# ---- fetch_unit ----
**fetch_unit: floorplan with the power grid**

Scale: 4 px per um. Pins as bars on the die edge.
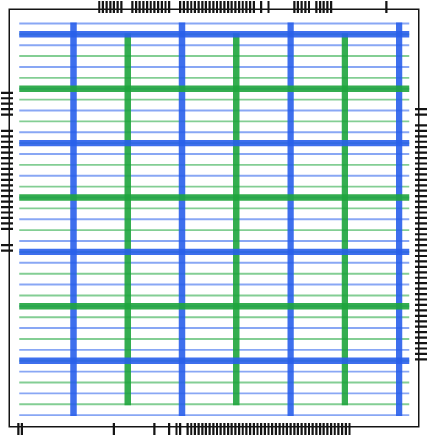

### config.mk
export PLATFORM = sky130hd
export DESIGN_NAME = fetch_unit
export DESIGN_NICKNAME = d
export VERILOG_FILES = /design/src/rtl/simplerisc_pkg.sv /design/src/rtl/fetch_unit.sv
export SDC_FILE = /design/constraint.sdc
export NUM_CORES = 1
export LEC_CHECK = 0
export CAP_MARGIN = 20
export CORE_AREA = 2 2 100 102
export CTS_CLUSTER_SIZE = 16
export DETAILED_ROUTE_END_ITERATION = 7
export DIE_AREA = 0 0 102 104
export PLACE_DENSITY = 0.87
export SYNTH_ARGS = -nofsm -noshare
export SYNTH_HDL_FRONTEND = slang
export SYNTH_SLANG_ARGS = --single-unit
### constraint.sdc
create_clock -name clk -period 3.51 [get_ports clk]
set_input_delay 0.702 -clock clk [delete_from_list [all_inputs] [get_ports clk]]
set_output_delay 0.702 -clock clk [all_outputs]
set_load 0.005 [all_outputs]
### src/rtl/simplerisc_pkg.sv
// ----------------------------------------------------------------------------
// simplerisc_pkg
//   Shared definitions for the SimpleRisc core: datapath widths, the major
//   opcode values that front-end stages care about, and the fetch FSM states.
// ----------------------------------------------------------------------------
package simplerisc_pkg;

    localparam int XLEN   = 32;   // data/address width
    localparam int INST_W = 32;   // instruction word width
    localparam int OPC_W  = 5;    // major opcode field width

    // Control-flow and filler opcodes (inst[31:27])
    localparam logic [OPC_W-1:0] OPC_NOP  = 5'b01101;
    localparam logic [OPC_W-1:0] OPC_B    = 5'b10010;
    localparam logic [OPC_W-1:0] OPC_CALL = 5'b10011;
    localparam logic [OPC_W-1:0] OPC_RET  = 5'b10100;

    typedef enum logic [1:0] {
        FETCH = 2'd0,
        EXEC  = 2'd1,
        HALT  = 2'd2
    } fetch_state_t;

endpackage

### src/rtl/fetch_unit.sv
// ----------------------------------------------------------------------------
// fetch_unit
//   Instruction fetch stage of the single-cycle SimpleRisc core. Holds the PC,
//   requests one instruction at a time from instruction memory over a
//   req/ready handshake, and holds it (with its {I,opcode} field) for decode
//   until execute commits it. A memory that never answers within
//   IMEM_TIMEOUT request cycles raises a sticky fetch_err and halts the unit.
//
// Ports
//   clk, reset                 rising-edge clock, async active-high reset
//   imem_req/addr/ready/rdata  instruction-memory handshake (addr == pc)
//   inst, opcode_and_I         current instruction and {inst[26], inst[31:27]}
//   inst_valid, pc             instruction-valid flag and its address
//   commit, branch_taken,      execute finished inst; optional redirect
//   branch_pc                    target (low two bits forced to zero)
//   halt_req, halted           stop after the current commit / unit halted
//   fetch_err                  sticky instruction-memory timeout flag
// ----------------------------------------------------------------------------
module fetch_unit
    import simplerisc_pkg::*;
#(
    parameter int               XLEN         = simplerisc_pkg::XLEN,
    parameter logic [XLEN-1:0]  RESET_PC     = '0,
    parameter int               IMEM_TIMEOUT = 15   // legal range 1..255
) (
    input  logic                clk,
    input  logic                reset,
    output logic                imem_req,
    output logic [XLEN-1:0]     imem_addr,
    input  logic                imem_ready,
    input  logic [INST_W-1:0]   imem_rdata,
    output logic [INST_W-1:0]   inst,
    output logic [OPC_W:0]      opcode_and_I,
    output logic                inst_valid,
    output logic [XLEN-1:0]     pc,
    input  logic                commit,
    input  logic                branch_taken,
    input  logic [XLEN-1:0]     branch_pc,
    input  logic                halt_req,
    output logic                halted,
    output logic                fetch_err
);

    localparam logic [7:0] LAST_WAIT = 8'(IMEM_TIMEOUT - 1);

    fetch_state_t state;
    logic [7:0]   wait_cnt;    // request cycles already spent without ready

    assign imem_addr = pc;

    // NOTE: all state and registered outputs update with non-blocking
    // assignments so every branch below sees the pre-edge values.
    always_ff @(posedge clk or posedge reset) begin
        if (reset) begin
            state        <= FETCH;
            pc           <= RESET_PC;
            imem_req     <= 1'b0;
            inst         <= '0;
            opcode_and_I <= '0;
            inst_valid   <= 1'b0;
            halted       <= 1'b0;
            fetch_err    <= 1'b0;
            wait_cnt     <= '0;
        end else begin
            case (state)
                FETCH: begin
                    if (!imem_req) begin
                        // First cycle after reset: raise the request; no
                        // handshake can happen until it is visible.
                        imem_req <= 1'b1;
                    end else if (imem_ready) begin
                        // Ready has priority over the timeout, so an answer on
                        // the last permitted cycle is still accepted.
                        inst         <= imem_rdata;
                        opcode_and_I <= {imem_rdata[26], imem_rdata[31:27]};
                        inst_valid   <= 1'b1;
                        imem_req     <= 1'b0;
                        wait_cnt     <= '0;
                        state        <= EXEC;
                    end else if (wait_cnt == LAST_WAIT) begin
                        fetch_err <= 1'b1;
                        halted    <= 1'b1;
                        imem_req  <= 1'b0;
                        wait_cnt  <= '0;
                        state     <= HALT;
                    end else begin
                        wait_cnt <= wait_cnt + 8'd1;
                    end
                end

                EXEC: begin
                    // halt_req only takes effect together with commit, so an
                    // instruction in execute is never abandoned.
                    if (commit) begin
                        pc         <= branch_taken ? (branch_pc & ~XLEN'(3))
                                                   : pc + XLEN'(4);
                        inst_valid <= 1'b0;
                        if (halt_req) begin
                            halted <= 1'b1;
                            state  <= HALT;
                        end else begin
                            imem_req <= 1'b1;
                            state    <= FETCH;
                        end
                    end
                end

                HALT: begin
                    // Only reset leaves HALT.
                end

                default: begin
                    imem_req   <= 1'b0;
                    inst_valid <= 1'b0;
                    halted     <= 1'b1;
                    state      <= HALT;
                end
            endcase
        end
    end

endmodule

# ---- instruction_register ----
[config.mk]
export PLATFORM = sky130hd
export DESIGN_NAME = instruction_register
export DESIGN_NICKNAME = d
export VERILOG_FILES = /design/src/rtl/instruction_register.sv
export SDC_FILE = /design/constraint.sdc
export NUM_CORES = 1
export LEC_CHECK = 0
export ABC_AREA = 0
export CORE_AREA = 4 4 54 66
export CTS_BUF_LIST = sky130_fd_sc_hd__clkbuf_16
export CTS_CLUSTER_SIZE = 10
export DETAILED_ROUTE_END_ITERATION = 8
export DIE_AREA = 0 0 58 70
export PLACE_DENSITY = 0.78
export SYNTH_ARGS = -nofsm -noshare
export SYNTH_HDL_FRONTEND = slang
export SYNTH_SLANG_ARGS = --single-unit
[constraint.sdc]
create_clock -name Clk -period 0.9 [get_ports Clk]
set_input_delay 0.135 -clock Clk [delete_from_list [all_inputs] [get_ports Clk]]
set_output_delay 0.135 -clock Clk [all_outputs]
set_load 0.02 [all_outputs]
[src/rtl/instruction_register.sv]
// Instruction register: captures a RAM instruction word on IR_Load and presents
// it split into opcode and register-address fields, all straight from the held word.
module instruction_register #(
  parameter int INST_WIDTH   = 21,
  parameter int OPCODE_WIDTH = 3,
  parameter int ADDR_WIDTH   = 6
) (
  input  logic                    Clk,
  input  logic                    Reset,
  input  logic                    IR_Load,
  input  logic [INST_WIDTH-1:0]   Ram_Inst_Out,
  output logic [OPCODE_WIDTH-1:0] Opcode,
  output logic [ADDR_WIDTH-1:0]   Source_Reg1,
  output logic [ADDR_WIDTH-1:0]   Source_Reg2,
  output logic [ADDR_WIDTH-1:0]   Dest_Reg,
  output logic [INST_WIDTH-1:0]   Instruction,
  output logic                    IR_Valid
);

  logic [INST_WIDTH-1:0] inst_q;
  logic                  valid_q;

  // Reset outranks a coincident load so the datapath always restarts from a clean word.
  always_ff @(posedge Clk) begin
    if (Reset) begin
      inst_q  <= '0;
      valid_q <= 1'b0;
    end else if (IR_Load) begin
      inst_q  <= Ram_Inst_Out;
      valid_q <= 1'b1;
    end
  end

  assign Opcode      = inst_q[INST_WIDTH-1 -: OPCODE_WIDTH];
  assign Source_Reg1 = inst_q[3*ADDR_WIDTH-1 -: ADDR_WIDTH];
  assign Source_Reg2 = inst_q[2*ADDR_WIDTH-1 -: ADDR_WIDTH];
  assign Dest_Reg    = inst_q[ADDR_WIDTH-1:0];
  assign Instruction = inst_q;
  assign IR_Valid    = valid_q;

endmodule

**fetch_unit: a small window of the routed layout**

Region (26, 48) to (76, 98) um. Cells in grey, sequential cells in the stronger grey; small squares are vias.
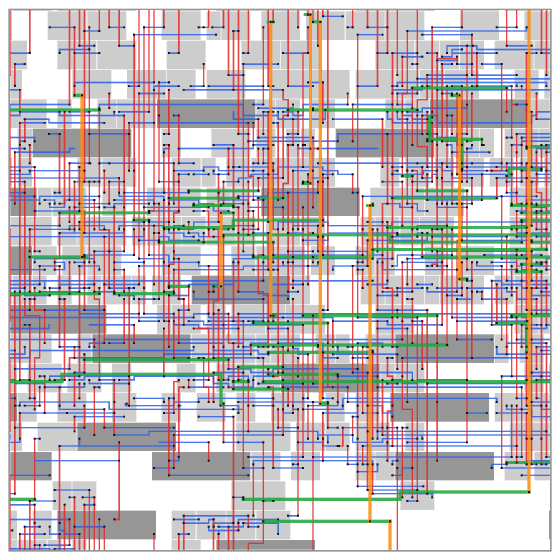
layer	colour
met4	orange
met1	blue
met3	green
met2	red
netlist names of flops here include	imem_addr (14), wait_cnt (1)
most frequent	clkdlybuf4s50_1 (29), nand3_1 (17), dfrtp_1 (15)
sequential cells in the window	15
cells with their middle in the window	197

**fetch_unit: placement view**

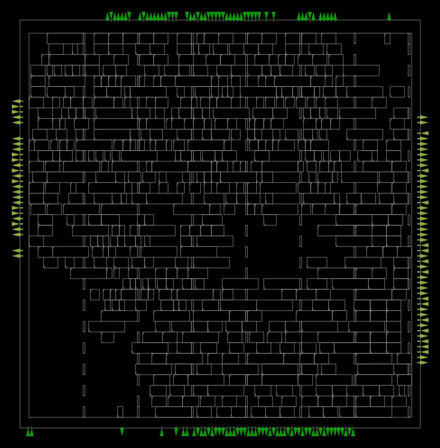
TAP cells: 133
fin util: 63.8%
FP Rows: 36

Notes on 'floorplan with the power grid' of fetch_unit above:
net	colour
VSS	blue
VDD	green
met1 rails	37
signal pins	176
met4 straps	7
rows	36
met5 straps	7

==> impl_metrics.json, fetch_unit <==
{
  "run_status": "finished, final reports clean",
  "layout.area.comb_sq_mm": 0.00203,
  "setup_violations": 0,
  "cp.required_ns": 3.79,
  "ctsResizeCount": 0,
  "area_leaders": "dfrtp_1 (43%), mux2_2 (8.5%), buf_4 (7.0%), nand3_1 (2.7%), o21ai_0 (2.6%)",
  "endpoint_kind": "flop",
  "p_comb_share_pct": 32.9,
  "lay_top_count": "clkdlybuf4s50_1",
  "worst_slack_ns": 1.06,
  "tns_ns": 0,
  "hpwl_um": 8800,
  "cts_hold_buf": 0,
  "ys.flops": 76,
  "period_needed_ns": 2.45,
  "ys.flop_type": "dfrtp_1",
  "edf_count": 0,
  "clock_latency_ns": 0.35,
  "hp-start": "fetch_err$_DFFE_PP0P_",
  "worst_r2r_path_depth": 4,
  "drv_cap": 0,
  "core_sq_mm": 0.00955,
  "logic_family": "simple AND/OR/NAND/NOR gates"
}
## fetch_unit: layer usage
| metal | wire length, um | global-route usage, % | vias up |
|---|---|---|---|
| met2 | 6190 | 37.9 | 226 |
| li1 | - | - | 1877 |
| met3 | 1050 | 3.83 | 26 |
| met1 | 4730 | 29.8 | 1954 |
| met4 | 297 | 10.0 | 0 |
| met5 | 0 | 0 | - |
## fetch_unit: worst max-delay path, stage by stage
cell and delay (ns):
clkdlybuf4s50_1 0.59, nand3b_1 0.45, or3_1 0.48, or4_1 0.41, nand3_1 0.09
**instruction_register: drive-strength map**

Scale: 4 px per um.
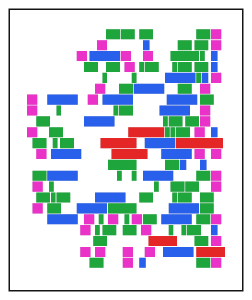
size	colour	cells	share
drive 2	blue	28	20%
drive 6 and up	red	6	4.3%
drive 3 to 4	magenta	37	26%
drive 1 or less	green	69	49%

==> impl_metrics.json, instruction_register <==
{
  "leakagePower_nw": 0.753,
  "timing.slew.headroom_pct": 89.0,
  "seqPwrFrac_pct": 42.8,
  "drt_pass1_iterations": 4,
  "fin_area_sq_mm": 0.00150,
  "cts_tree": "built",
  "seq-cell-share_pct": 31.0,
  "final-nonclk-buf-share_pct": 41.1,
  "final_nets": 166,
  "inv_count": 0,
  "hpwl_um": 1850,
  "cp-endpoint": "Instruction[2]",
  "final-clk-cell-share_pct": 5.02,
  "place_inst": 172,
  "run_status": "finished, final reports clean"
}
## instruction_register: placed cells by master, fill, tap and decap left out
master and n:
buf_4 37, nor2_1 23, clkdlybuf4s50_1 22, mux2i_1 21
dfxtp_2 19, buf_2 8, dfxtp_1 3, clkbuf_16 3
buf_12 2, bufbuf_16 1, clkbuf_2 1
## instruction_register: worst min-delay path, stage by stage
cell and delay (ns):
clkbuf_2 0.14, buf_12 0.15, mux2i_1 0.08, nor2_1 0.07
## instruction_register: synth_stat cells
cell type	number
clkbuf_1	1
dfxtp_1	22
mux2i_1	21
buf_2	1
buf_12	2
buf_6	1
buf_4	21
nor2_1	23

# ---- alu_ctrl_seq_flat ----
**alu_ctrl_seq_flat: drive-strength map**

Scale: 4 px per um.
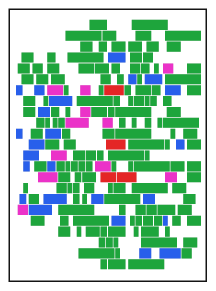

`src/rtl/alu_ctrl_seq_if.sv`:
```
`default_nettype none
// ============================================================================
//  alu_ctrl_seq_if
//  Decode-side request and execute-side response bundle for alu_ctrl_seq.
//  Rev 1.0 - initial release
// ============================================================================
interface alu_ctrl_seq_if #(
   parameter int CTL_W = 4,
   parameter int CNT_W = 8
);
   logic             in_valid;
   logic             in_ready;
   logic [5:0]       opcode;
   logic [5:0]       funct;
   logic             out_valid;
   logic             out_ready;
   logic [CTL_W-1:0] alu_ctl;
   logic             illegal;
   logic             busy;
   logic [CNT_W-1:0] illegal_cnt;

   modport master (
      output in_valid, opcode, funct, out_ready,
      input  in_ready, out_valid, alu_ctl, illegal, busy, illegal_cnt
   );

   modport slave (
      input  in_valid, opcode, funct, out_ready,
      output in_ready, out_valid, alu_ctl, illegal, busy, illegal_cnt
   );
endinterface
`default_nettype wire

```
`src/rtl/alu_ctrl_seq.sv`:
```
`default_nettype none
// ============================================================================
//  alu_ctrl_seq
//  Registered, handshaked ALU-control decoder with multi-cycle MULT/DIV stall.
//  Rev 1.0 - initial release
// ============================================================================
module alu_ctrl_seq #(
   parameter int CTL_W         = 4,
   parameter int MUL_CYCLES    = 4,
   parameter int DIV_CYCLES    = 8,
   parameter int ENABLE_MULDIV = 1,
   parameter int CNT_W         = 8
) (
   input  logic         clk,
   input  logic         rst_n,
   alu_ctrl_seq_if.slave bus
);
   localparam int c_MAX_CYC = (MUL_CYCLES > DIV_CYCLES) ? MUL_CYCLES : DIV_CYCLES;
   localparam int c_CYC_W   = (c_MAX_CYC > 1) ? $clog2(c_MAX_CYC) : 1;
   localparam logic [c_CYC_W-1:0] c_MUL_LOAD = c_CYC_W'(MUL_CYCLES - 1);
   localparam logic [c_CYC_W-1:0] c_DIV_LOAD = c_CYC_W'(DIV_CYCLES - 1);

   typedef enum logic [1:0] {
      S_IDLE = 2'd0,
      S_BUSY = 2'd1,
      S_OUT  = 2'd2
   } state_t;

   state_t             r_state;
   logic               r_out_valid;
   logic               r_busy;
   logic [CTL_W-1:0]   r_alu_ctl;
   logic               r_illegal;
   logic [c_CYC_W-1:0] r_cnt;
   logic [CNT_W-1:0]   r_illegal_cnt;

   logic               w_md_en;
   logic [3:0]         w_code;
   logic               w_illegal;
   logic               w_multi;
   logic               w_is_div;
   logic               w_in_ready;
   logic               w_accept;
   logic [c_CYC_W-1:0] w_cnt_load;

   if (ENABLE_MULDIV != 0) begin : g_muldiv_on
      assign w_md_en = 1'b1;
   end else begin : g_muldiv_off
      assign w_md_en = 1'b0;
   end

   always_comb begin
      w_code    = 4'b0000;
      w_illegal = 1'b0;
      w_multi   = 1'b0;
      w_is_div  = 1'b0;
      if (bus.opcode == 6'b000000) begin
         case (bus.funct)
            6'b100000: w_code = 4'b0010;
            6'b100010: w_code = 4'b0110;
            6'b000000: w_code = 4'b0100;
            6'b100100: w_code = 4'b0000;
            6'b100101: w_code = 4'b0101;
            6'b100111: w_code = 4'b1100;
            6'b101010: w_code = 4'b0111;
            6'b001000: w_code = 4'b1111;
            6'b011000: begin
               w_code    = w_md_en ? 4'b1101 : 4'b0000;
               w_illegal = !w_md_en;
               w_multi   = w_md_en;
            end
            6'b011010: begin
               w_code    = w_md_en ? 4'b1110 : 4'b0000;
               w_illegal = !w_md_en;
               w_multi   = w_md_en;
               w_is_div  = 1'b1;
            end
            default:   w_illegal = 1'b1;
         endcase
      end else begin
         case (bus.opcode)
            6'b100011: w_code = 4'b1000;
            6'b101011: w_code = 4'b1001;
            6'b001000: w_code = 4'b0011;
            6'b001100: w_code = 4'b0001;
            6'b000100: w_code = 4'b1010;
            6'b000011: w_code = 4'b1011;
            default:   w_illegal = 1'b1;
         endcase
      end
   end

   // A slot opens when idle, or when the held result is being consumed now.
   assign w_in_ready = (r_state == S_IDLE) || ((r_state == S_OUT) && bus.out_ready);
   assign w_accept   = bus.in_valid && w_in_ready;
   assign w_cnt_load = w_is_div ? c_DIV_LOAD : c_MUL_LOAD;

   always_ff @(posedge clk or negedge rst_n) begin
      if (!rst_n) begin
         r_state       <= S_IDLE;
         r_out_valid   <= 1'b0;
         r_busy        <= 1'b0;
         r_alu_ctl     <= '0;
         r_illegal     <= 1'b0;
         r_cnt         <= '0;
         r_illegal_cnt <= '0;
      end else if (w_accept) begin
         r_alu_ctl <= CTL_W'(w_code);
         r_illegal <= w_illegal;
         if (w_illegal && (r_illegal_cnt != '1)) begin
            r_illegal_cnt <= r_illegal_cnt + 1'b1;
         end
         if (w_multi) begin
            r_state     <= S_BUSY;
            r_busy      <= 1'b1;
            r_out_valid <= 1'b0;
            r_cnt       <= w_cnt_load;
         end else begin
            r_state     <= S_OUT;
            r_busy      <= 1'b0;
            r_out_valid <= 1'b1;
         end
      end else begin
         case (r_state)
            S_BUSY: begin
               if (r_cnt == '0) begin
                  r_state     <= S_OUT;
                  r_busy      <= 1'b0;
                  r_out_valid <= 1'b1;
               end else begin
                  r_cnt <= r_cnt - 1'b1;
               end
            end
            S_OUT: begin
               if (bus.out_ready) begin
                  r_state     <= S_IDLE;
                  r_out_valid <= 1'b0;
               end
            end
            default: ;
         endcase
      end
   end

   assign bus.in_ready    = w_in_ready;
   assign bus.out_valid   = r_out_valid;
   assign bus.busy        = r_busy;
   assign bus.alu_ctl     = r_alu_ctl;
   assign bus.illegal     = r_illegal;
   assign bus.illegal_cnt = r_illegal_cnt;
endmodule
`default_nettype wire

```
`src/flat_wrapper.sv`:
```
// flat-port wrapper written by rule: the top's interface ports become plain ports
module alu_ctrl_seq_flat 
#(
   parameter int CTL_W         = 4,
   parameter int MUL_CYCLES    = 4,
   parameter int DIV_CYCLES    = 8,
   parameter int ENABLE_MULDIV = 1,
   parameter int CNT_W         = 8
)
  (clk, rst_n, bus_in_valid, bus_opcode, bus_funct, bus_out_ready, bus_in_ready, bus_out_valid, bus_alu_ctl, bus_illegal, bus_busy, bus_illegal_cnt);
  alu_ctrl_seq_if #(.CTL_W(CTL_W), .CNT_W(CNT_W)) bus_i ();
  input  logic clk;
  input  logic rst_n;
  input wire logic [$bits(bus_i.in_valid)-1:0] bus_in_valid;
  input wire logic [$bits(bus_i.opcode)-1:0] bus_opcode;
  input wire logic [$bits(bus_i.funct)-1:0] bus_funct;
  input wire logic [$bits(bus_i.out_ready)-1:0] bus_out_ready;
  output wire logic [$bits(bus_i.in_ready)-1:0] bus_in_ready;
  output wire logic [$bits(bus_i.out_valid)-1:0] bus_out_valid;
  output wire logic [$bits(bus_i.alu_ctl)-1:0] bus_alu_ctl;
  output wire logic [$bits(bus_i.illegal)-1:0] bus_illegal;
  output wire logic [$bits(bus_i.busy)-1:0] bus_busy;
  output wire logic [$bits(bus_i.illegal_cnt)-1:0] bus_illegal_cnt;
  assign bus_i.in_valid = bus_in_valid;
  assign bus_i.opcode = bus_opcode;
  assign bus_i.funct = bus_funct;
  assign bus_i.out_ready = bus_out_ready;
  assign bus_in_ready = bus_i.in_ready;
  assign bus_out_valid = bus_i.out_valid;
  assign bus_alu_ctl = bus_i.alu_ctl;
  assign bus_illegal = bus_i.illegal;
  assign bus_busy = bus_i.busy;
  assign bus_illegal_cnt = bus_i.illegal_cnt;
  alu_ctrl_seq #(.CTL_W(CTL_W), .MUL_CYCLES(MUL_CYCLES), .DIV_CYCLES(DIV_CYCLES), .ENABLE_MULDIV(ENABLE_MULDIV), .CNT_W(CNT_W)) u_core (.clk(clk), .rst_n(rst_n), .bus(bus_i));
endmodule
```
`config.mk`:
```
export PLATFORM = sky130hd
export DESIGN_NAME = alu_ctrl_seq_flat
export DESIGN_NICKNAME = d
export VERILOG_FILES = /design/src/rtl/alu_ctrl_seq_if.sv /design/src/rtl/alu_ctrl_seq.sv /design/src/flat_wrapper.sv
export SDC_FILE = /design/constraint.sdc
export NUM_CORES = 1
export LEC_CHECK = 0
export ABC_CLOCK_PERIOD_IN_PS = 2029
export CORE_ASPECT_RATIO = 1.4
export CORE_UTILIZATION = 45
export CTS_CLUSTER_SIZE = 8
export DETAILED_ROUTE_END_ITERATION = 8
export GPL_TIMING_DRIVEN = 0
export HOLD_SLACK_MARGIN = 0.1
export PLACE_DENSITY = 0.73
export SLEW_MARGIN = 10
export SYNTH_ARGS = -nofsm -noshare
export SYNTH_HDL_FRONTEND = slang
export SYNTH_SLANG_ARGS = --single-unit
```
`constraint.sdc`:
```
create_clock -name clk -period 2.03 [get_ports clk]
set_input_delay 0.406 -clock clk [delete_from_list [all_inputs] [get_ports clk]]
set_output_delay 0.406 -clock clk [all_outputs]
set_load 0.01 [all_outputs]
```
# ---- i2c_cmd_arbiter ----
--- config.mk ---
export PLATFORM = sky130hd
export DESIGN_NAME = i2c_cmd_arbiter
export DESIGN_NICKNAME = d
export VERILOG_FILES = /design/src/rtl/i2c_arb_pkg.sv /design/src/rtl/i2c_cmd_arbiter_rr_pick.sv /design/src/rtl/i2c_cmd_arbiter.sv
export SDC_FILE = /design/constraint.sdc
export NUM_CORES = 1
export LEC_CHECK = 0
export ABC_AREA = 1
export CELL_PAD_IN_SITES_DETAIL_PLACEMENT = 1
export CELL_PAD_IN_SITES_GLOBAL_PLACEMENT = 2
export CORE_MARGIN = 3
export CORE_UTILIZATION = 27
export DETAILED_ROUTE_END_ITERATION = 8
export PLACE_DENSITY_LB_ADDON = 0.1
export SLEW_MARGIN = 20
export SYNTH_ARGS = -nofsm -noshare
export SYNTH_HDL_FRONTEND = slang
export SYNTH_SLANG_ARGS = --single-unit
--- constraint.sdc ---
create_clock -name clk -period 3.15 [get_ports clk]
set_input_delay 0.945 -clock clk [delete_from_list [all_inputs] [get_ports clk]]
set_output_delay 0.945 -clock clk [all_outputs]
set_load 0.01 [all_outputs]
--- src/rtl/i2c_arb_pkg.sv ---
// Shared types and constants for the I2C command arbiter.
// Holds the FSM state encoding and the I2C direction encoding.
package i2c_arb_pkg;

    typedef enum logic [2:0] {
        ST_IDLE    = 3'd0,
        ST_START   = 3'd1,
        ST_WAIT_HI = 3'd2,
        ST_WAIT_LO = 3'd3,
        ST_DONE    = 3'd4
    } state_e;

    localparam logic [7:0] CODEC_ADDR = 8'h34;

    localparam logic I2C_WR = 1'b0;
    localparam logic I2C_RD = 1'b1;

endpackage

--- src/rtl/i2c_cmd_arbiter_rr_pick.sv ---
// Combinational round-robin picker: first asserted request strictly after
// last_i, wrapping around, returned both one-hot and as a binary index.
module rr_pick #(
    parameter int NUM_REQ = 2,
    parameter int IDX_W   = $clog2(NUM_REQ)
) (
    input  logic [NUM_REQ-1:0] req_i,
    input  logic [IDX_W-1:0]   last_i,
    output logic [NUM_REQ-1:0] win_o,
    output logic [IDX_W-1:0]   idx_o
);

    logic [IDX_W-1:0] cand;
    logic             found;

    always_comb begin
        win_o = '0;
        idx_o = '0;
        cand  = '0;
        found = 1'b0;
        // Offsets 1..NUM_REQ so last_i itself is considered last.
        for (int k = 1; k <= NUM_REQ; k++) begin
            cand = IDX_W'((int'(last_i) + k) % NUM_REQ);
            if (!found && req_i[cand]) begin
                found       = 1'b1;
                win_o[cand] = 1'b1;
                idx_o       = cand;
            end
        end
    end

endmodule

--- src/rtl/i2c_cmd_arbiter.sv ---
// Shares one I2C master command port between NUM_REQ requesters with
// round-robin arbitration, start timeout and per-requester done/err pulses.
module i2c_cmd_arbiter
    import i2c_arb_pkg::*;
#(
    parameter int NUM_REQ   = 2,
    parameter int ADDR_W    = 8,
    parameter int DATA_W    = 16,
    parameter int START_TMO = 255
) (
    input  logic                      clk,
    input  logic                      reset,
    // Handshake: a requester raises req[i] with its command and holds it until
    // the cycle it sees done[i]; the command is captured at launch, so the
    // requester's addr/data/dir may change once grant[i] is high.
    input  logic [NUM_REQ-1:0]        req,
    input  logic [NUM_REQ*ADDR_W-1:0] req_addr,
    input  logic [NUM_REQ-1:0]        req_wr_rd,
    input  logic [NUM_REQ*DATA_W-1:0] req_data,
    output logic [NUM_REQ-1:0]        grant,
    output logic [NUM_REQ-1:0]        done,
    output logic [NUM_REQ-1:0]        err,
    input  logic                      i2c_busy,
    output logic                      i2c_start,
    output logic                      i2c_wr_rd,
    output logic [ADDR_W-1:0]         i2c_addr,
    output logic [DATA_W-1:0]         i2c_data,
    output logic [2:0]                dbg_state_o
);

    localparam int IDX_W = $clog2(NUM_REQ);
    localparam logic [15:0] TMO = 16'(START_TMO);

    state_e              state_q, state_d;
    logic [NUM_REQ-1:0]  grant_q, grant_d;
    logic [NUM_REQ-1:0]  done_q, done_d;
    logic [NUM_REQ-1:0]  err_q, err_d;
    logic                start_q, start_d;
    logic                wr_rd_q, wr_rd_d;
    logic [ADDR_W-1:0]   addr_q, addr_d;
    logic [DATA_W-1:0]   data_q, data_d;
    logic [IDX_W-1:0]    last_q, last_d;
    logic [IDX_W-1:0]    gidx_q, gidx_d;
    logic [15:0]         cnt_q, cnt_d;

    logic [NUM_REQ-1:0]  pick_win;
    logic [IDX_W-1:0]    pick_idx;

    rr_pick #(
        .NUM_REQ (NUM_REQ),
        .IDX_W   (IDX_W)
    ) u_rr_pick (
        .req_i  (req),
        .last_i (last_q),
        .win_o  (pick_win),
        .idx_o  (pick_idx)
    );

    always_comb begin
        state_d = state_q;
        grant_d = grant_q;
        done_d  = '0;
        err_d   = '0;
        start_d = 1'b0;
        wr_rd_d = wr_rd_q;
        addr_d  = addr_q;
        data_d  = data_q;
        last_d  = last_q;
        gidx_d  = gidx_q;
        cnt_d   = cnt_q;
        case (state_q)
            ST_IDLE: begin
                if (|req && !i2c_busy) begin
                    state_d = ST_START;
                    grant_d = pick_win;
                    gidx_d  = pick_idx;
                    start_d = 1'b1;
                    wr_rd_d = req_wr_rd[pick_idx];
                    addr_d  = req_addr[int'(pick_idx)*ADDR_W +: ADDR_W];
                    data_d  = req_data[int'(pick_idx)*DATA_W +: DATA_W];
                end
            end
            ST_START: begin
                cnt_d   = '0;
                state_d = ST_WAIT_HI;
            end
            ST_WAIT_HI: begin
                if (i2c_busy) begin
                    state_d = ST_WAIT_LO;
                end else begin
                    // Compare the incremented value so DONE lands START_TMO+1
                    // cycles after the start strobe.
                    cnt_d = cnt_q + 16'd1;
                    if (cnt_d == TMO) begin
                        state_d = ST_DONE;
                        done_d  = grant_q;
                        err_d   = grant_q;
                    end
                end
            end
            ST_WAIT_LO: begin
                if (!i2c_busy) begin
                    state_d = ST_DONE;
                    done_d  = grant_q;
                end
            end
            ST_DONE: begin
                state_d = ST_IDLE;
                grant_d = '0;
                last_d  = gidx_q;
            end
            default: begin
                state_d = ST_IDLE;
                grant_d = '0;
            end
        endcase
    end

    always_ff @(posedge clk or posedge reset) begin
        if (reset) begin
            state_q <= ST_IDLE;
            grant_q <= '0;
            done_q  <= '0;
            err_q   <= '0;
            start_q <= 1'b0;
            wr_rd_q <= I2C_WR;
            addr_q  <= '0;
            data_q  <= '0;
            last_q  <= IDX_W'(NUM_REQ - 1);
            gidx_q  <= '0;
            cnt_q   <= '0;
        end else begin
            state_q <= state_d;
            grant_q <= grant_d;
            done_q  <= done_d;
            err_q   <= err_d;
            start_q <= start_d;
            wr_rd_q <= wr_rd_d;
            addr_q  <= addr_d;
            data_q  <= data_d;
            last_q  <= last_d;
            gidx_q  <= gidx_d;
            cnt_q   <= cnt_d;
        end
    end

    assign grant       = grant_q;
    assign done        = done_q;
    assign err         = err_q;
    assign i2c_start   = start_q;
    assign i2c_wr_rd   = wr_rd_q;
    assign i2c_addr    = addr_q;
    assign i2c_data    = data_q;
    assign dbg_state_o = state_q;

endmodule

**alu_ctrl_seq_flat: where the registers sit**

Scale: 6 px per um. Other sequential cells in the stronger grey, the rest of the logic in the fainter grey.
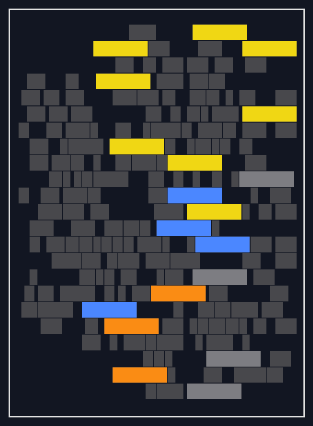
netlist name	colour	sequential cells
u_core.bus.illegal_cnt	yellow	8
u_core.r_cnt	orange	3
u_core.bus.alu_ctl	blue	4
not coloured	4

Notes on 'drive-strength map' of alu_ctrl_seq_flat above:
size	colour	cells	share
drive 6 and up	red	4	2.2%
drive 2	blue	24	13%
drive 1 or less	green	144	79%
drive 3 to 4	magenta	11	6.0%

==> impl_metrics.json, alu_ctrl_seq_flat <==
{
  "globalRouteTotalUtil_pct": 19.7,
  "endpoint_kind": "flop",
  "routedLengthMet1_um": 1350,
  "dieArea_sq_mm": 0.00331,
  "vias": 1294,
  "setup_violations": 0,
  "seq_cells": 19,
  "row_count": 23,
  "largest_area_cell": "dfrtp_1",
  "drv_slew": 0,
  "synth_nets": 171,
  "viasPerCell": 5.88,
  "r2r_end": "u_core.r_cnt[2]$_DFFE_PN0P_",
  "run_status": "finished, final reports clean",
  "drt_pass1_iterations": 4,
  "dominant_cells": "combinational gates",
  "comb-cell-share_pct": 48.9,
  "worst_r2r_path_depth": 8,
  "cts_max_level": 1,
  "wirelength_um": 3070,
  "lay_top_count": "dfrtp_1",
  "path_cells": "dlygate4sd2_1 > nand2_2 > or3_4 > a311o_2 > o211ai_1 > mux2_1",
  "fp_util_pct": 47.7,
  "tns_ns": 0,
  "dr.max_layer_used": "met4"
}
## alu_ctrl_seq_flat: state kept, by name, indices dropped and copies added (netlist names)
register	count
u_core.bus.alu_ctl	4
u_core.r_state	1
u_core.bus.illegal_cnt	8
u_core.bus.out_valid	1
u_core.r_cnt	3
u_core.bus.busy	1
u_core.bus.illegal	1
## alu_ctrl_seq_flat: power breakdown
| part | total (mW) | leakage [nW] | switching [mW] | internal, mW |
|---|---|---|---|---|
| logic | 0.692 | 0.517 | 0.323 | 0.369 |
| clock network | 0.262 | 0.0228 | 0.122 | 0.139 |
| registers | 0.585 | 0.238 | 0.108 | 0.477 |
**i2c_cmd_arbiter: floorplan with the power grid**

Scale: 4 px per um. Pins as bars on the die edge.
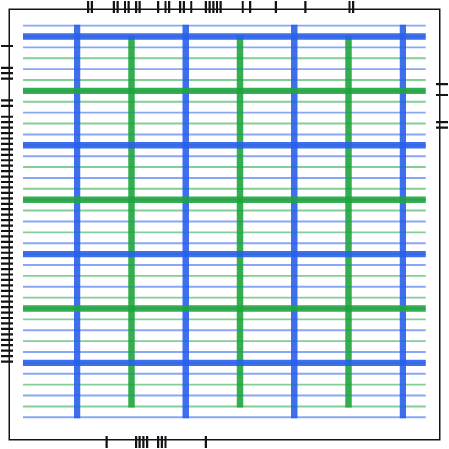
net	colour
VSS	blue
VDD	green
met4 straps	7
signal pins	90
rows	36
maximum vdd drop: 0.249 mV
Die Span X: 107 um
Die Height: 107 um
core footprint: 0.00986 sq mm

==> impl_metrics.json, i2c_cmd_arbiter <==
{
  "grt_pass1_vias": 2935,
  "postRouteAntennaNets": 0,
  "final_cell_mix": "clkdlybuf4s50_1 (89), nand2_1 (82), o21ai_0 (62)",
  "clkTransAtPathRegs_ns": 0.10,
  "netSwitchingFraction_pct": 37.9,
  "ys_types": 26,
  "seq_cells": 53,
  "globalRouteTotalUtil_pct": 15.8,
  "aoi_share_pct": 15.3,
  "hpwl_um": 6240,
  "cp_top_family": "buffers and inverters",
  "syn_inst": 364,
  "synth_warnings": 0,
  "syn_avg_cell_area_sq_um": 7.61,
  "grt_max_degree": 54,
  "cp.depth": 8,
  "seq-cell-share_pct": 33.9,
  "worst_r2r_path_depth": 14,
  "skew_ns": 0.00541,
  "endpoint_kind": "flop",
  "cts_max_level": 2,
  "rsz0062_at_grt": "no",
  "initialDrtViolationCount": 60,
  "comb-cell-share_pct": 31.3,
  "dominant_cells": "sequential cells",
  "run_status": "finished, final reports clean",
  "ys.flops": 53,
  "lay_top_count": "clkdlybuf4s50_1"
}
i2c_cmd_arbiter: worst min-delay path, cell delays in order (launching register included):
cell,delay [ns]
dfrtp_1,0.36
nand2_1,0.05
o21ai_0,0.05
i2c_cmd_arbiter: stage by stage:
step,power (mW),worst slack (ns)
after floorplan,1.60,0.920
after global routing,2.84,0.510
after global placement,2.25,0.475
after CTS,2.67,0.702
final,2.61,0.738
after detailed placement,2.26,0.373
i2c_cmd_arbiter: metal layers:
layer  GRT usage [%]  share of wire [%]
met3            5.58                7.6
met4            3.01               0.59
met1            20.0                 45
met5               0                  0
met2            26.3                 47

==> screenshots <==
Wire density map.
Plate I
Scale: 6 px per um. 10 x 14 tiles, from dark purple (low) to yellow (high), scaled to the fullest tile. Values are wire area over tile area, all layers added.
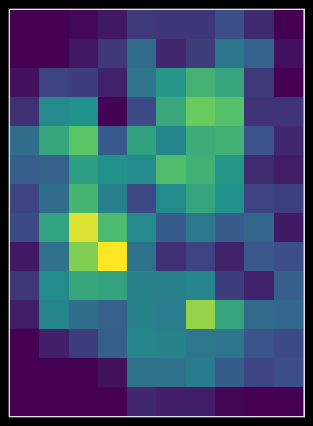
Plate II
Scale: 3 px per um. 21 x 21 tiles, from dark purple (low) to yellow (high), scaled to the fullest tile. Values are wire area over tile area, all layers added.
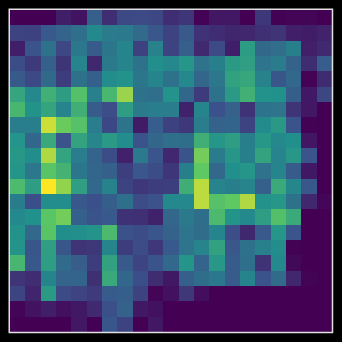
For i2c_cmd_arbiter, see Plate II.
For alu_ctrl_seq_flat, see Plate I.

Key to Plate II:
mean over tiles	0.12
emptiest ninth of the die	bottom right
densest ninth of the die	left middle


# ---- an_tradeoff_decoder ----
**an_tradeoff_decoder: floorplan with the power grid**

Scale: 1.5 px per um. Pins as bars on the die edge.
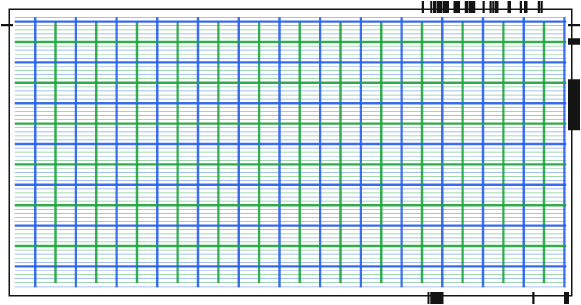

## config.mk

```make
export PLATFORM = sky130hd
export DESIGN_NAME = an_tradeoff_decoder
export DESIGN_NICKNAME = d
export VERILOG_FILES = /design/src/rtl/an_tradeoff_decoder.sv
export SDC_FILE = /design/constraint.sdc
export NUM_CORES = 2
export LEC_CHECK = 0
export CORE_ASPECT_RATIO = 0.5
export CORE_MARGIN = 3
export CORE_UTILIZATION = 58
export CTS_CLUSTER_SIZE = 10
export DETAILED_ROUTE_END_ITERATION = 7
export PLACE_DENSITY_LB_ADDON = 0.1
export SLEW_MARGIN = 40
export SYNTH_ARGS = -nofsm -noshare
export SYNTH_HDL_FRONTEND = slang
export SYNTH_SLANG_ARGS = --single-unit
```

## constraint.sdc

```tcl
create_clock -name clk -period 5.2 [get_ports clk]
set_input_delay 1.56 -clock clk [delete_from_list [all_inputs] [get_ports clk]]
set_output_delay 1.56 -clock clk [all_outputs]
set_load 0.1 [all_outputs]
```

## src/rtl/an_tradeoff_decoder.sv

```systemverilog
// Sequential AN-code decoder: corrects single (and, with AN_DOUBLE_CORR_EN defined,
// double) arithmetic errors in W = A*N + e and returns N with a status code.
module an_tradeoff_decoder #(
  parameter int A      = 6311,
  parameter int A_BITS = 13,
  parameter int W_BITS = 34,
  parameter int N_BITS = 21,
  parameter int P_BITS = 6
) (
  input  logic              clk,
  input  logic              rst,
  input  logic              in_valid,
  output logic              in_ready,
  input  logic [W_BITS-1:0] W,
  output logic              out_valid,
  input  logic              out_ready,
  output logic [N_BITS-1:0] N,
  output logic [1:0]        status,
  output logic [P_BITS-1:0] pos1,
  output logic              sign1,
  output logic [P_BITS-1:0] pos2,
  output logic              sign2
);

  localparam logic [A_BITS:0]   A_EXT = A[A_BITS:0];
  localparam logic [A_BITS-1:0] A_R   = A[A_BITS-1:0];
  localparam int                EW    = W_BITS + 2;

  localparam logic [1:0] ST_CLEAN  = 2'b00;
  localparam logic [1:0] ST_SINGLE = 2'b01;
  localparam logic [1:0] ST_DOUBLE = 2'b10;
  localparam logic [1:0] ST_BAD    = 2'b11;

  typedef enum logic [2:0] {
    S_INIT, S_IDLE, S_RES, S_SEC, S_SRCH, S_CORR, S_DIV, S_OUT
  } state_t;

  state_t state, state_nxt;

  logic [P_BITS-1:0] cnt;
  logic              cnt_last;
  logic [A_BITS-1:0] p [W_BITS];
  logic [A_BITS-1:0] r;
  logic [W_BITS-1:0] w_reg;
  logic [W_BITS-1:0] quo;

  assign cnt_last  = (cnt == P_BITS'(W_BITS - 1));
  assign in_ready  = (state == S_IDLE);
  assign out_valid = (state == S_OUT);

  // One shared "2r + bit mod A" step serves table build, residue and division.
  logic              in_bit;
  logic [A_BITS:0]   trial, trial_diff;
  logic              trial_ge;
  logic [A_BITS-1:0] step_r;
  logic [W_BITS-1:0] quo_nxt;

  always_comb begin
    in_bit     = (state == S_INIT) ? 1'b0 : quo[W_BITS-1];
    trial      = {r, in_bit};
    trial_ge   = (trial >= A_EXT);
    trial_diff = trial - A_EXT;
    step_r     = trial_ge ? trial_diff[A_BITS-1:0] : trial[A_BITS-1:0];
    quo_nxt    = {quo[W_BITS-2:0], trial_ge};
  end

  logic              sec_hit;
  logic [P_BITS-1:0] sec_pos;
  logic              sec_sign;

  // NOTE: every always_comb output gets a default first so no latch is inferred.
  always_comb begin
    sec_hit  = 1'b0;
    sec_pos  = '0;
    sec_sign = 1'b0;
    for (int k = W_BITS - 1; k >= 0; k--) begin
      if (r == p[k]) begin
        sec_hit  = 1'b1;
        sec_pos  = P_BITS'(k);
        sec_sign = 1'b1;
      end else if (r == A_R - p[k]) begin
        sec_hit  = 1'b1;
        sec_pos  = P_BITS'(k);
        sec_sign = 1'b0;
      end
    end
  end

`ifdef AN_DOUBLE_CORR_EN
  logic              srch_neg;
  logic [A_BITS-1:0] p_i, t_sub, tgt;
  logic [A_BITS:0]   t_add;
  logic              srch_hit;
  logic [P_BITS-1:0] srch_pos;
  logic              srch_sign;

  always_comb begin
    p_i   = p[cnt];
    t_sub = r - p_i;
    if (r < p_i) t_sub = t_sub + A_R;
    t_add = {1'b0, r} + {1'b0, p_i};
    if (t_add >= A_EXT) t_add = t_add - A_EXT;
    tgt       = srch_neg ? t_add[A_BITS-1:0] : t_sub;
    srch_hit  = 1'b0;
    srch_pos  = '0;
    srch_sign = 1'b0;
    for (int j = W_BITS - 1; j >= 0; j--) begin
      if (j > int'(cnt)) begin
        if (tgt == p[j]) begin
          srch_hit  = 1'b1;
          srch_pos  = P_BITS'(j);
          srch_sign = 1'b1;
        end else if (tgt == A_R - p[j]) begin
          srch_hit  = 1'b1;
          srch_pos  = P_BITS'(j);
          srch_sign = 1'b0;
        end
      end
    end
  end
`endif

  // Corrected word in two spare bits so both underflow and overflow show up on top.
  logic [EW-1:0] mag1, mag2, e_val, wc;
  logic          wc_ok;

  always_comb begin
    mag1  = EW'(1) << pos1;
    mag2  = EW'(1) << pos2;
    e_val = '0;
    if (status == ST_SINGLE || status == ST_DOUBLE) e_val = sign1 ? mag1 : -mag1;
    if (status == ST_DOUBLE) e_val = e_val + (sign2 ? mag2 : -mag2);
    wc    = EW'(w_reg) - e_val;
    wc_ok = (wc[EW-1:W_BITS] == '0);
  end

  always_comb begin
    state_nxt = state;
    case (state)
      S_INIT: if (cnt_last) state_nxt = S_IDLE;
      S_IDLE: if (in_valid) state_nxt = S_RES;
      S_RES:  if (cnt_last) state_nxt = S_SEC;
      S_SEC: begin
        if (r == '0 || sec_hit) state_nxt = S_CORR;
`ifdef AN_DOUBLE_CORR_EN
        else state_nxt = S_SRCH;
`else
        else state_nxt = S_CORR;
`endif
      end
`ifdef AN_DOUBLE_CORR_EN
      S_SRCH: if (srch_hit || (srch_neg && cnt_last)) state_nxt = S_CORR;
`endif
      S_CORR: state_nxt = S_DIV;
      S_DIV:  if (cnt_last) state_nxt = S_OUT;
      S_OUT:  if (out_ready) state_nxt = S_IDLE;
      default: state_nxt = S_INIT;
    endcase
  end

  // NOTE: sequential state uses non-blocking assignments so all registers update together.
  always_ff @(posedge clk) begin
    if (rst) state <= S_INIT;
    else     state <= state_nxt;
  end

  // NOTE: the power-residue table has no reset; INIT rewrites every entry before use.
  always_ff @(posedge clk) begin
    if (!rst && state == S_INIT) p[cnt] <= r;
  end

  always_ff @(posedge clk) begin
    if (rst) begin
      cnt    <= '0;
      r      <= A_BITS'(1);
      w_reg  <= '0;
      quo    <= '0;
      N      <= '0;
      status <= ST_CLEAN;
      pos1   <= '0;
      sign1  <= 1'b0;
      pos2   <= '0;
      sign2  <= 1'b0;
`ifdef AN_DOUBLE_CORR_EN
      srch_neg <= 1'b0;
`endif
    end else begin
      case (state)
        S_INIT: begin
          r   <= step_r;
          cnt <= cnt_last ? '0 : cnt + P_BITS'(1);
        end
        S_IDLE: if (in_valid) begin
          w_reg  <= W;
          quo    <= W;
          r      <= '0;
          cnt    <= '0;
          status <= ST_CLEAN;
          pos1   <= '0;
          sign1  <= 1'b0;
          pos2   <= '0;
          sign2  <= 1'b0;
        end
        S_RES: begin
          r   <= step_r;
          quo <= {quo[W_BITS-2:0], 1'b0};
          cnt <= cnt_last ? '0 : cnt + P_BITS'(1);
        end
        S_SEC: begin
          if (r == '0) begin
            status <= ST_CLEAN;
          end else if (sec_hit) begin
            status <= ST_SINGLE;
            pos1   <= sec_pos;
            sign1  <= sec_sign;
          end else begin
`ifdef AN_DOUBLE_CORR_EN
            cnt      <= '0;
            srch_neg <= 1'b0;
`else
            status <= ST_BAD;
`endif
          end
        end
`ifdef AN_DOUBLE_CORR_EN
        S_SRCH: begin
          if (srch_hit) begin
            status <= ST_DOUBLE;
            pos1   <= cnt;
            sign1  <= ~srch_neg;
            pos2   <= srch_pos;
            sign2  <= srch_sign;
          end else if (srch_neg && cnt_last) begin
            status <= ST_BAD;
          end else if (srch_neg) begin
            srch_neg <= 1'b0;
            cnt      <= cnt + P_BITS'(1);
          end else begin
            srch_neg <= 1'b1;
          end
        end
`endif
        S_CORR: begin
          r   <= '0;
          cnt <= '0;
          if (wc_ok) begin
            quo <= wc[W_BITS-1:0];
          end else begin
            quo    <= w_reg;
            status <= ST_BAD;
            pos1   <= '0;
            sign1  <= 1'b0;
            pos2   <= '0;
            sign2  <= 1'b0;
          end
        end
        S_DIV: begin
          r   <= step_r;
          quo <= quo_nxt;
          cnt <= cnt_last ? '0 : cnt + P_BITS'(1);
          if (cnt_last) begin
            N <= quo_nxt[N_BITS-1:0];
            if (|quo_nxt[W_BITS-1:N_BITS]) begin
              status <= ST_BAD;
              pos1   <= '0;
              sign1  <= 1'b0;
              pos2   <= '0;
              sign2  <= 1'b0;
            end
          end
        end
        default: ;
      endcase
    end
  end

endmodule

```

# ---- fetch_queue ----
### src/rtl/mips_pkg.sv
// Shared MIPS front-end constants.
// Holds the instruction width and the default reset PC / PC increment used by
// the fetch stage, so every block that deals with instruction addresses agrees
// on them.
package mips_pkg;

  localparam int INST_WIDTH = 32;

  localparam logic [INST_WIDTH-1:0] RESET_PC_DEFAULT = 32'h0000_0000;
  localparam logic [INST_WIDTH-1:0] PC_INC_DEFAULT   = 32'h0000_0004;

  localparam int FETCH_DEPTH_DEFAULT = 4;

endpackage

### src/rtl/fetch_fifo.sv
// Prefetch queue storage for the fetch stage.
// A DEPTH-entry circular buffer of DW-bit entries with an occupancy counter.
// Ports:
//   clk, rst       - rising-edge clock, synchronous active-high reset
//   flush          - synchronous clear of pointers and count (contents kept)
//   push/push_data - write one entry at the tail (ignored when full)
//   pop            - retire the head entry (ignored when empty)
//   head_data      - entry at the head pointer
//   count/full/empty - occupancy status
module fetch_fifo
  import mips_pkg::*;
#(
  parameter int DW    = 2 * INST_WIDTH,
  parameter int DEPTH = FETCH_DEPTH_DEFAULT,
  localparam int AW   = $clog2(DEPTH),
  localparam int CW   = $clog2(DEPTH + 1)
) (
  input  logic          clk,
  input  logic          rst,
  input  logic          flush,
  input  logic          push,
  input  logic [DW-1:0] push_data,
  input  logic          pop,
  output logic [DW-1:0] head_data,
  output logic [CW-1:0] count,
  output logic          full,
  output logic          empty
);

  logic [DW-1:0] mem_r [DEPTH];
  logic [AW-1:0] wr_ptr_r;
  logic [AW-1:0] rd_ptr_r;
  logic [CW-1:0] count_r;
  logic          push_ok_s;
  logic          pop_ok_s;

  assign full      = (count_r == CW'(DEPTH));
  assign empty     = (count_r == {CW{1'b0}});
  assign count     = count_r;
  assign head_data = mem_r[rd_ptr_r];

  // Qualified handshakes: never overrun a full queue or underrun an empty one.
  always_comb begin
    push_ok_s = push && !full;
    pop_ok_s  = pop && !empty;
  end

  // Pointer and occupancy bookkeeping; DEPTH is a power of two so the
  // pointers wrap naturally at their width.
  always_ff @(posedge clk) begin
    if (rst || flush) begin
      wr_ptr_r <= {AW{1'b0}};
      rd_ptr_r <= {AW{1'b0}};
      count_r  <= {CW{1'b0}};
    end else begin
      if (push_ok_s) begin
        wr_ptr_r <= wr_ptr_r + AW'(1);
      end
      if (pop_ok_s) begin
        rd_ptr_r <= rd_ptr_r + AW'(1);
      end
      case ({push_ok_s, pop_ok_s})
        2'b10:   count_r <= count_r + CW'(1);
        2'b01:   count_r <= count_r - CW'(1);
        default: count_r <= count_r;
      endcase
    end
  end

  // Entry storage; not cleared on reset, only ever read below count.
  always_ff @(posedge clk) begin
    if (push_ok_s && !rst && !flush) begin
      mem_r[wr_ptr_r] <= push_data;
    end
  end

endmodule

### src/rtl/fetch_queue.sv
// Instruction fetch stage with a small prefetch queue feeding IF/ID.
// Owns the PC and the fetch/pop/redirect control; storage lives in fetch_fifo.
// Ports:
//   clk, rst                  - rising-edge clock, synchronous active-high reset
//   inst_adr, inst_req        - fetch address / request to instruction memory
//   inst_ready, inst          - memory accept and returned instruction word
//   redirect, redirect_pc     - taken branch/jump and its target
//   stall                     - decode is not consuming this cycle
//   ifid_inst/pc4/valid       - head instruction, its PC+PC_INC, presence flag
//   count, full, empty        - queue occupancy
module fetch_queue
  import mips_pkg::*;
#(
  parameter int               WIDTH    = INST_WIDTH,
  parameter int               DEPTH    = FETCH_DEPTH_DEFAULT,
  parameter logic [WIDTH-1:0] RESET_PC = WIDTH'(RESET_PC_DEFAULT),
  parameter logic [WIDTH-1:0] PC_INC   = WIDTH'(PC_INC_DEFAULT),
  localparam int              CW       = $clog2(DEPTH + 1)
) (
  input  logic             clk,
  input  logic             rst,
  output logic [WIDTH-1:0] inst_adr,
  output logic             inst_req,
  input  logic             inst_ready,
  input  logic [WIDTH-1:0] inst,
  input  logic             redirect,
  input  logic [WIDTH-1:0] redirect_pc,
  input  logic             stall,
  output logic [WIDTH-1:0] ifid_inst,
  output logic [WIDTH-1:0] ifid_pc4,
  output logic             ifid_valid,
  output logic [CW-1:0]    count,
  output logic             full,
  output logic             empty
);

  logic [WIDTH-1:0]   pc_r;
  logic [WIDTH-1:0]   pc_next_s;
  logic               fire_s;
  logic               pop_s;
  logic [2*WIDTH-1:0] head_s;

  assign inst_adr   = pc_r;
  assign ifid_valid = !empty;

  // Request and handshake decode; redirect blocks both fetch and pop so
  // nothing from the wrong path is queued or consumed.
  always_comb begin
    inst_req = !full && !redirect && !rst;
    fire_s   = inst_req && inst_ready;
    pop_s    = ifid_valid && !stall && !redirect;
  end

  // PC next-state: redirect outranks a normal advance, otherwise hold.
  always_comb begin
    if (redirect) begin
      pc_next_s = redirect_pc;
    end else if (fire_s) begin
      pc_next_s = pc_r + PC_INC;
    end else begin
      pc_next_s = pc_r;
    end
  end

  // PC register.
  always_ff @(posedge clk) begin
    if (rst) begin
      pc_r <= RESET_PC;
    end else begin
      pc_r <= pc_next_s;
    end
  end

  fetch_fifo #(
    .DW    (2 * WIDTH),
    .DEPTH (DEPTH)
  ) u_fifo (
    .clk       (clk),
    .rst       (rst),
    .flush     (redirect),
    .push      (fire_s),
    .push_data ({inst, pc_r + PC_INC}),
    .pop       (pop_s),
    .head_data (head_s),
    .count     (count),
    .full      (full),
    .empty     (empty)
  );

  // Head presentation; stale storage must never leak out when empty.
  always_comb begin
    if (ifid_valid) begin
      ifid_inst = head_s[2*WIDTH-1:WIDTH];
      ifid_pc4  = head_s[WIDTH-1:0];
    end else begin
      ifid_inst = {WIDTH{1'b0}};
      ifid_pc4  = {WIDTH{1'b0}};
    end
  end

endmodule

### config.mk
export PLATFORM = sky130hd
export DESIGN_NAME = fetch_queue
export DESIGN_NICKNAME = d
export VERILOG_FILES = /design/src/rtl/mips_pkg.sv /design/src/rtl/fetch_fifo.sv /design/src/rtl/fetch_queue.sv
export SDC_FILE = /design/constraint.sdc
export NUM_CORES = 1
export LEC_CHECK = 0
export CAP_MARGIN = 20
export CORE_MARGIN = 1.5
export CORE_UTILIZATION = 42
export DETAILED_ROUTE_END_ITERATION = 16
export PLACE_DENSITY = 0.7
export SYNTH_ARGS = -nofsm -noshare
export SYNTH_HDL_FRONTEND = slang
export SYNTH_SLANG_ARGS = --single-unit
### constraint.sdc
create_clock -name clk -period 2.8 [get_ports clk]
set_clock_uncertainty 0.1 [all_clocks]
set_input_delay 0.42 -clock clk [delete_from_list [all_inputs] [get_ports clk]]
set_output_delay 0.42 -clock clk [all_outputs]
set_load 0.02 [all_outputs]
# ---- quiz_host_flat ----
==> src/rtl/quiz_host_pkg.sv <==
// Shared definitions for the quiz host: FSM state encoding, the blank segment
// pattern, the score width and the contestant-priority helper.
package quiz_defs;

  typedef enum logic [1:0] {
    ST_IDLE   = 2'd0,
    ST_ARMED  = 2'd1,
    ST_ANSWER = 2'd2,
    ST_RESULT = 2'd3
  } state_e;

  localparam logic [6:0] SEG_BLANK = 7'h7F;

  localparam int SCORE_W = 4;
  typedef logic [SCORE_W-1:0] score_t;
  localparam score_t SCORE_MAX = score_t'(9);

  // Contestant id 1..3 from the one-hot lockout vector; lowest index wins.
  function automatic logic [1:0] lowest_id(input logic [2:0] chose);
    logic [1:0] id;
    id = 2'd0;
    if (chose[0]) begin
      id = 2'd1;
    end else if (chose[1]) begin
      id = 2'd2;
    end else if (chose[2]) begin
      id = 2'd3;
    end
    return id;
  endfunction

endpackage

==> src/rtl/quiz_host_if.sv <==
// Panel-side signal bundle of the quiz host: host buttons, lockout vector,
// 1 Hz tick and verdicts in; lockout control, buzzer and two digits out.
interface quiz_host_if;

  logic       start;
  logic [2:0] chose;
  logic       tick;
  logic       judge_ok;
  logic       judge_ng;
  logic       arm;
  logic       clear;
  logic       beep;
  logic [6:0] bs0;
  logic [6:0] bs1;

  modport master (
    output start, chose, tick, judge_ok, judge_ng,
    input  arm, clear, beep, bs0, bs1
  );

  modport slave (
    input  start, chose, tick, judge_ok, judge_ng,
    output arm, clear, beep, bs0, bs1
  );

endinterface

==> src/rtl/quiz_host_seg7.sv <==
// Decimal digit to active-low 7-segment pattern {g,f,e,d,c,b,a}; values above
// 9 and an asserted blank both produce an unlit digit.
module seg7_decode
  import quiz_defs::*;
(
  input  logic [3:0] value_i,
  input  logic       blank_i,
  output logic [6:0] seg_o
);

  always_comb begin
    seg_o = SEG_BLANK;
    if (!blank_i) begin
      case (value_i)
        4'd0:    seg_o = 7'h40;
        4'd1:    seg_o = 7'h79;
        4'd2:    seg_o = 7'h24;
        4'd3:    seg_o = 7'h30;
        4'd4:    seg_o = 7'h19;
        4'd5:    seg_o = 7'h12;
        4'd6:    seg_o = 7'h02;
        4'd7:    seg_o = 7'h78;
        4'd8:    seg_o = 7'h00;
        4'd9:    seg_o = 7'h10;
        default: seg_o = SEG_BLANK;
      endcase
    end
  end

endmodule

==> src/rtl/quiz_host.sv <==
// Quiz host controller: arms the lockout, times the answer, keeps three scores
// and drives buzzer plus two digits. Define QUIZ_PENALTY_EN to deduct on a miss.
module quiz_host
  import quiz_defs::*;
#(
  parameter int unsigned ANSWER_SECS = 9,
  parameter int unsigned BEEP_CYCLES = 50_000_000
) (
  input logic        clock_i,
  input logic        reset_ni,
  quiz_host_if.slave bus
);

  localparam int BEEP_W = (BEEP_CYCLES > 1) ? $clog2(BEEP_CYCLES) : 1;
  localparam logic [BEEP_W-1:0] BEEP_LAST   = BEEP_W'(BEEP_CYCLES - 1);
  localparam logic [3:0]        ANSWER_INIT = 4'(ANSWER_SECS);

  state_e            state_q, state_d;
  logic              start_q;
  logic [1:0]        id_q, id_d;
  logic [3:0]        timer_q, timer_d;
  logic [BEEP_W-1:0] beep_cnt_q, beep_cnt_d;
  logic              clear_q, clear_d;
  logic [6:0]        bs0_q, bs1_q;
  logic [6:0]        bs0_d, bs1_d;

  logic              start_edge;
  logic              verdict_ok;
  logic              verdict_ng;
  logic              timeout;
  logic              score_inc;
  logic              score_dec;
  score_t [2:0]      score_all;
  score_t            latched_score;
  logic              show_id;
  logic [3:0]        bs1_value;

  assign start_edge = bus.start & ~start_q;
  // Contradictory verdicts cancel each other; the tick is still honoured.
  assign verdict_ok = bus.judge_ok & ~bus.judge_ng;
  assign verdict_ng = bus.judge_ng & ~bus.judge_ok;

  always_comb begin
    state_d    = state_q;
    id_d       = id_q;
    timer_d    = timer_q;
    beep_cnt_d = beep_cnt_q;
    clear_d    = 1'b0;
    score_inc  = 1'b0;
    score_dec  = 1'b0;
    timeout    = 1'b0;

    case (state_q)
      ST_IDLE: begin
        if (start_edge) begin
          state_d = ST_ARMED;
        end
      end

      ST_ARMED: begin
        if (start_edge) begin
          state_d = ST_IDLE;
          clear_d = 1'b1;
        end else if (bus.chose != 3'b000) begin
          id_d    = lowest_id(bus.chose);
          timer_d = ANSWER_INIT;
          state_d = ST_ANSWER;
        end
      end

      ST_ANSWER: begin
        if (bus.tick && (timer_q != 4'd0)) begin
          timer_d = timer_q - 4'd1;
          timeout = (timer_q == 4'd1);
        end
        if (verdict_ok) begin
          score_inc  = 1'b1;
          beep_cnt_d = '0;
          state_d    = ST_RESULT;
        end else if (verdict_ng || timeout) begin
`ifdef QUIZ_PENALTY_EN
          score_dec  = 1'b1;
`endif
          beep_cnt_d = '0;
          state_d    = ST_RESULT;
        end
      end

      ST_RESULT: begin
        if (beep_cnt_q == BEEP_LAST) begin
          state_d = ST_IDLE;
          clear_d = 1'b1;
        end else begin
          beep_cnt_d = beep_cnt_q + 1'b1;
        end
      end

      default: begin
        state_d = ST_IDLE;
      end
    endcase
  end

  // One saturating score register per contestant, selected by the latched id.
  for (genvar gi = 0; gi < 3; gi++) begin : g_score
    score_t score_q;
    logic   selected;

    assign selected = (id_q == 2'(gi + 1));

    always_ff @(posedge clock_i or negedge reset_ni) begin
      if (!reset_ni) begin
        score_q <= '0;
      end else if (selected && score_inc && (score_q != SCORE_MAX)) begin
        score_q <= score_q + 1'b1;
      end else if (selected && score_dec && (score_q != '0)) begin
        score_q <= score_q - 1'b1;
      end
    end

    assign score_all[gi] = score_q;
  end

  always_comb begin
    latched_score = '0;
    for (int i = 0; i < 3; i++) begin
      if (id_q == 2'(i + 1)) begin
        latched_score = score_all[i];
      end
    end
  end

  assign show_id   = (state_q == ST_ANSWER) || (state_q == ST_RESULT);
  assign bs1_value = (state_q == ST_ANSWER) ? timer_q : latched_score;

  seg7_decode u_seg_id (
    .value_i ({2'b00, id_q}),
    .blank_i (!show_id),
    .seg_o   (bs0_d)
  );

  seg7_decode u_seg_value (
    .value_i (bs1_value),
    .blank_i (!show_id),
    .seg_o   (bs1_d)
  );

  // start_q resets high so a button held through reset is not taken as an edge.
  always_ff @(posedge clock_i or negedge reset_ni) begin
    if (!reset_ni) begin
      state_q    <= ST_IDLE;
      start_q    <= 1'b1;
      id_q       <= '0;
      timer_q    <= '0;
      beep_cnt_q <= '0;
      clear_q    <= 1'b0;
      bs0_q      <= SEG_BLANK;
      bs1_q      <= SEG_BLANK;
    end else begin
      state_q    <= state_d;
      start_q    <= bus.start;
      id_q       <= id_d;
      timer_q    <= timer_d;
      beep_cnt_q <= beep_cnt_d;
      clear_q    <= clear_d;
      bs0_q      <= bs0_d;
      bs1_q      <= bs1_d;
    end
  end

  assign bus.arm   = (state_q == ST_ARMED);
  assign bus.beep  = (state_q == ST_RESULT);
  assign bus.clear = clear_q;
  assign bus.bs0   = bs0_q;
  assign bus.bs1   = bs1_q;

endmodule

==> src/flat_wrapper.sv <==
// flat-port wrapper written by rule: the top's interface ports become plain ports
module quiz_host_flat import quiz_defs::*;
#(
  parameter int unsigned ANSWER_SECS = 9,
  parameter int unsigned BEEP_CYCLES = 50_000_000
)
  (clock_i, reset_ni, bus_start, bus_chose, bus_tick, bus_judge_ok, bus_judge_ng, bus_arm, bus_clear, bus_beep, bus_bs0, bus_bs1);
  quiz_host_if bus_i ();
  input logic clock_i;
  input logic reset_ni;
  input wire logic [$bits(bus_i.start)-1:0] bus_start;
  input wire logic [$bits(bus_i.chose)-1:0] bus_chose;
  input wire logic [$bits(bus_i.tick)-1:0] bus_tick;
  input wire logic [$bits(bus_i.judge_ok)-1:0] bus_judge_ok;
  input wire logic [$bits(bus_i.judge_ng)-1:0] bus_judge_ng;
  output wire logic [$bits(bus_i.arm)-1:0] bus_arm;
  output wire logic [$bits(bus_i.clear)-1:0] bus_clear;
  output wire logic [$bits(bus_i.beep)-1:0] bus_beep;
  output wire logic [$bits(bus_i.bs0)-1:0] bus_bs0;
  output wire logic [$bits(bus_i.bs1)-1:0] bus_bs1;
  assign bus_i.start = bus_start;
  assign bus_i.chose = bus_chose;
  assign bus_i.tick = bus_tick;
  assign bus_i.judge_ok = bus_judge_ok;
  assign bus_i.judge_ng = bus_judge_ng;
  assign bus_arm = bus_i.arm;
  assign bus_clear = bus_i.clear;
  assign bus_beep = bus_i.beep;
  assign bus_bs0 = bus_i.bs0;
  assign bus_bs1 = bus_i.bs1;
  quiz_host #(.ANSWER_SECS(ANSWER_SECS), .BEEP_CYCLES(BEEP_CYCLES)) u_core (.clock_i(clock_i), .reset_ni(reset_ni), .bus(bus_i));
endmodule
==> config.mk <==
export PLATFORM = sky130hd
export DESIGN_NAME = quiz_host_flat
export DESIGN_NICKNAME = d
export VERILOG_FILES = /design/src/rtl/quiz_host_pkg.sv /design/src/rtl/quiz_host_if.sv /design/src/rtl/quiz_host_seg7.sv /design/src/rtl/quiz_host.sv /design/src/flat_wrapper.sv
export SDC_FILE = /design/constraint.sdc
export NUM_CORES = 1
export LEC_CHECK = 0
export ABC_AREA = 1
export CAP_MARGIN = 20
export CORE_ASPECT_RATIO = 1.25
export CORE_MARGIN = 2
export CORE_UTILIZATION = 30
export CTS_CLUSTER_SIZE = 28
export DETAILED_ROUTE_END_ITERATION = 16
export GPL_TIMING_DRIVEN = 0
export MAX_ROUTING_LAYER = met4
export PLACE_DENSITY = 0.51
export SLEW_MARGIN = 20
export SYNTH_ARGS = -nofsm -noshare
export SYNTH_HDL_FRONTEND = slang
export SYNTH_HIERARCHICAL = 1
export SYNTH_SLANG_ARGS = --single-unit
==> constraint.sdc <==
create_clock -name clock_i -period 3.09 [get_ports clock_i]
set_clock_uncertainty 0.1 [all_clocks]
set_input_delay 0.4635 -clock clock_i [delete_from_list [all_inputs] [get_ports clock_i]]
set_output_delay 0.4635 -clock clock_i [all_outputs]
set_load 0.02 [all_outputs]
# ---- ring_renderer ----
<file path="config.mk">
export PLATFORM = sky130hd
export DESIGN_NAME = ring_renderer
export DESIGN_NICKNAME = d
export VERILOG_FILES = /design/src/rtl/ring_renderer.sv
export SDC_FILE = /design/constraint.sdc
export NUM_CORES = 1
export LEC_CHECK = 0
export CORE_MARGIN = 2
export CORE_UTILIZATION = 30
export DETAILED_ROUTE_END_ITERATION = 7
export PLACE_DENSITY = 0.44
export SYNTH_ARGS = -nofsm -noshare
export SYNTH_HDL_FRONTEND = slang
export SYNTH_SLANG_ARGS = --single-unit
</file>
<file path="constraint.sdc">
create_clock -name Clk -period 7 [get_ports Clk]
set_clock_uncertainty 0.1 [all_clocks]
set_input_delay 1.4 -clock Clk [delete_from_list [all_inputs] [get_ports Clk]]
set_output_delay 1.4 -clock Clk [all_outputs]
set_load 0.005 [all_outputs]
</file>
<file path="src/rtl/ring_renderer.sv">
// Ring renderer: tracks the pixel coordinate behind the 640x480 timing generators
// and draws one animated filled annulus through a 4-stage squared-distance pipeline.
module ring_renderer #(
   parameter int unsigned CX       = 320,
   parameter int unsigned CY       = 240,
   parameter int unsigned R_MIN    = 16,
   parameter int unsigned R_MAX    = 200,
   parameter int unsigned STEP     = 2,
   parameter int unsigned WIDTH    = 8,
   parameter logic [11:0] RING_RGB = 12'hF80,
   parameter logic [11:0] BG_RGB   = 12'h008
) (
   input  logic       Clk,
   input  logic       nReset,
   input  logic       hblank,
   input  logic       vblank,
   input  logic       hsync_in,
   input  logic       vsync_in,
   output logic [3:0] red,
   output logic [3:0] green,
   output logic [3:0] blue,
   output logic       hsync_out,
   output logic       vsync_out,
   output logic [8:0] radius
);

   logic [9:0]  x;
   logic [9:0]  y;
   logic        hblank_q;
   logic        vblank_q;
   logic        frame_start;
   logic        sq_update;
   logic [9:0]  radius_step;
   logic [9:0]  radius_outer;
   logic [18:0] r_in2;
   logic [18:0] r_out2;
   logic [10:0] dx;
   logic [10:0] dy;
   logic [19:0] dx_ext;
   logic [19:0] dy_ext;
   logic [19:0] dx2;
   logic [19:0] dy2;
   logic [20:0] d2;
   logic        in_ring;
   logic [2:0]  blank_d;
   logic [3:0]  hs_d;
   logic [3:0]  vs_d;
   logic [11:0] rgb_q;

   assign frame_start  = vblank & ~vblank_q;
   assign radius_step  = {1'b0, radius} + 10'(STEP);
   assign radius_outer = {1'b0, radius} + 10'(WIDTH);
   // Sign-extended so an unsigned 20-bit multiply yields the exact square.
   assign dx_ext       = {{9{dx[10]}}, dx};
   assign dy_ext       = {{9{dy[10]}}, dy};
   assign d2           = {1'b0, dx2} + {1'b0, dy2};

   // The edge registers reset to "blanking" so leaving reset never fakes an edge.
   always_ff @(posedge Clk or negedge nReset) begin
      if (!nReset) begin
         x        <= '0;
         y        <= '0;
         hblank_q <= 1'b1;
         vblank_q <= 1'b1;
      end else begin
         hblank_q <= hblank;
         vblank_q <= vblank;
         x        <= hblank ? 10'd0 : x + 10'd1;
         if (vblank)
            y <= '0;
         else if (hblank && !hblank_q)
            y <= y + 10'd1;
      end
   end

   // Radius steps on the vblank rise; the squared bounds follow one clock later.
   always_ff @(posedge Clk or negedge nReset) begin
      if (!nReset) begin
         radius    <= 9'(R_MIN);
         sq_update <= 1'b0;
         r_in2     <= 19'(R_MIN * R_MIN);
         r_out2    <= 19'((R_MIN + WIDTH) * (R_MIN + WIDTH));
      end else begin
         sq_update <= frame_start;
         if (frame_start)
            radius <= (radius_step > 10'(R_MAX)) ? 9'(R_MIN) : radius_step[8:0];
         if (sq_update) begin
            r_in2  <= {10'b0, radius} * {10'b0, radius};
            r_out2 <= {9'b0, radius_outer} * {9'b0, radius_outer};
         end
      end
   end

   always_ff @(posedge Clk or negedge nReset) begin
      if (!nReset) begin
         dx      <= '0;
         dy      <= '0;
         dx2     <= '0;
         dy2     <= '0;
         in_ring <= 1'b0;
         blank_d <= '1;
         hs_d    <= '1;
         vs_d    <= '1;
         rgb_q   <= '0;
      end else begin
         dx      <= {1'b0, x} - 11'(CX);
         dy      <= {1'b0, y} - 11'(CY);
         dx2     <= dx_ext * dx_ext;
         dy2     <= dy_ext * dy_ext;
         in_ring <= (d2 >= {2'b0, r_in2}) && (d2 < {2'b0, r_out2});
         // Blank needs only three stages: the RGB register supplies the fourth.
         blank_d <= {blank_d[1:0], hblank | vblank};
         hs_d    <= {hs_d[2:0], hsync_in};
         vs_d    <= {vs_d[2:0], vsync_in};
         if (blank_d[2])
            rgb_q <= '0;
         else if (in_ring)
            rgb_q <= RING_RGB;
         else
            rgb_q <= BG_RGB;
      end
   end

   assign {red, green, blue} = rgb_q;
   assign hsync_out          = hs_d[3];
   assign vsync_out          = vs_d[3];

endmodule

</file>

==> notes/layouts.md <==
Pictures saved along the way, in no particular order.

A small window of the routed layout.
image #1
Region (162, 108) to (212, 158) um. Cells in grey, sequential cells in the stronger grey; small squares are vias.
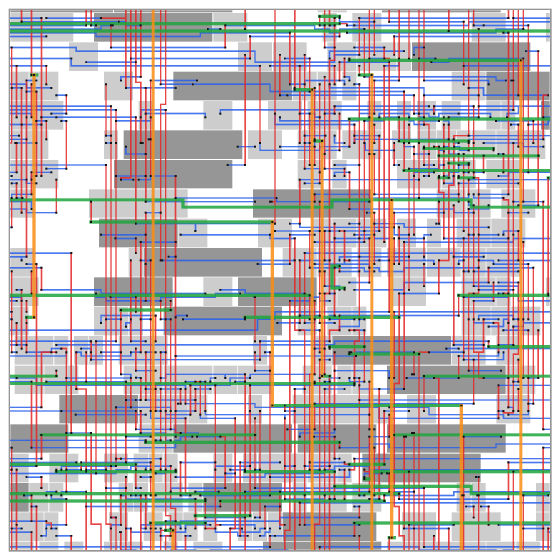
image #2
Region (101, 151) to (151, 201) um. Cells in grey, sequential cells in the stronger grey; small squares are vias.
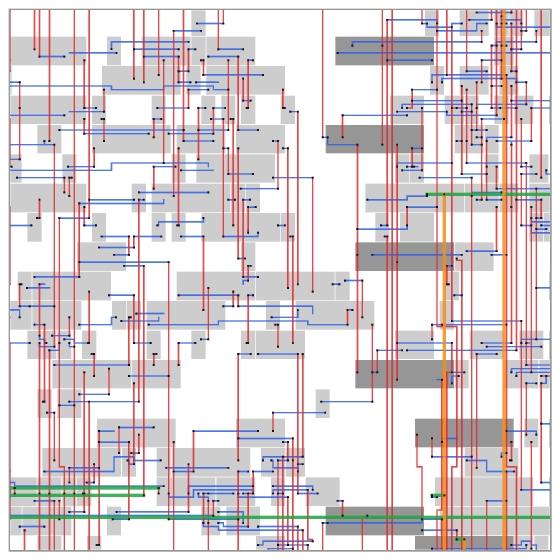
image #3
Region (62, 97) to (112, 147) um. Cells in grey, sequential cells in the stronger grey; small squares are vias.
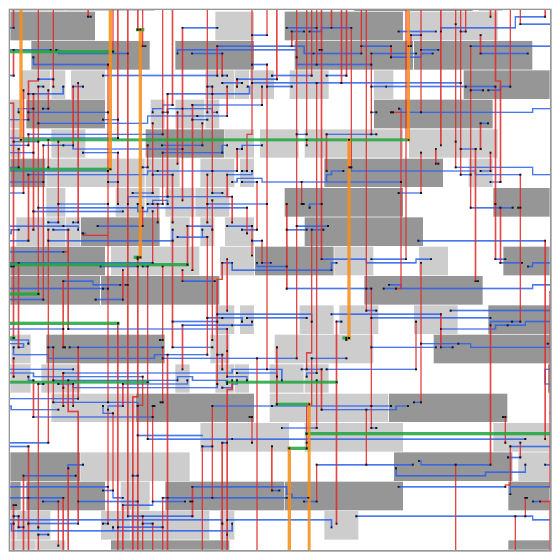
image #4
Region (28, 66) to (78, 116) um. Cells in grey, sequential cells in the stronger grey; small squares are vias.
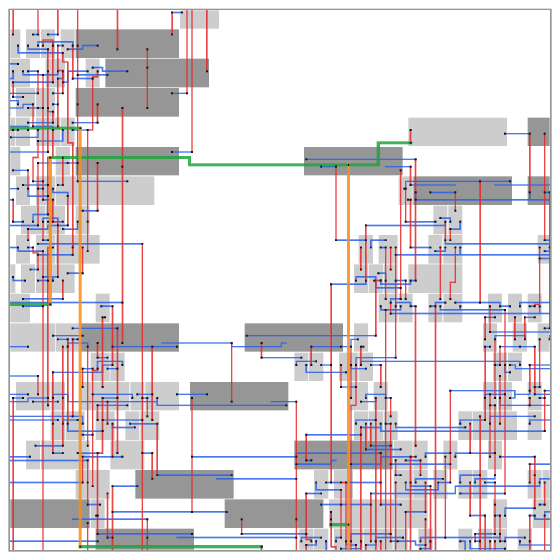
- fetch_queue = image #3
- ring_renderer = image #2
- quiz_host_flat = image #4
- an_tradeoff_decoder = image #1

**an_tradeoff_decoder: placement view**

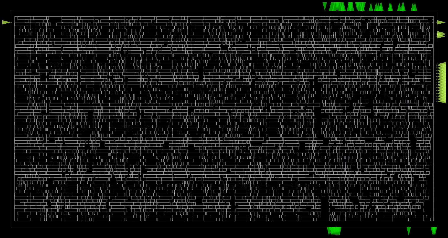
filler cell count: 5282
fin util: 67.9%
Seq Cell Count: 562
FP Rows: 66

**an_tradeoff_decoder: wire density map**

Scale: 1.5 px per um. 37 x 19 tiles, from dark purple (low) to yellow (high), scaled to the fullest tile. Values are wire area over tile area, all layers added.
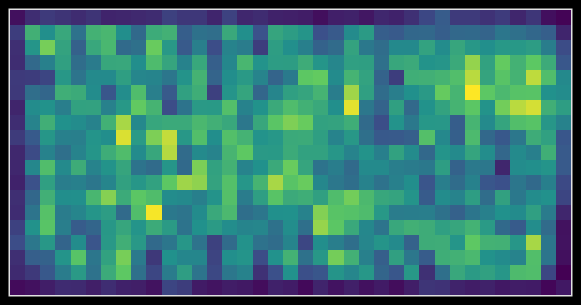
tiles over half the peak	44%
nearly empty tiles	0.40%
fullest tile	0.61
mean over tiles	0.28

About 'floorplan with the power grid' of an_tradeoff_decoder:
net	colour
VSS	blue
VDD	green
met4 straps	27
met5 straps	13
met1 rails	67
signal pins	77

==> impl_metrics.json, an_tradeoff_decoder <==
{
  "run_status": "finished with violations",
  "failed_checks": "negative setup slack",
  "p_switching_mw": 8.03,
  "synthTopCellsByCount": "edfxtp_1 (442), xnor2_1 (404), nand2_1 (312)",
  "timing.slew.headroom_pct": 37.8,
  "hold_viol": 0,
  "fp.dieH_um": 190,
  "grt_pass1_vias": 32600,
  "netSwitchingFraction_pct": 39.0,
  "gp_congestion": 0.899,
  "hold_ws_ns": 0.448,
  "ys_cells": 4172,
  "clock-sinks": 562,
  "drv_slew": 0,
  "setup_violations": 43,
  "final_layout_size_suffix_gt1_share_pct": 14.0,
  "hp-start": "N[17]$_SDFFE_PP0P_",
  "period_needed_ns": 5.59,
  "hpwl_um": 83100,
  "crit_start": "pos1[3]$_SDFFE_PP0P_",
  "initialDrtViolationCount": 3551,
  "globalRouteTotalUtil_pct": 32.7,
  "r2r_end": "quo[21]$_SDFFE_PP0P_",
  "cp_slowest_stage_delay_ns": 0.48,
  "worst_slack_ns": -0.386,
  "syn_avg_cell_area_sq_um": 9.41,
  "regToRegSetupSlack_ns": -0.39,
  "clkTransAtPathRegs_ns": 0.07,
  "grt_pass1_wl_um": 184000,
  "core_sq_mm": 0.0660
}
## an_tradeoff_decoder: worst max-delay path: cells and delay by family (launching register included)
family	cells	cell delay [ns]
and+or+nand+nor	11	2.05
xor gates and xnor gates	1	0.14
buffers and inverters	3	0.46
muxes	2	0.53
AOI/OAI and AO/OA	7	1.36
adders and majority gates	2	0.54
DFF	1	0.35
## an_tradeoff_decoder: area by class of cell
class | instances | area share (%)
multi-input cells | 3237 | 49.5
flip-flops and latches | 562 | 35.1
repair buffers | 419 | 7.68
clock buffers | 79 | 3.86
well taps | 884 | 2.47
inverters | 132 | 1.11
clock inverters | 7 | 0.232
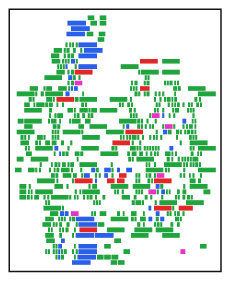
**Above:** quiz_host_flat (drive-strength map).
Scale: 2 px per um.
size	colour	cells	share
drive 2	blue	47	8.3%
drive 3 to 4	magenta	7	1.2%
drive 1 or less	green	496	88%
drive 6 and up	red	14	2.5%

**quiz_host_flat: wire density map**

Scale: 3 px per um. 21 x 26 tiles, from dark purple (low) to yellow (high), scaled to the fullest tile. Values are wire area over tile area, all layers added.
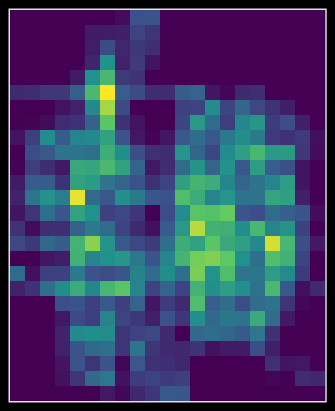
fullest tile	0.44
mean over tiles	0.098
nearly empty tiles	31%
tiles over half the peak	14%
emptiest ninth of the die	top right
detailed-route via count: 3261
Routed WL: 8620 um
GRT Total Usage: 14.0%

==> impl_metrics.json, quiz_host_flat <==
{
  "antenna_found_initial": 0,
  "endpoint_kind": "output port",
  "edf_count": 0,
  "largest_register": "u_core/beep_cnt_q",
  "ios": 26,
  "ys_types": 33,
  "run_status": "finished, final reports clean",
  "clock_latency_ns": 0.33,
  "final-clk-cell-share_pct": 5.73,
  "seq-cell-share_pct": 34.1,
  "cts_max_level": 3,
  "adder_share_pct": 6.53,
  "syn_inst": 514,
  "cp-endpoint": "bus_beep",
  "timing.slew.headroom_pct": 61.9,
  "regToRegSetupSlack_ns": 0.75,
  "area_leaders": "dfrtp_1 (31%), nand2_1 (16%), dfstp_2 (10%), ha_1 (6.5%), nand3_1 (6.1%)",
  "cp_data_arrival_time_ns": 2.01
}
==> quiz_host_flat: through the flow <==
step	hold slack [ns]	cells	TNS [ns]	utilization, %
3_5_place_dp	0.318	715	0	34.4
6_report	0.403	732	0	36.6
2_1_floorplan	0.0679	521	0	-
4_1_cts	0.402	732	0	36.6
3_3_place_gp	0.382	714	-34.61	34.3
5_1_grt	0.419	732	0	36.6
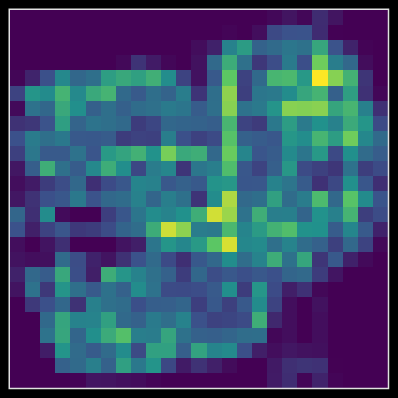
**Above:** ring_renderer (wire density map).
Scale: 1.5 px per um. 25 x 25 tiles, from dark purple (low) to yellow (high), scaled to the fullest tile. Values are wire area over tile area, all layers added.
emptiest ninth of the die	bottom right
nearly empty tiles	22%
tiles over half the peak	16%

==> impl_metrics.json, ring_renderer <==
{
  "instances_no_fill": 2775,
  "gr-total-overflow": 0,
  "hold_class": "reg -> reg",
  "drt_pass1_iterations": 4,
  "seqPwrFrac_pct": 13.9,
  "initialDrtViolationCount": 411,
  "fin_total_pwr_mw": 8.11,
  "fin_area_sq_mm": 0.0201,
  "ys_seq_share_pct": 18.5,
  "clkPwrFrac_pct": 11.1,
  "register_area_sq_mm": 0.00340,
  "hold_viol": 0,
  "fp.dieH_um": 252,
  "xor_share_pct": 5.28,
  "r2r_end": "r_out2[17]$_DFFE_PN0P_",
  "p_seq_mw": 1.12,
  "yosys_area_sq_mm": 0.0184,
  "cpMostUsedCell": "inv_1",
  "die_w_um": 252,
  "timing.slew.headroom_pct": 56.6,
  "hp-start": "blank_d[1]$_DFF_PN1_",
  "postRouteAntennaNets": 0,
  "cp_max_fo": 9,
  "r2r_start": "radius[3]$_DFFE_PN0P_",
  "worst_pin_slew_ns": 0.635,
  "leakagePower_nw": 10.3,
  "numCtsBuffers": 17,
  "lay_top_count": "inv_1",
  "run_status": "finished, final reports clean"
}
ring_renderer: cell type report:
type                    count  area share (%)
well taps                 782            4.87
inverters                 447            8.35
clock inverters            13           0.598
repair buffers             34            1.54
flip-flops and latches    135            16.9
multi-input cells        1345            65.5
clock buffers              19            2.25
ring_renderer: metal layers:
metal  global-route usage [%]  routed length [um]  vias to the layer above
met5                        0                   0                        -
met4                     4.16                 783                        0
met3                     2.17                 945                       33
met2                     23.0               19200                       78
met1                     17.8               18400                     6178
li1                         -                   -                     6136
**fetch_queue: wire density map**

Scale: 2 px per um. 35 x 35 tiles, from dark purple (low) to yellow (high), scaled to the fullest tile. Values are wire area over tile area, all layers added.
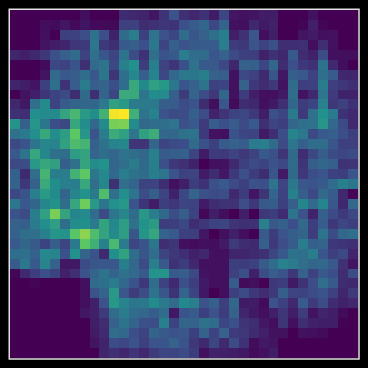
densest ninth of the die	left middle
fullest tile	0.62
nearly empty tiles	12%
mean over tiles	0.15
tiles over half the peak	6.4%
detailed-route via count: 7203
Routed WL: 27900 um
GRT Total Usage: 18.5%

==> impl_metrics.json, fetch_queue <==
{
  "run_status": "finished, final reports clean",
  "routedLengthMet1_um": 12100,
  "hold_viol": 0,
  "ys.flops": 297,
  "row_count": 62,
  "cts_hold_buf": 0,
  "tns_ns": 0,
  "hpwl_um": 17700,
  "cts_setup_buffers": 6,
  "final_cell_mix": "edfxtp_1 (256), clkdlybuf4s50_1 (106), and2_1 (72)",
  "final_nets": 1030,
  "detail_route.drc_violations": 0,
  "layout.area.comb_sq_mm": 0.00355,
  "syn_avg_cell_area_sq_um": 16.6,
  "yosys_area_sq_mm": 0.0123,
  "hold_class": "in -> reg",
  "clock_buffers": 40,
  "worst_slack_ns": 0.0688,
  "register_area_sq_mm": 0.00852,
  "dieArea_sq_mm": 0.0303,
  "ys_cells": 740,
  "cp.depth": 5,
  "period_needed_ns": 2.73,
  "lay_top_count": "edfxtp_1",
  "ys_seq_share_pct": 69.2,
  "ys.flop_type": "edfxtp_1",
  "edf_count": 256,
  "largest_register": "u_fifo.mem_r",
  "core_sq_mm": 0.0288,
  "hold_end": "inst_adr[2]$_SDFFE_PP0N_"
}
## fetch_queue: report_power, final
| group | total, mW | internal, mW | switching (mW) |
|---|---|---|---|
| clock network | 4.09 | 2.48 | 1.61 |
| registers | 4.95 | 4.89 | 0.0630 |
| logic | 0.568 | 0.272 | 0.296 |
| total | 9.60 | 7.63 | 1.97 |
## fetch_queue: stage by stage
stage	util, %	total power, mW	cells
6_report	55.5	9.60	1362
3_5_place_dp	51.3	5.62	1287
4_1_cts	55.1	9.69	1352
5_1_grt	55.5	9.91	1362
3_3_place_gp	51.3	5.61	1287
2_1_floorplan	-	5.29	740

# ---- nibble_bus_memory ----
**nibble_bus_memory: a small window of the routed layout**

Region (80, 228) to (130, 278) um. Cells in grey, sequential cells in the stronger grey; small squares are vias.
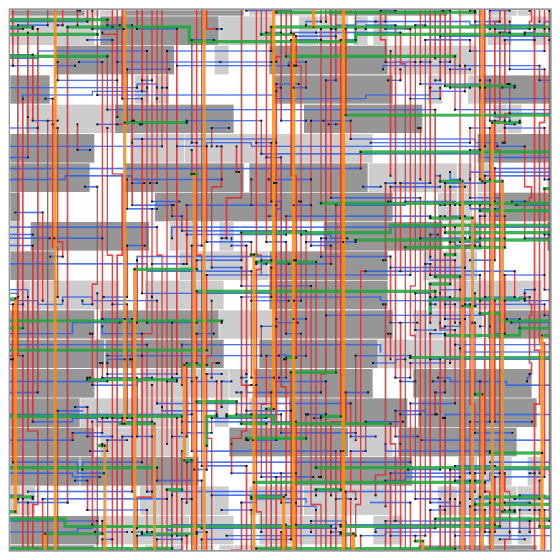

==> config.mk <==
export PLATFORM = sky130hd
export DESIGN_NAME = nibble_bus_memory
export DESIGN_NICKNAME = d
export VERILOG_FILES = /design/src/rtl/nibble_bus_memory.sv
export SDC_FILE = /design/constraint.sdc
export NUM_CORES = 1
export LEC_CHECK = 0
export CAP_MARGIN = 20
export CORE_AREA = 5 5 206 357
export CTS_BUF_LIST = sky130_fd_sc_hd__clkbuf_8
export CTS_CLUSTER_DIAMETER = 200
export DETAILED_ROUTE_END_ITERATION = 10
export DIE_AREA = 0 0 211 362
export GPL_TIMING_DRIVEN = 0
export MAX_ROUTING_LAYER = met4
export PLACE_DENSITY = 0.69
export SLEW_MARGIN = 15
export SYNTH_ARGS = -nofsm -noshare
export SYNTH_HDL_FRONTEND = slang
export SYNTH_SLANG_ARGS = --single-unit
==> constraint.sdc <==
create_clock -name clk -period 7.1 [get_ports clk]
set_input_delay 1.42 -clock clk [delete_from_list [all_inputs] [get_ports clk]]
set_output_delay 1.42 -clock clk [all_outputs]
set_load 0.01 [all_outputs]
==> src/rtl/nibble_bus_memory.sv <==
// Memory side of the 4-bit CPU nibble bus: program memory, a 16-nibble zero-page RAM and a host
// program loader that holds the CPU in reset until a full program has been streamed in.
module nibble_bus_memory #(
  parameter int unsigned PROG_WORDS = 64,
  parameter int unsigned DATA_WORDS = 16
) (
  input  logic       clk,
  input  logic       rst_n,
  input  logic [7:0] bus_addr,
  input  logic [3:0] bus_hi,
  input  logic [3:0] bus_wdata,
  output logic [3:0] bus_rdata,
  input  logic       ld_start,
  input  logic       ld_valid,
  input  logic [3:0] ld_data,
  output logic       ld_ready,
  output logic       ld_done,
  output logic       cpu_rst_n
);

  localparam int unsigned NIB = PROG_WORDS * 3;
  localparam int unsigned IW  = $clog2(NIB);

  localparam logic [1:0] ST_IDLE = 2'd0;
  localparam logic [1:0] ST_LOAD = 2'd1;
  localparam logic [1:0] ST_RUN  = 2'd2;

  logic [1:0]    r_state, w_state_d;
  logic [IW-1:0] r_wptr, w_wptr_d;
  logic          r_ld_done, r_cpu_rst_n;
  logic          w_accept, w_last, w_run, w_store, w_pc_ok;
  logic [9:0]    w_pc;
  logic [IW-1:0] w_fetch_idx;

  logic [3:0] r_prog [NIB];
  logic [3:0] r_data [DATA_WORDS];

  // Flat nibble pointer: word w, nibble n lives at w*3 + n.
  assign ld_ready  = (r_state == ST_LOAD);
  assign w_accept  = ld_ready && ld_valid && !ld_start;
  assign w_last    = w_accept && (r_wptr == IW'(NIB - 1));
  assign ld_done   = r_ld_done;
  assign cpu_rst_n = r_cpu_rst_n;

  always_comb begin
    w_state_d = r_state;
    w_wptr_d  = r_wptr;
    case (r_state)
      ST_IDLE: begin
        if (ld_start) begin
          w_state_d = ST_LOAD;
          w_wptr_d  = '0;
        end
      end
      ST_LOAD: begin
        if (ld_start) begin
          w_wptr_d = '0;
        end else if (w_accept) begin
          w_wptr_d = w_last ? '0 : r_wptr + IW'(1);
          if (w_last) w_state_d = ST_RUN;
        end
      end
      ST_RUN: begin
        if (ld_start) begin
          w_state_d = ST_LOAD;
          w_wptr_d  = '0;
        end
      end
      default: w_state_d = ST_IDLE;
    endcase
  end

  always_ff @(posedge clk) begin
    if (!rst_n) begin
      r_state     <= ST_IDLE;
      r_wptr      <= '0;
      r_ld_done   <= 1'b0;
      r_cpu_rst_n <= 1'b0;
    end else begin
      r_state     <= w_state_d;
      r_wptr      <= w_wptr_d;
      r_ld_done   <= w_last;
      r_cpu_rst_n <= (w_state_d == ST_RUN);
    end
  end

  // Program memory is deliberately not reset.
  always_ff @(posedge clk) begin
    if (rst_n && w_accept) begin
      r_prog[r_wptr] <= ld_data;
    end
  end

  assign w_run   = (r_state == ST_RUN);
  assign w_store = w_run && (bus_hi == 4'b0011);

  always_ff @(posedge clk) begin
    if (!rst_n) begin
      for (int i = 0; i < DATA_WORDS; i++) r_data[i] <= 4'h0;
    end else if (w_store) begin
      r_data[bus_addr[3:0]] <= bus_wdata;
    end
  end

  assign w_pc        = {bus_addr, bus_hi[3:2]};
  assign w_pc_ok     = ({22'd0, w_pc} < PROG_WORDS);
  assign w_fetch_idx = IW'({2'b00, w_pc} * 12'd3 + {10'd0, bus_hi[1:0]});

  always_comb begin
    bus_rdata = 4'h0;
    if (w_run) begin
      if (bus_hi[1:0] != 2'b11) begin
        if (w_pc_ok) bus_rdata = r_prog[w_fetch_idx];
      end else if (bus_hi[3:2] == 2'b01) begin
        bus_rdata = r_data[bus_addr[3:0]];
      end
    end
  end

endmodule

# ---- uart_transmitter_controller_flat ----
$ cat src/rtl/uart_transmitter_controller_if.sv
// Handshake bundle between the system controller, the UART transmitter and
// uart_transmitter_controller. The master modport is the controller's view and
// the slave modport is the view of whatever surrounds it.
interface uart_transmitter_controller_if #(
  parameter int unsigned DATA_WIDTH = 8
);
  logic                    enable;
  logic [2*DATA_WIDTH-1:0] ALU_result;
  logic                    ALU_result_valid;
  logic [DATA_WIDTH-1:0]   read_data;
  logic                    read_data_valid;
  logic                    transmitter_busy_synchronized;
  logic [DATA_WIDTH-1:0]   transmitter_parallel_data;
  logic                    transmitter_parallel_data_valid;
  logic                    controller_busy;
  logic                    overrun;

  modport master (
    input  enable,
    input  ALU_result,
    input  ALU_result_valid,
    input  read_data,
    input  read_data_valid,
    input  transmitter_busy_synchronized,
    output transmitter_parallel_data,
    output transmitter_parallel_data_valid,
    output controller_busy,
    output overrun
  );

  modport slave (
    output enable,
    output ALU_result,
    output ALU_result_valid,
    output read_data,
    output read_data_valid,
    output transmitter_busy_synchronized,
    input  transmitter_parallel_data,
    input  transmitter_parallel_data_valid,
    input  controller_busy,
    input  overrun
  );
endinterface

$ cat src/rtl/uart_transmitter_controller.sv
// Transmit-side sequencer for the UART. Buffers one register-file byte and one
// ALU result, arbitrates (read data first) and feeds the transmitter one byte at
// a time with a valid/busy handshake. ALU results go low byte first.
// Optional feature macro: UART_TX_CTRL_ACK_TIMEOUT_EN -- abandons an item whose
// byte is not acknowledged within ACK_TIMEOUT_CYCLES cycles.
module uart_transmitter_controller #(
  parameter int unsigned DATA_WIDTH         = 8,
  parameter int unsigned ACK_TIMEOUT_CYCLES = 64
) (
  input logic                           clk,
  input logic                           reset,
  uart_transmitter_controller_if.master bus
);

  localparam int unsigned ItemWidth = 2 * DATA_WIDTH;

  typedef enum logic [1:0] {StIdle, StLoad, StWaitAck, StWaitDone} state_e;

  if (ACK_TIMEOUT_CYCLES == 0) begin : g_bad_timeout
    $error("ACK_TIMEOUT_CYCLES must be nonzero");
  end

  state_e                state_q;
  logic                  src_alu_q;   // item in flight came from the ALU buffer
  logic                  byte_idx_q;  // 0: low byte, 1: high byte
  logic [ItemWidth-1:0]  item_q;      // frozen copy of the item being sent
  logic [DATA_WIDTH-1:0] tx_data_q;
  logic                  tx_valid_q;
  logic                  ctrl_busy_q;
  logic                  overrun_q;

  logic [DATA_WIDTH-1:0] rd_buf_q;
  logic [ItemWidth-1:0]  alu_buf_q;
  logic                  rd_full_q, rd_full_d;
  logic                  alu_full_q, alu_full_d;
  // Set when a buffer is rewritten while its previous contents are in flight,
  // so the flag must survive completion and the new value goes out next.
  logic                  rd_reload_q, rd_reload_d;
  logic                  alu_reload_q, alu_reload_d;

  logic rd_load, alu_load, start, last_byte, item_done, item_abort;
  logic rd_in_flight, alu_in_flight, rd_finish, alu_finish;

  assign rd_load   = bus.enable & bus.read_data_valid;
  assign alu_load  = bus.enable & bus.ALU_result_valid;
  assign start     = (state_q == StIdle) & bus.enable & (rd_full_q | alu_full_q);
  assign last_byte = ~src_alu_q | byte_idx_q;
  assign item_done = (state_q == StWaitDone) & ~bus.transmitter_busy_synchronized & last_byte;

`ifdef UART_TX_CTRL_ACK_TIMEOUT_EN
  localparam int unsigned CntWidth = $clog2(ACK_TIMEOUT_CYCLES + 1);
  logic [CntWidth-1:0] ack_cnt_q;

  assign item_abort = (state_q == StWaitAck) & ~bus.transmitter_busy_synchronized &
                      (ack_cnt_q == CntWidth'(ACK_TIMEOUT_CYCLES - 1));
`else
  assign item_abort = 1'b0;
`endif

  // A source counts as in flight from the cycle it is selected onwards.
  assign rd_in_flight  = ((state_q != StIdle) & ~src_alu_q) | (start & rd_full_q);
  assign alu_in_flight = ((state_q != StIdle) & src_alu_q) | (start & ~rd_full_q);
  assign rd_finish     = (item_done | item_abort) & ~src_alu_q;
  assign alu_finish    = (item_done | item_abort) & src_alu_q;

  // Next state of the full/reload flags; a fresh load always wins.
  always_comb begin
    rd_full_d    = rd_full_q;
    alu_full_d   = alu_full_q;
    rd_reload_d  = rd_reload_q;
    alu_reload_d = alu_reload_q;
    if (start) begin
      rd_reload_d  = 1'b0;
      alu_reload_d = 1'b0;
    end
    if (rd_finish) begin
      rd_full_d   = item_done & rd_reload_q;
      rd_reload_d = 1'b0;
    end
    if (alu_finish) begin
      alu_full_d   = item_done & alu_reload_q;
      alu_reload_d = 1'b0;
    end
    if (rd_load) begin
      rd_full_d   = 1'b1;
      rd_reload_d = rd_in_flight & ~rd_finish;
    end
    if (alu_load) begin
      alu_full_d   = 1'b1;
      alu_reload_d = alu_in_flight & ~alu_finish;
    end
  end

  // Input buffers, flags and the overrun pulse.
  always_ff @(posedge clk or negedge reset) begin
    if (!reset) begin
      rd_buf_q     <= '0;
      alu_buf_q    <= '0;
      rd_full_q    <= 1'b0;
      alu_full_q   <= 1'b0;
      rd_reload_q  <= 1'b0;
      alu_reload_q <= 1'b0;
      overrun_q    <= 1'b0;
    end else begin
      rd_full_q    <= rd_full_d;
      alu_full_q   <= alu_full_d;
      rd_reload_q  <= rd_reload_d;
      alu_reload_q <= alu_reload_d;
      overrun_q    <= (rd_load & rd_full_q) | (alu_load & alu_full_q);
      if (rd_load) rd_buf_q <= bus.read_data;
      if (alu_load) alu_buf_q <= bus.ALU_result;
    end
  end

  // Transfer FSM with registered transmitter outputs and controller_busy.
  always_ff @(posedge clk or negedge reset) begin
    if (!reset) begin
      state_q     <= StIdle;
      src_alu_q   <= 1'b0;
      byte_idx_q  <= 1'b0;
      item_q      <= '0;
      tx_data_q   <= '0;
      tx_valid_q  <= 1'b0;
      ctrl_busy_q <= 1'b0;
`ifdef UART_TX_CTRL_ACK_TIMEOUT_EN
      ack_cnt_q   <= '0;
`endif
    end else begin
      case (state_q)
        StIdle: begin
          if (start) begin
            src_alu_q   <= ~rd_full_q;
            byte_idx_q  <= 1'b0;
            item_q      <= rd_full_q ? {{DATA_WIDTH{1'b0}}, rd_buf_q} : alu_buf_q;
            state_q     <= StLoad;
            ctrl_busy_q <= 1'b1;
          end else begin
            ctrl_busy_q <= rd_full_d | alu_full_d;
          end
        end
        StLoad: begin
          tx_data_q   <= byte_idx_q ? item_q[ItemWidth-1:DATA_WIDTH] : item_q[DATA_WIDTH-1:0];
          tx_valid_q  <= 1'b1;
          state_q     <= StWaitAck;
          ctrl_busy_q <= 1'b1;
`ifdef UART_TX_CTRL_ACK_TIMEOUT_EN
          ack_cnt_q   <= '0;
`endif
        end
        StWaitAck: begin
          if (bus.transmitter_busy_synchronized) begin
            tx_valid_q <= 1'b0;
            state_q    <= StWaitDone;
          end
`ifdef UART_TX_CTRL_ACK_TIMEOUT_EN
          else if (item_abort) begin
            tx_valid_q  <= 1'b0;
            state_q     <= StIdle;
            ctrl_busy_q <= rd_full_d | alu_full_d;
          end else begin
            ack_cnt_q <= ack_cnt_q + 1'b1;
          end
`endif
        end
        StWaitDone: begin
          if (!bus.transmitter_busy_synchronized) begin
            if (!last_byte) begin
              byte_idx_q <= 1'b1;
              state_q    <= StLoad;
            end else begin
              state_q     <= StIdle;
              ctrl_busy_q <= rd_full_d | alu_full_d;
            end
          end
        end
        default: state_q <= StIdle;
      endcase
    end
  end

  assign bus.transmitter_parallel_data       = tx_data_q;
  assign bus.transmitter_parallel_data_valid = tx_valid_q;
  assign bus.controller_busy                 = ctrl_busy_q;
  assign bus.overrun                         = overrun_q;

endmodule

$ cat src/flat_wrapper.sv
// flat-port wrapper written by rule: the top's interface ports become plain ports
module uart_transmitter_controller_flat 
#(
  parameter int unsigned DATA_WIDTH         = 8,
  parameter int unsigned ACK_TIMEOUT_CYCLES = 64
)
  (clk, reset, bus_enable, bus_ALU_result, bus_ALU_result_valid, bus_read_data, bus_read_data_valid, bus_transmitter_busy_synchronized, bus_transmitter_parallel_data, bus_transmitter_parallel_data_valid, bus_controller_busy, bus_overrun);
  uart_transmitter_controller_if #(.DATA_WIDTH(DATA_WIDTH)) bus_i ();
  input logic clk;
  input logic reset;
  input wire logic [$bits(bus_i.enable)-1:0] bus_enable;
  input wire logic [$bits(bus_i.ALU_result)-1:0] bus_ALU_result;
  input wire logic [$bits(bus_i.ALU_result_valid)-1:0] bus_ALU_result_valid;
  input wire logic [$bits(bus_i.read_data)-1:0] bus_read_data;
  input wire logic [$bits(bus_i.read_data_valid)-1:0] bus_read_data_valid;
  input wire logic [$bits(bus_i.transmitter_busy_synchronized)-1:0] bus_transmitter_busy_synchronized;
  output wire logic [$bits(bus_i.transmitter_parallel_data)-1:0] bus_transmitter_parallel_data;
  output wire logic [$bits(bus_i.transmitter_parallel_data_valid)-1:0] bus_transmitter_parallel_data_valid;
  output wire logic [$bits(bus_i.controller_busy)-1:0] bus_controller_busy;
  output wire logic [$bits(bus_i.overrun)-1:0] bus_overrun;
  assign bus_i.enable = bus_enable;
  assign bus_i.ALU_result = bus_ALU_result;
  assign bus_i.ALU_result_valid = bus_ALU_result_valid;
  assign bus_i.read_data = bus_read_data;
  assign bus_i.read_data_valid = bus_read_data_valid;
  assign bus_i.transmitter_busy_synchronized = bus_transmitter_busy_synchronized;
  assign bus_transmitter_parallel_data = bus_i.transmitter_parallel_data;
  assign bus_transmitter_parallel_data_valid = bus_i.transmitter_parallel_data_valid;
  assign bus_controller_busy = bus_i.controller_busy;
  assign bus_overrun = bus_i.overrun;
  uart_transmitter_controller #(.DATA_WIDTH(DATA_WIDTH), .ACK_TIMEOUT_CYCLES(ACK_TIMEOUT_CYCLES)) u_core (.clk(clk), .reset(reset), .bus(bus_i));
endmodule
$ cat config.mk
export PLATFORM = sky130hd
export DESIGN_NAME = uart_transmitter_controller_flat
export DESIGN_NICKNAME = d
export VERILOG_FILES = /design/src/rtl/uart_transmitter_controller_if.sv /design/src/rtl/uart_transmitter_controller.sv /design/src/flat_wrapper.sv
export SDC_FILE = /design/constraint.sdc
export NUM_CORES = 1
export LEC_CHECK = 0
export CORE_MARGIN = 10
export CORE_UTILIZATION = 53
export DETAILED_ROUTE_END_ITERATION = 10
export HOLD_SLACK_MARGIN = 0.03
export PLACE_DENSITY = 0.77
export SETUP_SLACK_MARGIN = 0.15
export SYNTH_ARGS = -nofsm -noshare
export SYNTH_HDL_FRONTEND = slang
export SYNTH_SLANG_ARGS = --single-unit
$ cat constraint.sdc
create_clock -name clk -period 2.2 [get_ports clk]
set_input_delay 0.22 -clock clk [delete_from_list [all_inputs] [get_ports clk]]
set_output_delay 0.22 -clock clk [all_outputs]
set_load 0.01 [all_outputs]
# ---- muldiv_issue_ctrl ----
===== src/rtl/muldiv_issue_ctrl_pkg.sv =====
// muldiv_issue_ctrl_pkg: shared state encoding, register width and exception constants
package muldiv_issue_ctrl_pkg;
  localparam int REG_W = 5;
  localparam logic [REG_W-1:0] EXC_REG = 5'd30;
  localparam logic [31:0] MULT_EXC_CODE = 32'd4;
  localparam logic [31:0] DIV_EXC_CODE = 32'd5;
  typedef enum logic [2:0] {IDLE, ISSUE, WAIT, WB, DRAIN} state_t;
endpackage


===== src/rtl/muldiv_wait_counter.sv =====
// muldiv_wait_counter: saturating wait counter with stale-ready masking and timeout compare
module muldiv_wait_counter #(
  parameter int MIN_WAIT = 2,
  parameter int TIMEOUT_CYCLES = 48
) (
  input  logic clock,
  input  logic clrn,
  input  logic clear,
  input  logic en,
  input  logic rdy,
  output logic rdy_qualified,
  output logic timed_out
);
  logic [5:0] cnt;
  always_ff @(posedge clock)
    if (!clrn || clear) cnt <= '0;
    else if (en && cnt != '1) cnt <= cnt + 6'd1;
  assign rdy_qualified = rdy && cnt >= 6'(MIN_WAIT);
  assign timed_out = cnt == 6'(TIMEOUT_CYCLES);
endmodule


===== src/rtl/muldiv_issue_ctrl.sv =====
// muldiv_issue_ctrl: issues mult/div ops to the unit, waits for the result and writes it back
module muldiv_issue_ctrl
  import muldiv_issue_ctrl_pkg::*;
#(
  parameter int MIN_WAIT = 2,
  parameter int TIMEOUT_CYCLES = 48
) (
  input  logic             clock,
  input  logic             clrn,
  input  logic             issue_valid,
  input  logic             issue_is_div,
  input  logic [REG_W-1:0] issue_rd,
  input  logic [31:0]      issue_opA,
  input  logic [31:0]      issue_opB,
  input  logic             flush,
  output logic             issue_ready,
  output logic             stall,
  output logic [REG_W-1:0] busy_rd,
  output logic [31:0]      data_operandA,
  output logic [31:0]      data_operandB,
  output logic             ctrl_MULT,
  output logic             ctrl_DIV,
  input  logic [31:0]      data_result,
  input  logic             data_exception,
  input  logic             data_resultRDY,
  output logic             wb_valid,
  output logic [REG_W-1:0] wb_rd,
  output logic [31:0]      wb_data,
  output logic             timeout_err
);
  state_t state, next;
  logic is_div, exc, rdy_q, timed_out, accept, capture;
  logic [REG_W-1:0] rd;
  logic [31:0] result;
  muldiv_wait_counter #(.MIN_WAIT(MIN_WAIT), .TIMEOUT_CYCLES(TIMEOUT_CYCLES)) u_cnt (
    .clock,
    .clrn,
    .clear(state == IDLE || state == ISSUE),
    .en(state == WAIT || state == DRAIN),
    .rdy(data_resultRDY),
    .rdy_qualified(rdy_q),
    .timed_out
  );
  always_ff @(posedge clock)
    if (!clrn) begin
      state <= IDLE;
      rd <= '0;
      is_div <= 1'b0;
      exc <= 1'b0;
      result <= '0;
      data_operandA <= '0;
      data_operandB <= '0;
    end else begin
      state <= next;
      if (accept) begin
        rd <= issue_rd;
        is_div <= issue_is_div;
        data_operandA <= issue_opA;
        data_operandB <= issue_opB;
      end
      if (capture) begin
        result <= data_result;
        exc <= data_exception;
      end
    end
  // a flush colliding with a qualified ready drops the result and returns straight to IDLE
  always_comb begin
    next = state;
    accept = 1'b0;
    capture = 1'b0;
    timeout_err = 1'b0;
    case (state)
      IDLE: begin
        accept = issue_valid && !flush;
        next = accept ? ISSUE : IDLE;
      end
      ISSUE: next = flush ? DRAIN : WAIT;
      WAIT: begin
        if (rdy_q) begin
          capture = !flush;
          next = flush ? IDLE : WB;
        end else if (timed_out) begin
          timeout_err = 1'b1;
          next = IDLE;
        end else if (flush) next = DRAIN;
      end
      WB: next = IDLE;
      DRAIN: begin
        if (rdy_q) next = IDLE;
        else if (timed_out) begin
          timeout_err = 1'b1;
          next = IDLE;
        end
      end
      default: next = IDLE;
    endcase
  end
  assign issue_ready = state == IDLE;
  assign stall = state != IDLE;
  assign busy_rd = (state == ISSUE || state == WAIT || state == WB) ? rd : '0;
  assign ctrl_MULT = state == ISSUE && !is_div;
  assign ctrl_DIV = state == ISSUE && is_div;
  assign wb_valid = state == WB;
  assign wb_rd = !wb_valid ? '0 : exc ? EXC_REG : rd;
  assign wb_data = !wb_valid ? '0 : exc ? (is_div ? DIV_EXC_CODE : MULT_EXC_CODE) : result;
endmodule


===== config.mk =====
export PLATFORM = sky130hd
export DESIGN_NAME = muldiv_issue_ctrl
export DESIGN_NICKNAME = d
export VERILOG_FILES = /design/src/rtl/muldiv_issue_ctrl_pkg.sv /design/src/rtl/muldiv_wait_counter.sv /design/src/rtl/muldiv_issue_ctrl.sv
export SDC_FILE = /design/constraint.sdc
export NUM_CORES = 1
export LEC_CHECK = 0
export CAP_MARGIN = 20
export CORE_MARGIN = 2
export CORE_UTILIZATION = 25
export DETAILED_ROUTE_END_ITERATION = 7
export GPL_ROUTABILITY_DRIVEN = 1
export SYNTH_ARGS = -nofsm -noshare
export SYNTH_HDL_FRONTEND = slang
export SYNTH_SLANG_ARGS = --single-unit

===== constraint.sdc =====
create_clock -name clock -period 2 [get_ports clock]
set_clock_uncertainty 0.05 [all_clocks]
set_input_delay 0.4 -clock clock [delete_from_list [all_inputs] [get_ports clock]]
set_output_delay 0.4 -clock clock [all_outputs]
set_load 0.03 [all_outputs]

**uart_transmitter_controller_flat: a small window of the routed layout**

Region (20, 38) to (70, 88) um. Cells in grey, sequential cells in the stronger grey; small squares are vias.
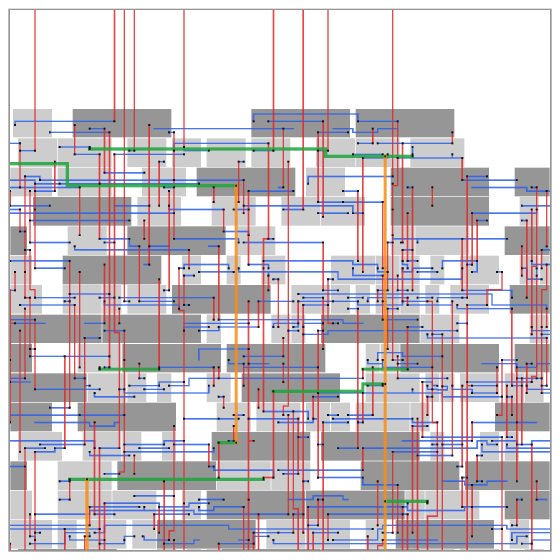
layer	colour
met3	green
met2	red
met4	orange
met1	blue
cells with their middle in the window	123
netlist names of flops here include	u_core.item_q (14), u_core.alu_buf_q (12), u_core.bus.transmitter_parallel_data (2)
most frequent	dfrtp_1 (29), o21ai_1 (14), mux2_1 (14)
sequential cells in the window	29

==> impl_metrics.json, uart_transmitter_controller_flat <==
{
  "endpoint_kind": "flop",
  "run_status": "finished, final reports clean",
  "crit_buf_inv": 1,
  "aoi_share_pct": 10.0,
  "row_count": 25,
  "skew_ns": 0.00483,
  "lay_top_count": "dfrtp_1",
  "ctsResizeCount": 0,
  "final_layout_size_suffix_gt1_share_pct": 11.9,
  "regToRegSetupSlack_ns": 0.47,
  "fin_area_sq_mm": 0.00330,
  "place_inst": 320,
  "largest_area_cell": "dfrtp_1",
  "mux_share_pct": 18.1,
  "clockBufferDepth": 2,
  "netSwitchingFraction_pct": 32.4,
  "syn_avg_cell_area_sq_um": 11.9,
  "cts_max_level": 3,
  "use_met2_pct": 21.2
}
## uart_transmitter_controller_flat: area by class of cell
class                           instances  area share, %
Clock buffer                           12           5.01
Inverter                                6          0.683
Clock inverter                          4           1.44
Tap cell                               67           2.54
Sequential cell                        59           44.7
Multi-Input combinational cell        142           31.6
Timing Repair Buffer                   47           14.0
## uart_transmitter_controller_flat: state kept, by name (all words and copies together), names as in the netlist, 2 cells and up
name,flops
u_core.rd_buf_q,8
u_core.item_q,16
u_core.alu_buf_q,16
u_core.bus.transmitter_parallel_data,8
u_core.state_q,2
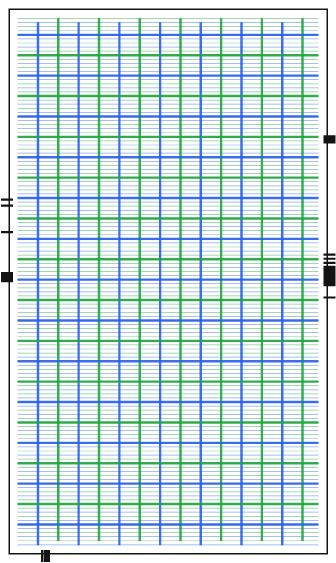
**Above:** nibble_bus_memory (floorplan with the power grid).
Scale: 1.5 px per um. Pins as bars on the die edge.
net	colour
VDD	green
VSS	blue
rows	129
met4 straps	14
met1 rails	130

About 'a small window of the routed layout' of nibble_bus_memory:
layer	colour
met2	red
met3	green
met1	blue
met4	orange
most frequent	edfxtp_1 (38), mux4_2 (14), nand2_1 (13)
sequential cells in the window	38
cells with their middle in the window	109
netlist names of flops here include	r_prog (38)

==> impl_metrics.json, nibble_bus_memory <==
{
  "simple_gate_area_share_pct": 6.77,
  "grt_pass1_wl_um": 143000,
  "regToRegSetupSlack_ns": 3.84,
  "vias": 19500,
  "edf_count": 832,
  "cp-endpoint": "bus_rdata[1]",
  "p_seq_mw": 5.48,
  "areaGrowthSynthToFinish_pct": 13.1,
  "run_status": "finished, final reports clean",
  "cts_max_level": 3,
  "ys.flop_type": "edfxtp_1",
  "crit_buf_inv": 7,
  "hp-start": "r_wptr[0]$_SDFFE_PN0P_",
  "clkPwrFrac_pct": 33.1,
  "cp.required_ns": 5.68,
  "cts_setup_buffers": 11,
  "ios": 31,
  "netSwitchingFraction_pct": 27.1
}
nibble_bus_memory: final cells by class:
class / instances / area [sq um] / area share [%]
clock inverter: 84 / 510 / 1.30
inverter: 19 / 71.3 / 0.182
timing repair buffer: 65 / 722 / 1.84
clock buffer: 121 / 1670 / 4.24
tap: 917 / 1150 / 2.92
sequential: 844 / 25200 / 64.3
buffer: 124 / 883 / 2.25
multi-input combinational: 906 / 9020 / 23.0
antenna: 3 / 7.51 / 0.0191
**muldiv_issue_ctrl: a small window of the routed layout**

Region (46, 74) to (96, 124) um. Cells in grey, sequential cells in the stronger grey; small squares are vias.
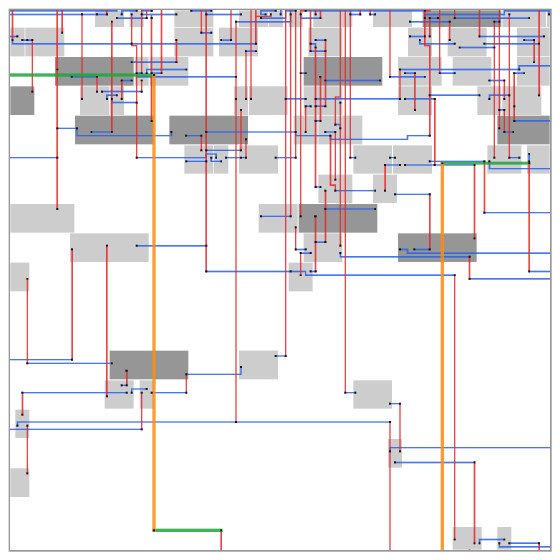
layer	colour
met2	red
met3	green
met4	orange
met1	blue
most frequent	clkdlybuf4s50_1 (15), nand2_1 (12), dfxtp_1 (9)
netlist names of flops here include	result (5), data_operandA (4)
sequential cells in the window	9
cells with their middle in the window	63

==> impl_metrics.json, muldiv_issue_ctrl <==
{
  "run_status": "finished with violations",
  "failed_checks": "negative setup slack",
  "wire_per_inst_um": 14.7,
  "clockBufferDepth": 2,
  "ys_types": 39,
  "diodes": 0,
  "synth_nets": 648,
  "drv_slew": 0,
  "setup_violations": 66,
  "powerDensity_mw_per_mm2": 604,
  "leakagePower_nw": 3.23,
  "hold_class": "reg -> reg",
  "comb.multi_input.count": 382,
  "period_needed_ns": 2.37,
  "worst_slack_ns": -0.374,
  "areaGrowthSynthToFinish_pct": 69.3,
  "p_seq_mw": 2.34,
  "p_switching_mw": 1.24,
  "gr-total-overflow": 0,
  "cp_max_fo": 2
}
==> muldiv_issue_ctrl: layer usage <==
metal | track usage, % | share of wire (%)
met5 | 0 | 0
met1 | 18.3 | 43
met3 | 5.87 | 9.4
met4 | 4.26 | 1.1
met2 | 24.4 | 46
==> muldiv_issue_ctrl: repair_timing <==
action,in CTS,in global routing
gates resized,94,29
gates cloned,6,0
pin swaps,33,8
setup buffers,15,5
endpoints found under the setup margin,74,80
==> muldiv_issue_ctrl: tightest hold or removal path, cell delays in order, from the launching register on <==
cell	delay (ns)
dfxtp_1	0.31
nand2_1	0.05
a21boi_1	0.05

# ---- mxrx_check_flat ----
$ cat config.mk
export PLATFORM = sky130hd
export DESIGN_NAME = mxrx_check_flat
export DESIGN_NICKNAME = d
export VERILOG_FILES = /design/src/rtl/mxrx_check_if.sv /design/src/rtl/mxrx_check.sv /design/src/flat_wrapper.sv
export SDC_FILE = /design/constraint.sdc
export NUM_CORES = 1
export LEC_CHECK = 0
export CAP_MARGIN = 20
export CORE_UTILIZATION = 53
export DETAILED_ROUTE_END_ITERATION = 8
export PLACE_DENSITY = 0.94
export SLEW_MARGIN = 20
export SYNTH_ARGS = -nofsm -noshare
export SYNTH_HDL_FRONTEND = slang
export SYNTH_SLANG_ARGS = --single-unit
$ cat constraint.sdc
create_clock -name clk -period 8.19 [get_ports clk]
set_input_delay 2.457 -clock clk [delete_from_list [all_inputs] [get_ports clk]]
set_output_delay 2.457 -clock clk [all_outputs]
set_load 0.01 [all_outputs]
$ cat src/rtl/mxrx_check_if.sv
// Receive-side strobe bundle from the Manchester receiver to mxrx_check.
// master drives the byte and strobes, slave (the checker) observes them.
interface mxrx_check_if;
    logic [7:0] rx_data;
    logic       rx_valid;
    logic       rx_eof;
    logic       rx_error;

    modport master (output rx_data, rx_valid, rx_eof, rx_error);
    modport slave  (input  rx_data, rx_valid, rx_eof, rx_error);
endinterface

$ cat src/rtl/mxrx_check.sv
// Frame checker for the Manchester receiver: compares received bytes against a fixed table
// and keeps saturating frame/byte statistics. Define MXRX_CHECK_ERRLOG_EN for the first-error log.
module mxrx_check #(
    parameter int MEM_SIZE = 32
) (
    input  logic        clk,
    input  logic        reset,
    mxrx_check_if.slave rx,
    input  logic [5:0]  length_i,
    input  logic        clear_i,
    output logic        busy_o,
    output logic        frame_done_o,
    output logic        last_frame_ok_o,
    output logic [15:0] frame_count_o,
    output logic [15:0] good_count_o,
    output logic [15:0] byte_err_count_o,
    output logic [4:0]  first_err_addr_o,
    output logic [7:0]  first_err_data_o
);

    typedef enum logic [1:0] {
        ST_IDLE,
        ST_RECV,
        ST_DONE
    } state_t;

    localparam logic [4:0] LAST_IDX = 5'(MEM_SIZE - 1);

    localparam logic [7:0] EXP_TABLE [32] = '{
        8'haa, 8'h00, 8'haa, 8'hff, 8'h55, 8'h06, 8'h07, 8'h08,
        8'h09, 8'h10, 8'h11, 8'h12, 8'h13, 8'h14, 8'h15, 8'h16,
        8'h17, 8'h18, 8'h19, 8'h20, 8'h21, 8'h22, 8'h23, 8'h24,
        8'h25, 8'h26, 8'h27, 8'h28, 8'h29, 8'h30, 8'h31, 8'h32
    };

    function automatic logic [15:0] sat_inc16(input logic [15:0] v);
        return (v == '1) ? v : v + 16'd1;
    endfunction

    state_t      state_q, state_d;
    logic [4:0]  idx_q, idx_d;
    logic        bad_q, bad_d;
    logic [6:0]  rcnt_q, rcnt_d;
    logic [15:0] frame_cnt_q, frame_cnt_d;
    logic [15:0] good_cnt_q, good_cnt_d;
    logic [15:0] err_cnt_q, err_cnt_d;
    logic        last_ok_q, last_ok_d;

    logic byte_take;
    logic surplus;
    logic mismatch;
    logic frame_ok;

    always_comb begin
        state_d     = state_q;
        idx_d       = idx_q;
        bad_d       = bad_q;
        rcnt_d      = rcnt_q;
        frame_cnt_d = frame_cnt_q;
        good_cnt_d  = good_cnt_q;
        err_cnt_d   = err_cnt_q;
        last_ok_d   = last_ok_q;

        byte_take = rx.rx_valid &&
                    ((state_q == ST_RECV) || ((state_q == ST_IDLE) && (length_i != '0)));
        surplus   = rcnt_q >= {1'b0, length_i};
        mismatch  = byte_take && !surplus && (rx.rx_data != EXP_TABLE[idx_q]);
        frame_ok  = !bad_q && (rcnt_q == {1'b0, length_i});

        // A byte arriving together with eof is scored before the move to DONE.
        if (byte_take) begin
            rcnt_d = (rcnt_q == '1) ? rcnt_q : rcnt_q + 7'd1;
            if (surplus) begin
                idx_d = LAST_IDX;
            end else if (idx_q != LAST_IDX) begin
                idx_d = idx_q + 5'd1;
            end
            if (surplus || mismatch) begin
                bad_d     = 1'b1;
                err_cnt_d = sat_inc16(err_cnt_q);
            end
        end

        case (state_q)
            ST_IDLE: begin
                if (byte_take) state_d = ST_RECV;
            end
            ST_RECV: begin
                if (rx.rx_error) bad_d = 1'b1;
                if (rx.rx_eof) state_d = ST_DONE;
            end
            ST_DONE: begin
                state_d     = ST_IDLE;
                idx_d       = '0;
                bad_d       = 1'b0;
                rcnt_d      = '0;
                frame_cnt_d = sat_inc16(frame_cnt_q);
                if (frame_ok) good_cnt_d = sat_inc16(good_cnt_q);
                last_ok_d   = frame_ok;
            end
            default: state_d = ST_IDLE;
        endcase

        // Statistics clear takes priority over any same-cycle update; frame state is untouched.
        if (clear_i) begin
            frame_cnt_d = '0;
            good_cnt_d  = '0;
            err_cnt_d   = '0;
            last_ok_d   = 1'b0;
        end
    end

    always_ff @(posedge clk) begin
        if (reset) begin
            state_q     <= ST_IDLE;
            idx_q       <= '0;
            bad_q       <= 1'b0;
            rcnt_q      <= '0;
            frame_cnt_q <= '0;
            good_cnt_q  <= '0;
            err_cnt_q   <= '0;
            last_ok_q   <= 1'b0;
        end else begin
            state_q     <= state_d;
            idx_q       <= idx_d;
            bad_q       <= bad_d;
            rcnt_q      <= rcnt_d;
            frame_cnt_q <= frame_cnt_d;
            good_cnt_q  <= good_cnt_d;
            err_cnt_q   <= err_cnt_d;
            last_ok_q   <= last_ok_d;
        end
    end

    assign busy_o           = (state_q != ST_IDLE);
    assign frame_done_o     = (state_q == ST_DONE);
    assign last_frame_ok_o  = last_ok_q;
    assign frame_count_o    = frame_cnt_q;
    assign good_count_o     = good_cnt_q;
    assign byte_err_count_o = err_cnt_q;

`ifdef MXRX_CHECK_ERRLOG_EN
    logic       log_vld_q;
    logic [4:0] log_addr_q;
    logic [7:0] log_data_q;

    always_ff @(posedge clk) begin
        if (reset || clear_i) begin
            log_vld_q  <= 1'b0;
            log_addr_q <= '0;
            log_data_q <= '0;
        end else if (mismatch && !log_vld_q) begin
            log_vld_q  <= 1'b1;
            log_addr_q <= idx_q;
            log_data_q <= rx.rx_data;
        end
    end

    assign first_err_addr_o = log_addr_q;
    assign first_err_data_o = log_data_q;
`else
    assign first_err_addr_o = '0;
    assign first_err_data_o = '0;
`endif

endmodule

$ cat src/flat_wrapper.sv
// flat-port wrapper written by rule: the top's interface ports become plain ports
module mxrx_check_flat 
#(
    parameter int MEM_SIZE = 32
)
  (clk, reset, length_i, clear_i, busy_o, frame_done_o, last_frame_ok_o, frame_count_o, good_count_o, byte_err_count_o, first_err_addr_o, first_err_data_o, rx_rx_data, rx_rx_valid, rx_rx_eof, rx_rx_error);
  mxrx_check_if rx_i ();
  input  logic clk;
  input  logic reset;
  input  logic [5:0] length_i;
  input  logic clear_i;
  output logic busy_o;
  output logic frame_done_o;
  output logic last_frame_ok_o;
  output logic [15:0] frame_count_o;
  output logic [15:0] good_count_o;
  output logic [15:0] byte_err_count_o;
  output logic [4:0] first_err_addr_o;
  output logic [7:0] first_err_data_o;
  input wire logic [$bits(rx_i.rx_data)-1:0] rx_rx_data;
  input wire logic [$bits(rx_i.rx_valid)-1:0] rx_rx_valid;
  input wire logic [$bits(rx_i.rx_eof)-1:0] rx_rx_eof;
  input wire logic [$bits(rx_i.rx_error)-1:0] rx_rx_error;
  assign rx_i.rx_data = rx_rx_data;
  assign rx_i.rx_valid = rx_rx_valid;
  assign rx_i.rx_eof = rx_rx_eof;
  assign rx_i.rx_error = rx_rx_error;
  mxrx_check #(.MEM_SIZE(MEM_SIZE)) u_core (.clk(clk), .reset(reset), .rx(rx_i), .length_i(length_i), .clear_i(clear_i), .busy_o(busy_o), .frame_done_o(frame_done_o), .last_frame_ok_o(last_frame_ok_o), .frame_count_o(frame_count_o), .good_count_o(good_count_o), .byte_err_count_o(byte_err_count_o), .first_err_addr_o(first_err_addr_o), .first_err_data_o(first_err_data_o));
endmodule
==> impl_metrics.json <==
{
  "final_cell_mix": "clkdlybuf4s50_1 (70), dfxtp_1 (64), nor2_1 (58)",
  "port_buffers": 70,
  "dieArea_sq_mm": 0.00756,
  "setup_violations": 0,
  "run_status": "finished, final reports clean",
  "cp_max_fo": 15,
  "fp.dieH_um": 87.0,
  "numCtsBuffers": 9,
  "warnings": 32,
  "adder_share_pct": 6.54,
  "crit_start": "length_i[4]",
  "tapCellCount": 96,
  "final_nets": 569,
  "xor_share_pct": 8.24,
  "globalRouteTotalUtil_pct": 24.7,
  "r2r_start": "u_core.idx_q[2]$_SDFFE_PP0P_",
  "initialDrtViolationCount": 189,
  "areaGrowthSynthToFinish_pct": 21.5,
  "core_sq_mm": 0.00687,
  "viasPerCell": 5.68,
  "synthTopCellsByCount": "dfxtp_1 (64), nor2_1 (58), nand2_1 (32)",
  "register_area_sq_mm": 0.00128,
  "cts_tree": "built",
  "use_met2_pct": 42.9,
  "synth_warnings": 0
}
-- worst max-delay path, delay by kind of cell --
family / cells / cell delay [ns]
AND-OR/OR-AND: 5 / 0.97
buffers and inverters: 3 / 0.78
AND/OR/NAND/NOR: 1 / 0.70
adder cells (fa/ha/maj): 1 / 0.31
-- per-stage QoR --
stage          total power [mW]  hold WS [ns]
3_3_place_gp              0.517         0.460
3_5_place_dp              0.527         0.489
4_1_cts                   0.759         0.500
5_1_grt                   0.795         0.526
2_1_floorplan             0.487         0.473
6_report                  0.760         0.497
**mxrx_check_flat: wire density map**

Scale: 4 px per um. 17 x 17 tiles, from dark purple (low) to yellow (high), scaled to the fullest tile. Values are wire area over tile area, all layers added.
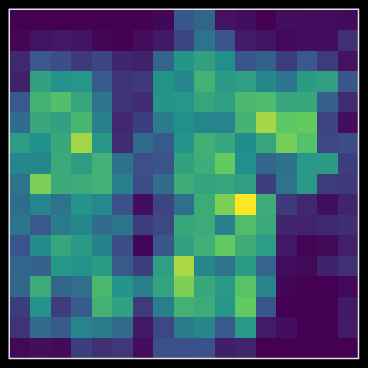
nearly empty tiles	9.3%
emptiest ninth of the die	bottom right
fullest tile	0.58
Routed WL: 9130 um
Avg WL per Cell: 14.5 um



==> notes/layouts.md <==
Pictures saved along the way, in no particular order.

Drive-strength map.
panel A
Scale: 3 px per um.
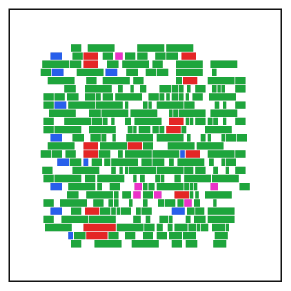
panel B
Scale: 1.5 px per um.
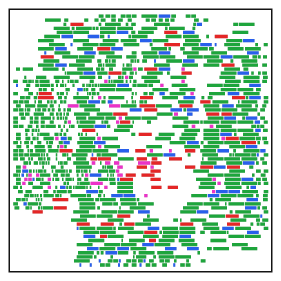
panel C
Scale: 3 px per um.
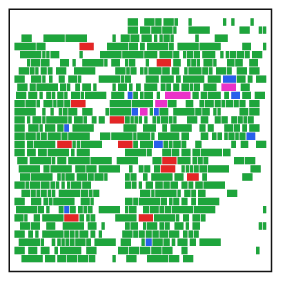
panel D
Scale: 2 px per um.
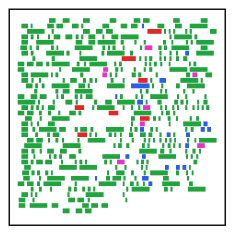
panel E
Scale: 2 px per um.
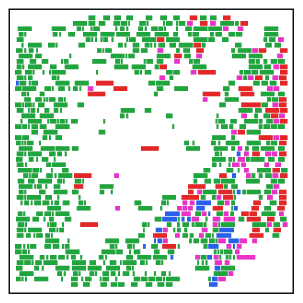
panel F
Scale: 3 px per um.
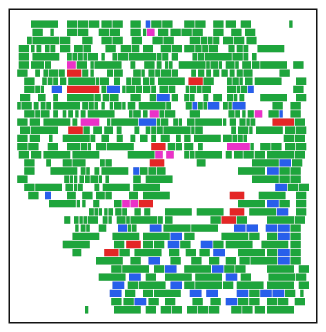
Of these, largest die: panel B
- panel B = fetch_queue
- panel C = mxrx_check_flat
- panel A = uart_transmitter_controller_flat
- panel F = fetch_unit
- panel D = i2c_cmd_arbiter
- panel E = muldiv_issue_ctrl


==> gallery <==
Floorplan with the power grid.
picture 1
Scale: 6 px per um. Pins as bars on the die edge.
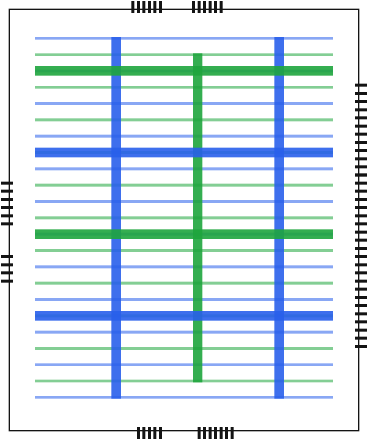
picture 2
Scale: 3 px per um. Pins as bars on the die edge.
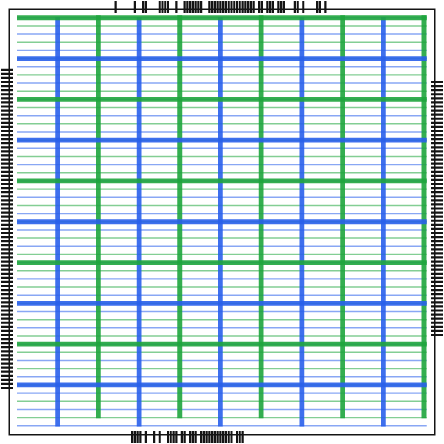
picture 3
Scale: 4 px per um. Pins as bars on the die edge.
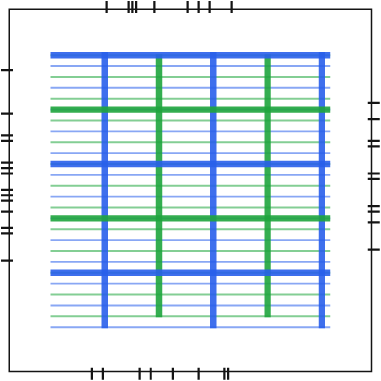
picture 4
Scale: 4 px per um. Pins as bars on the die edge.
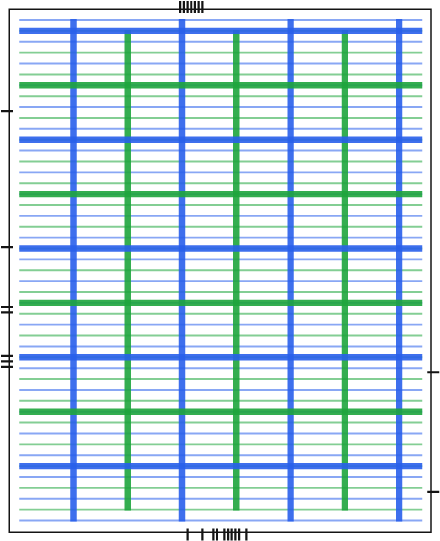
picture 5
Scale: 6 px per um. Pins as bars on the die edge.
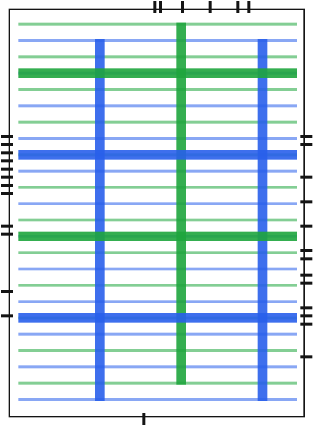
picture 6
Scale: 6 px per um. Pins as bars on the die edge.
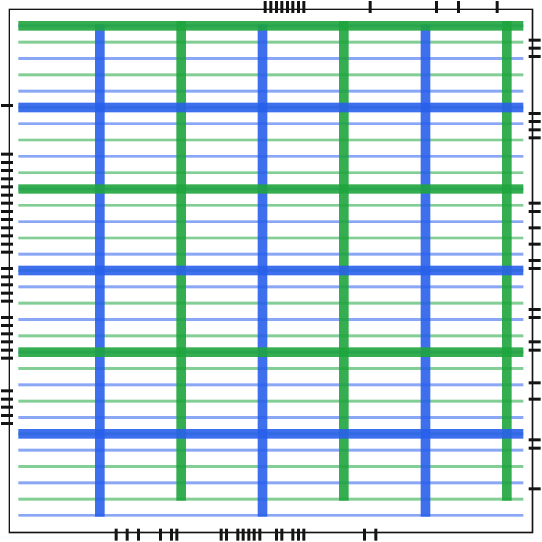
The one with the smallest die is picture 5.
The one with the most pins is picture 2.
Picture 5 is alu_ctrl_seq_flat.
Picture 1 is instruction_register.
Picture 3 is uart_transmitter_controller_flat.
Picture 4 is quiz_host_flat.
Picture 2 is muldiv_issue_ctrl.
Picture 6 is mxrx_check_flat.

No activity file was given, so power comes from the tool's default toggle rates.
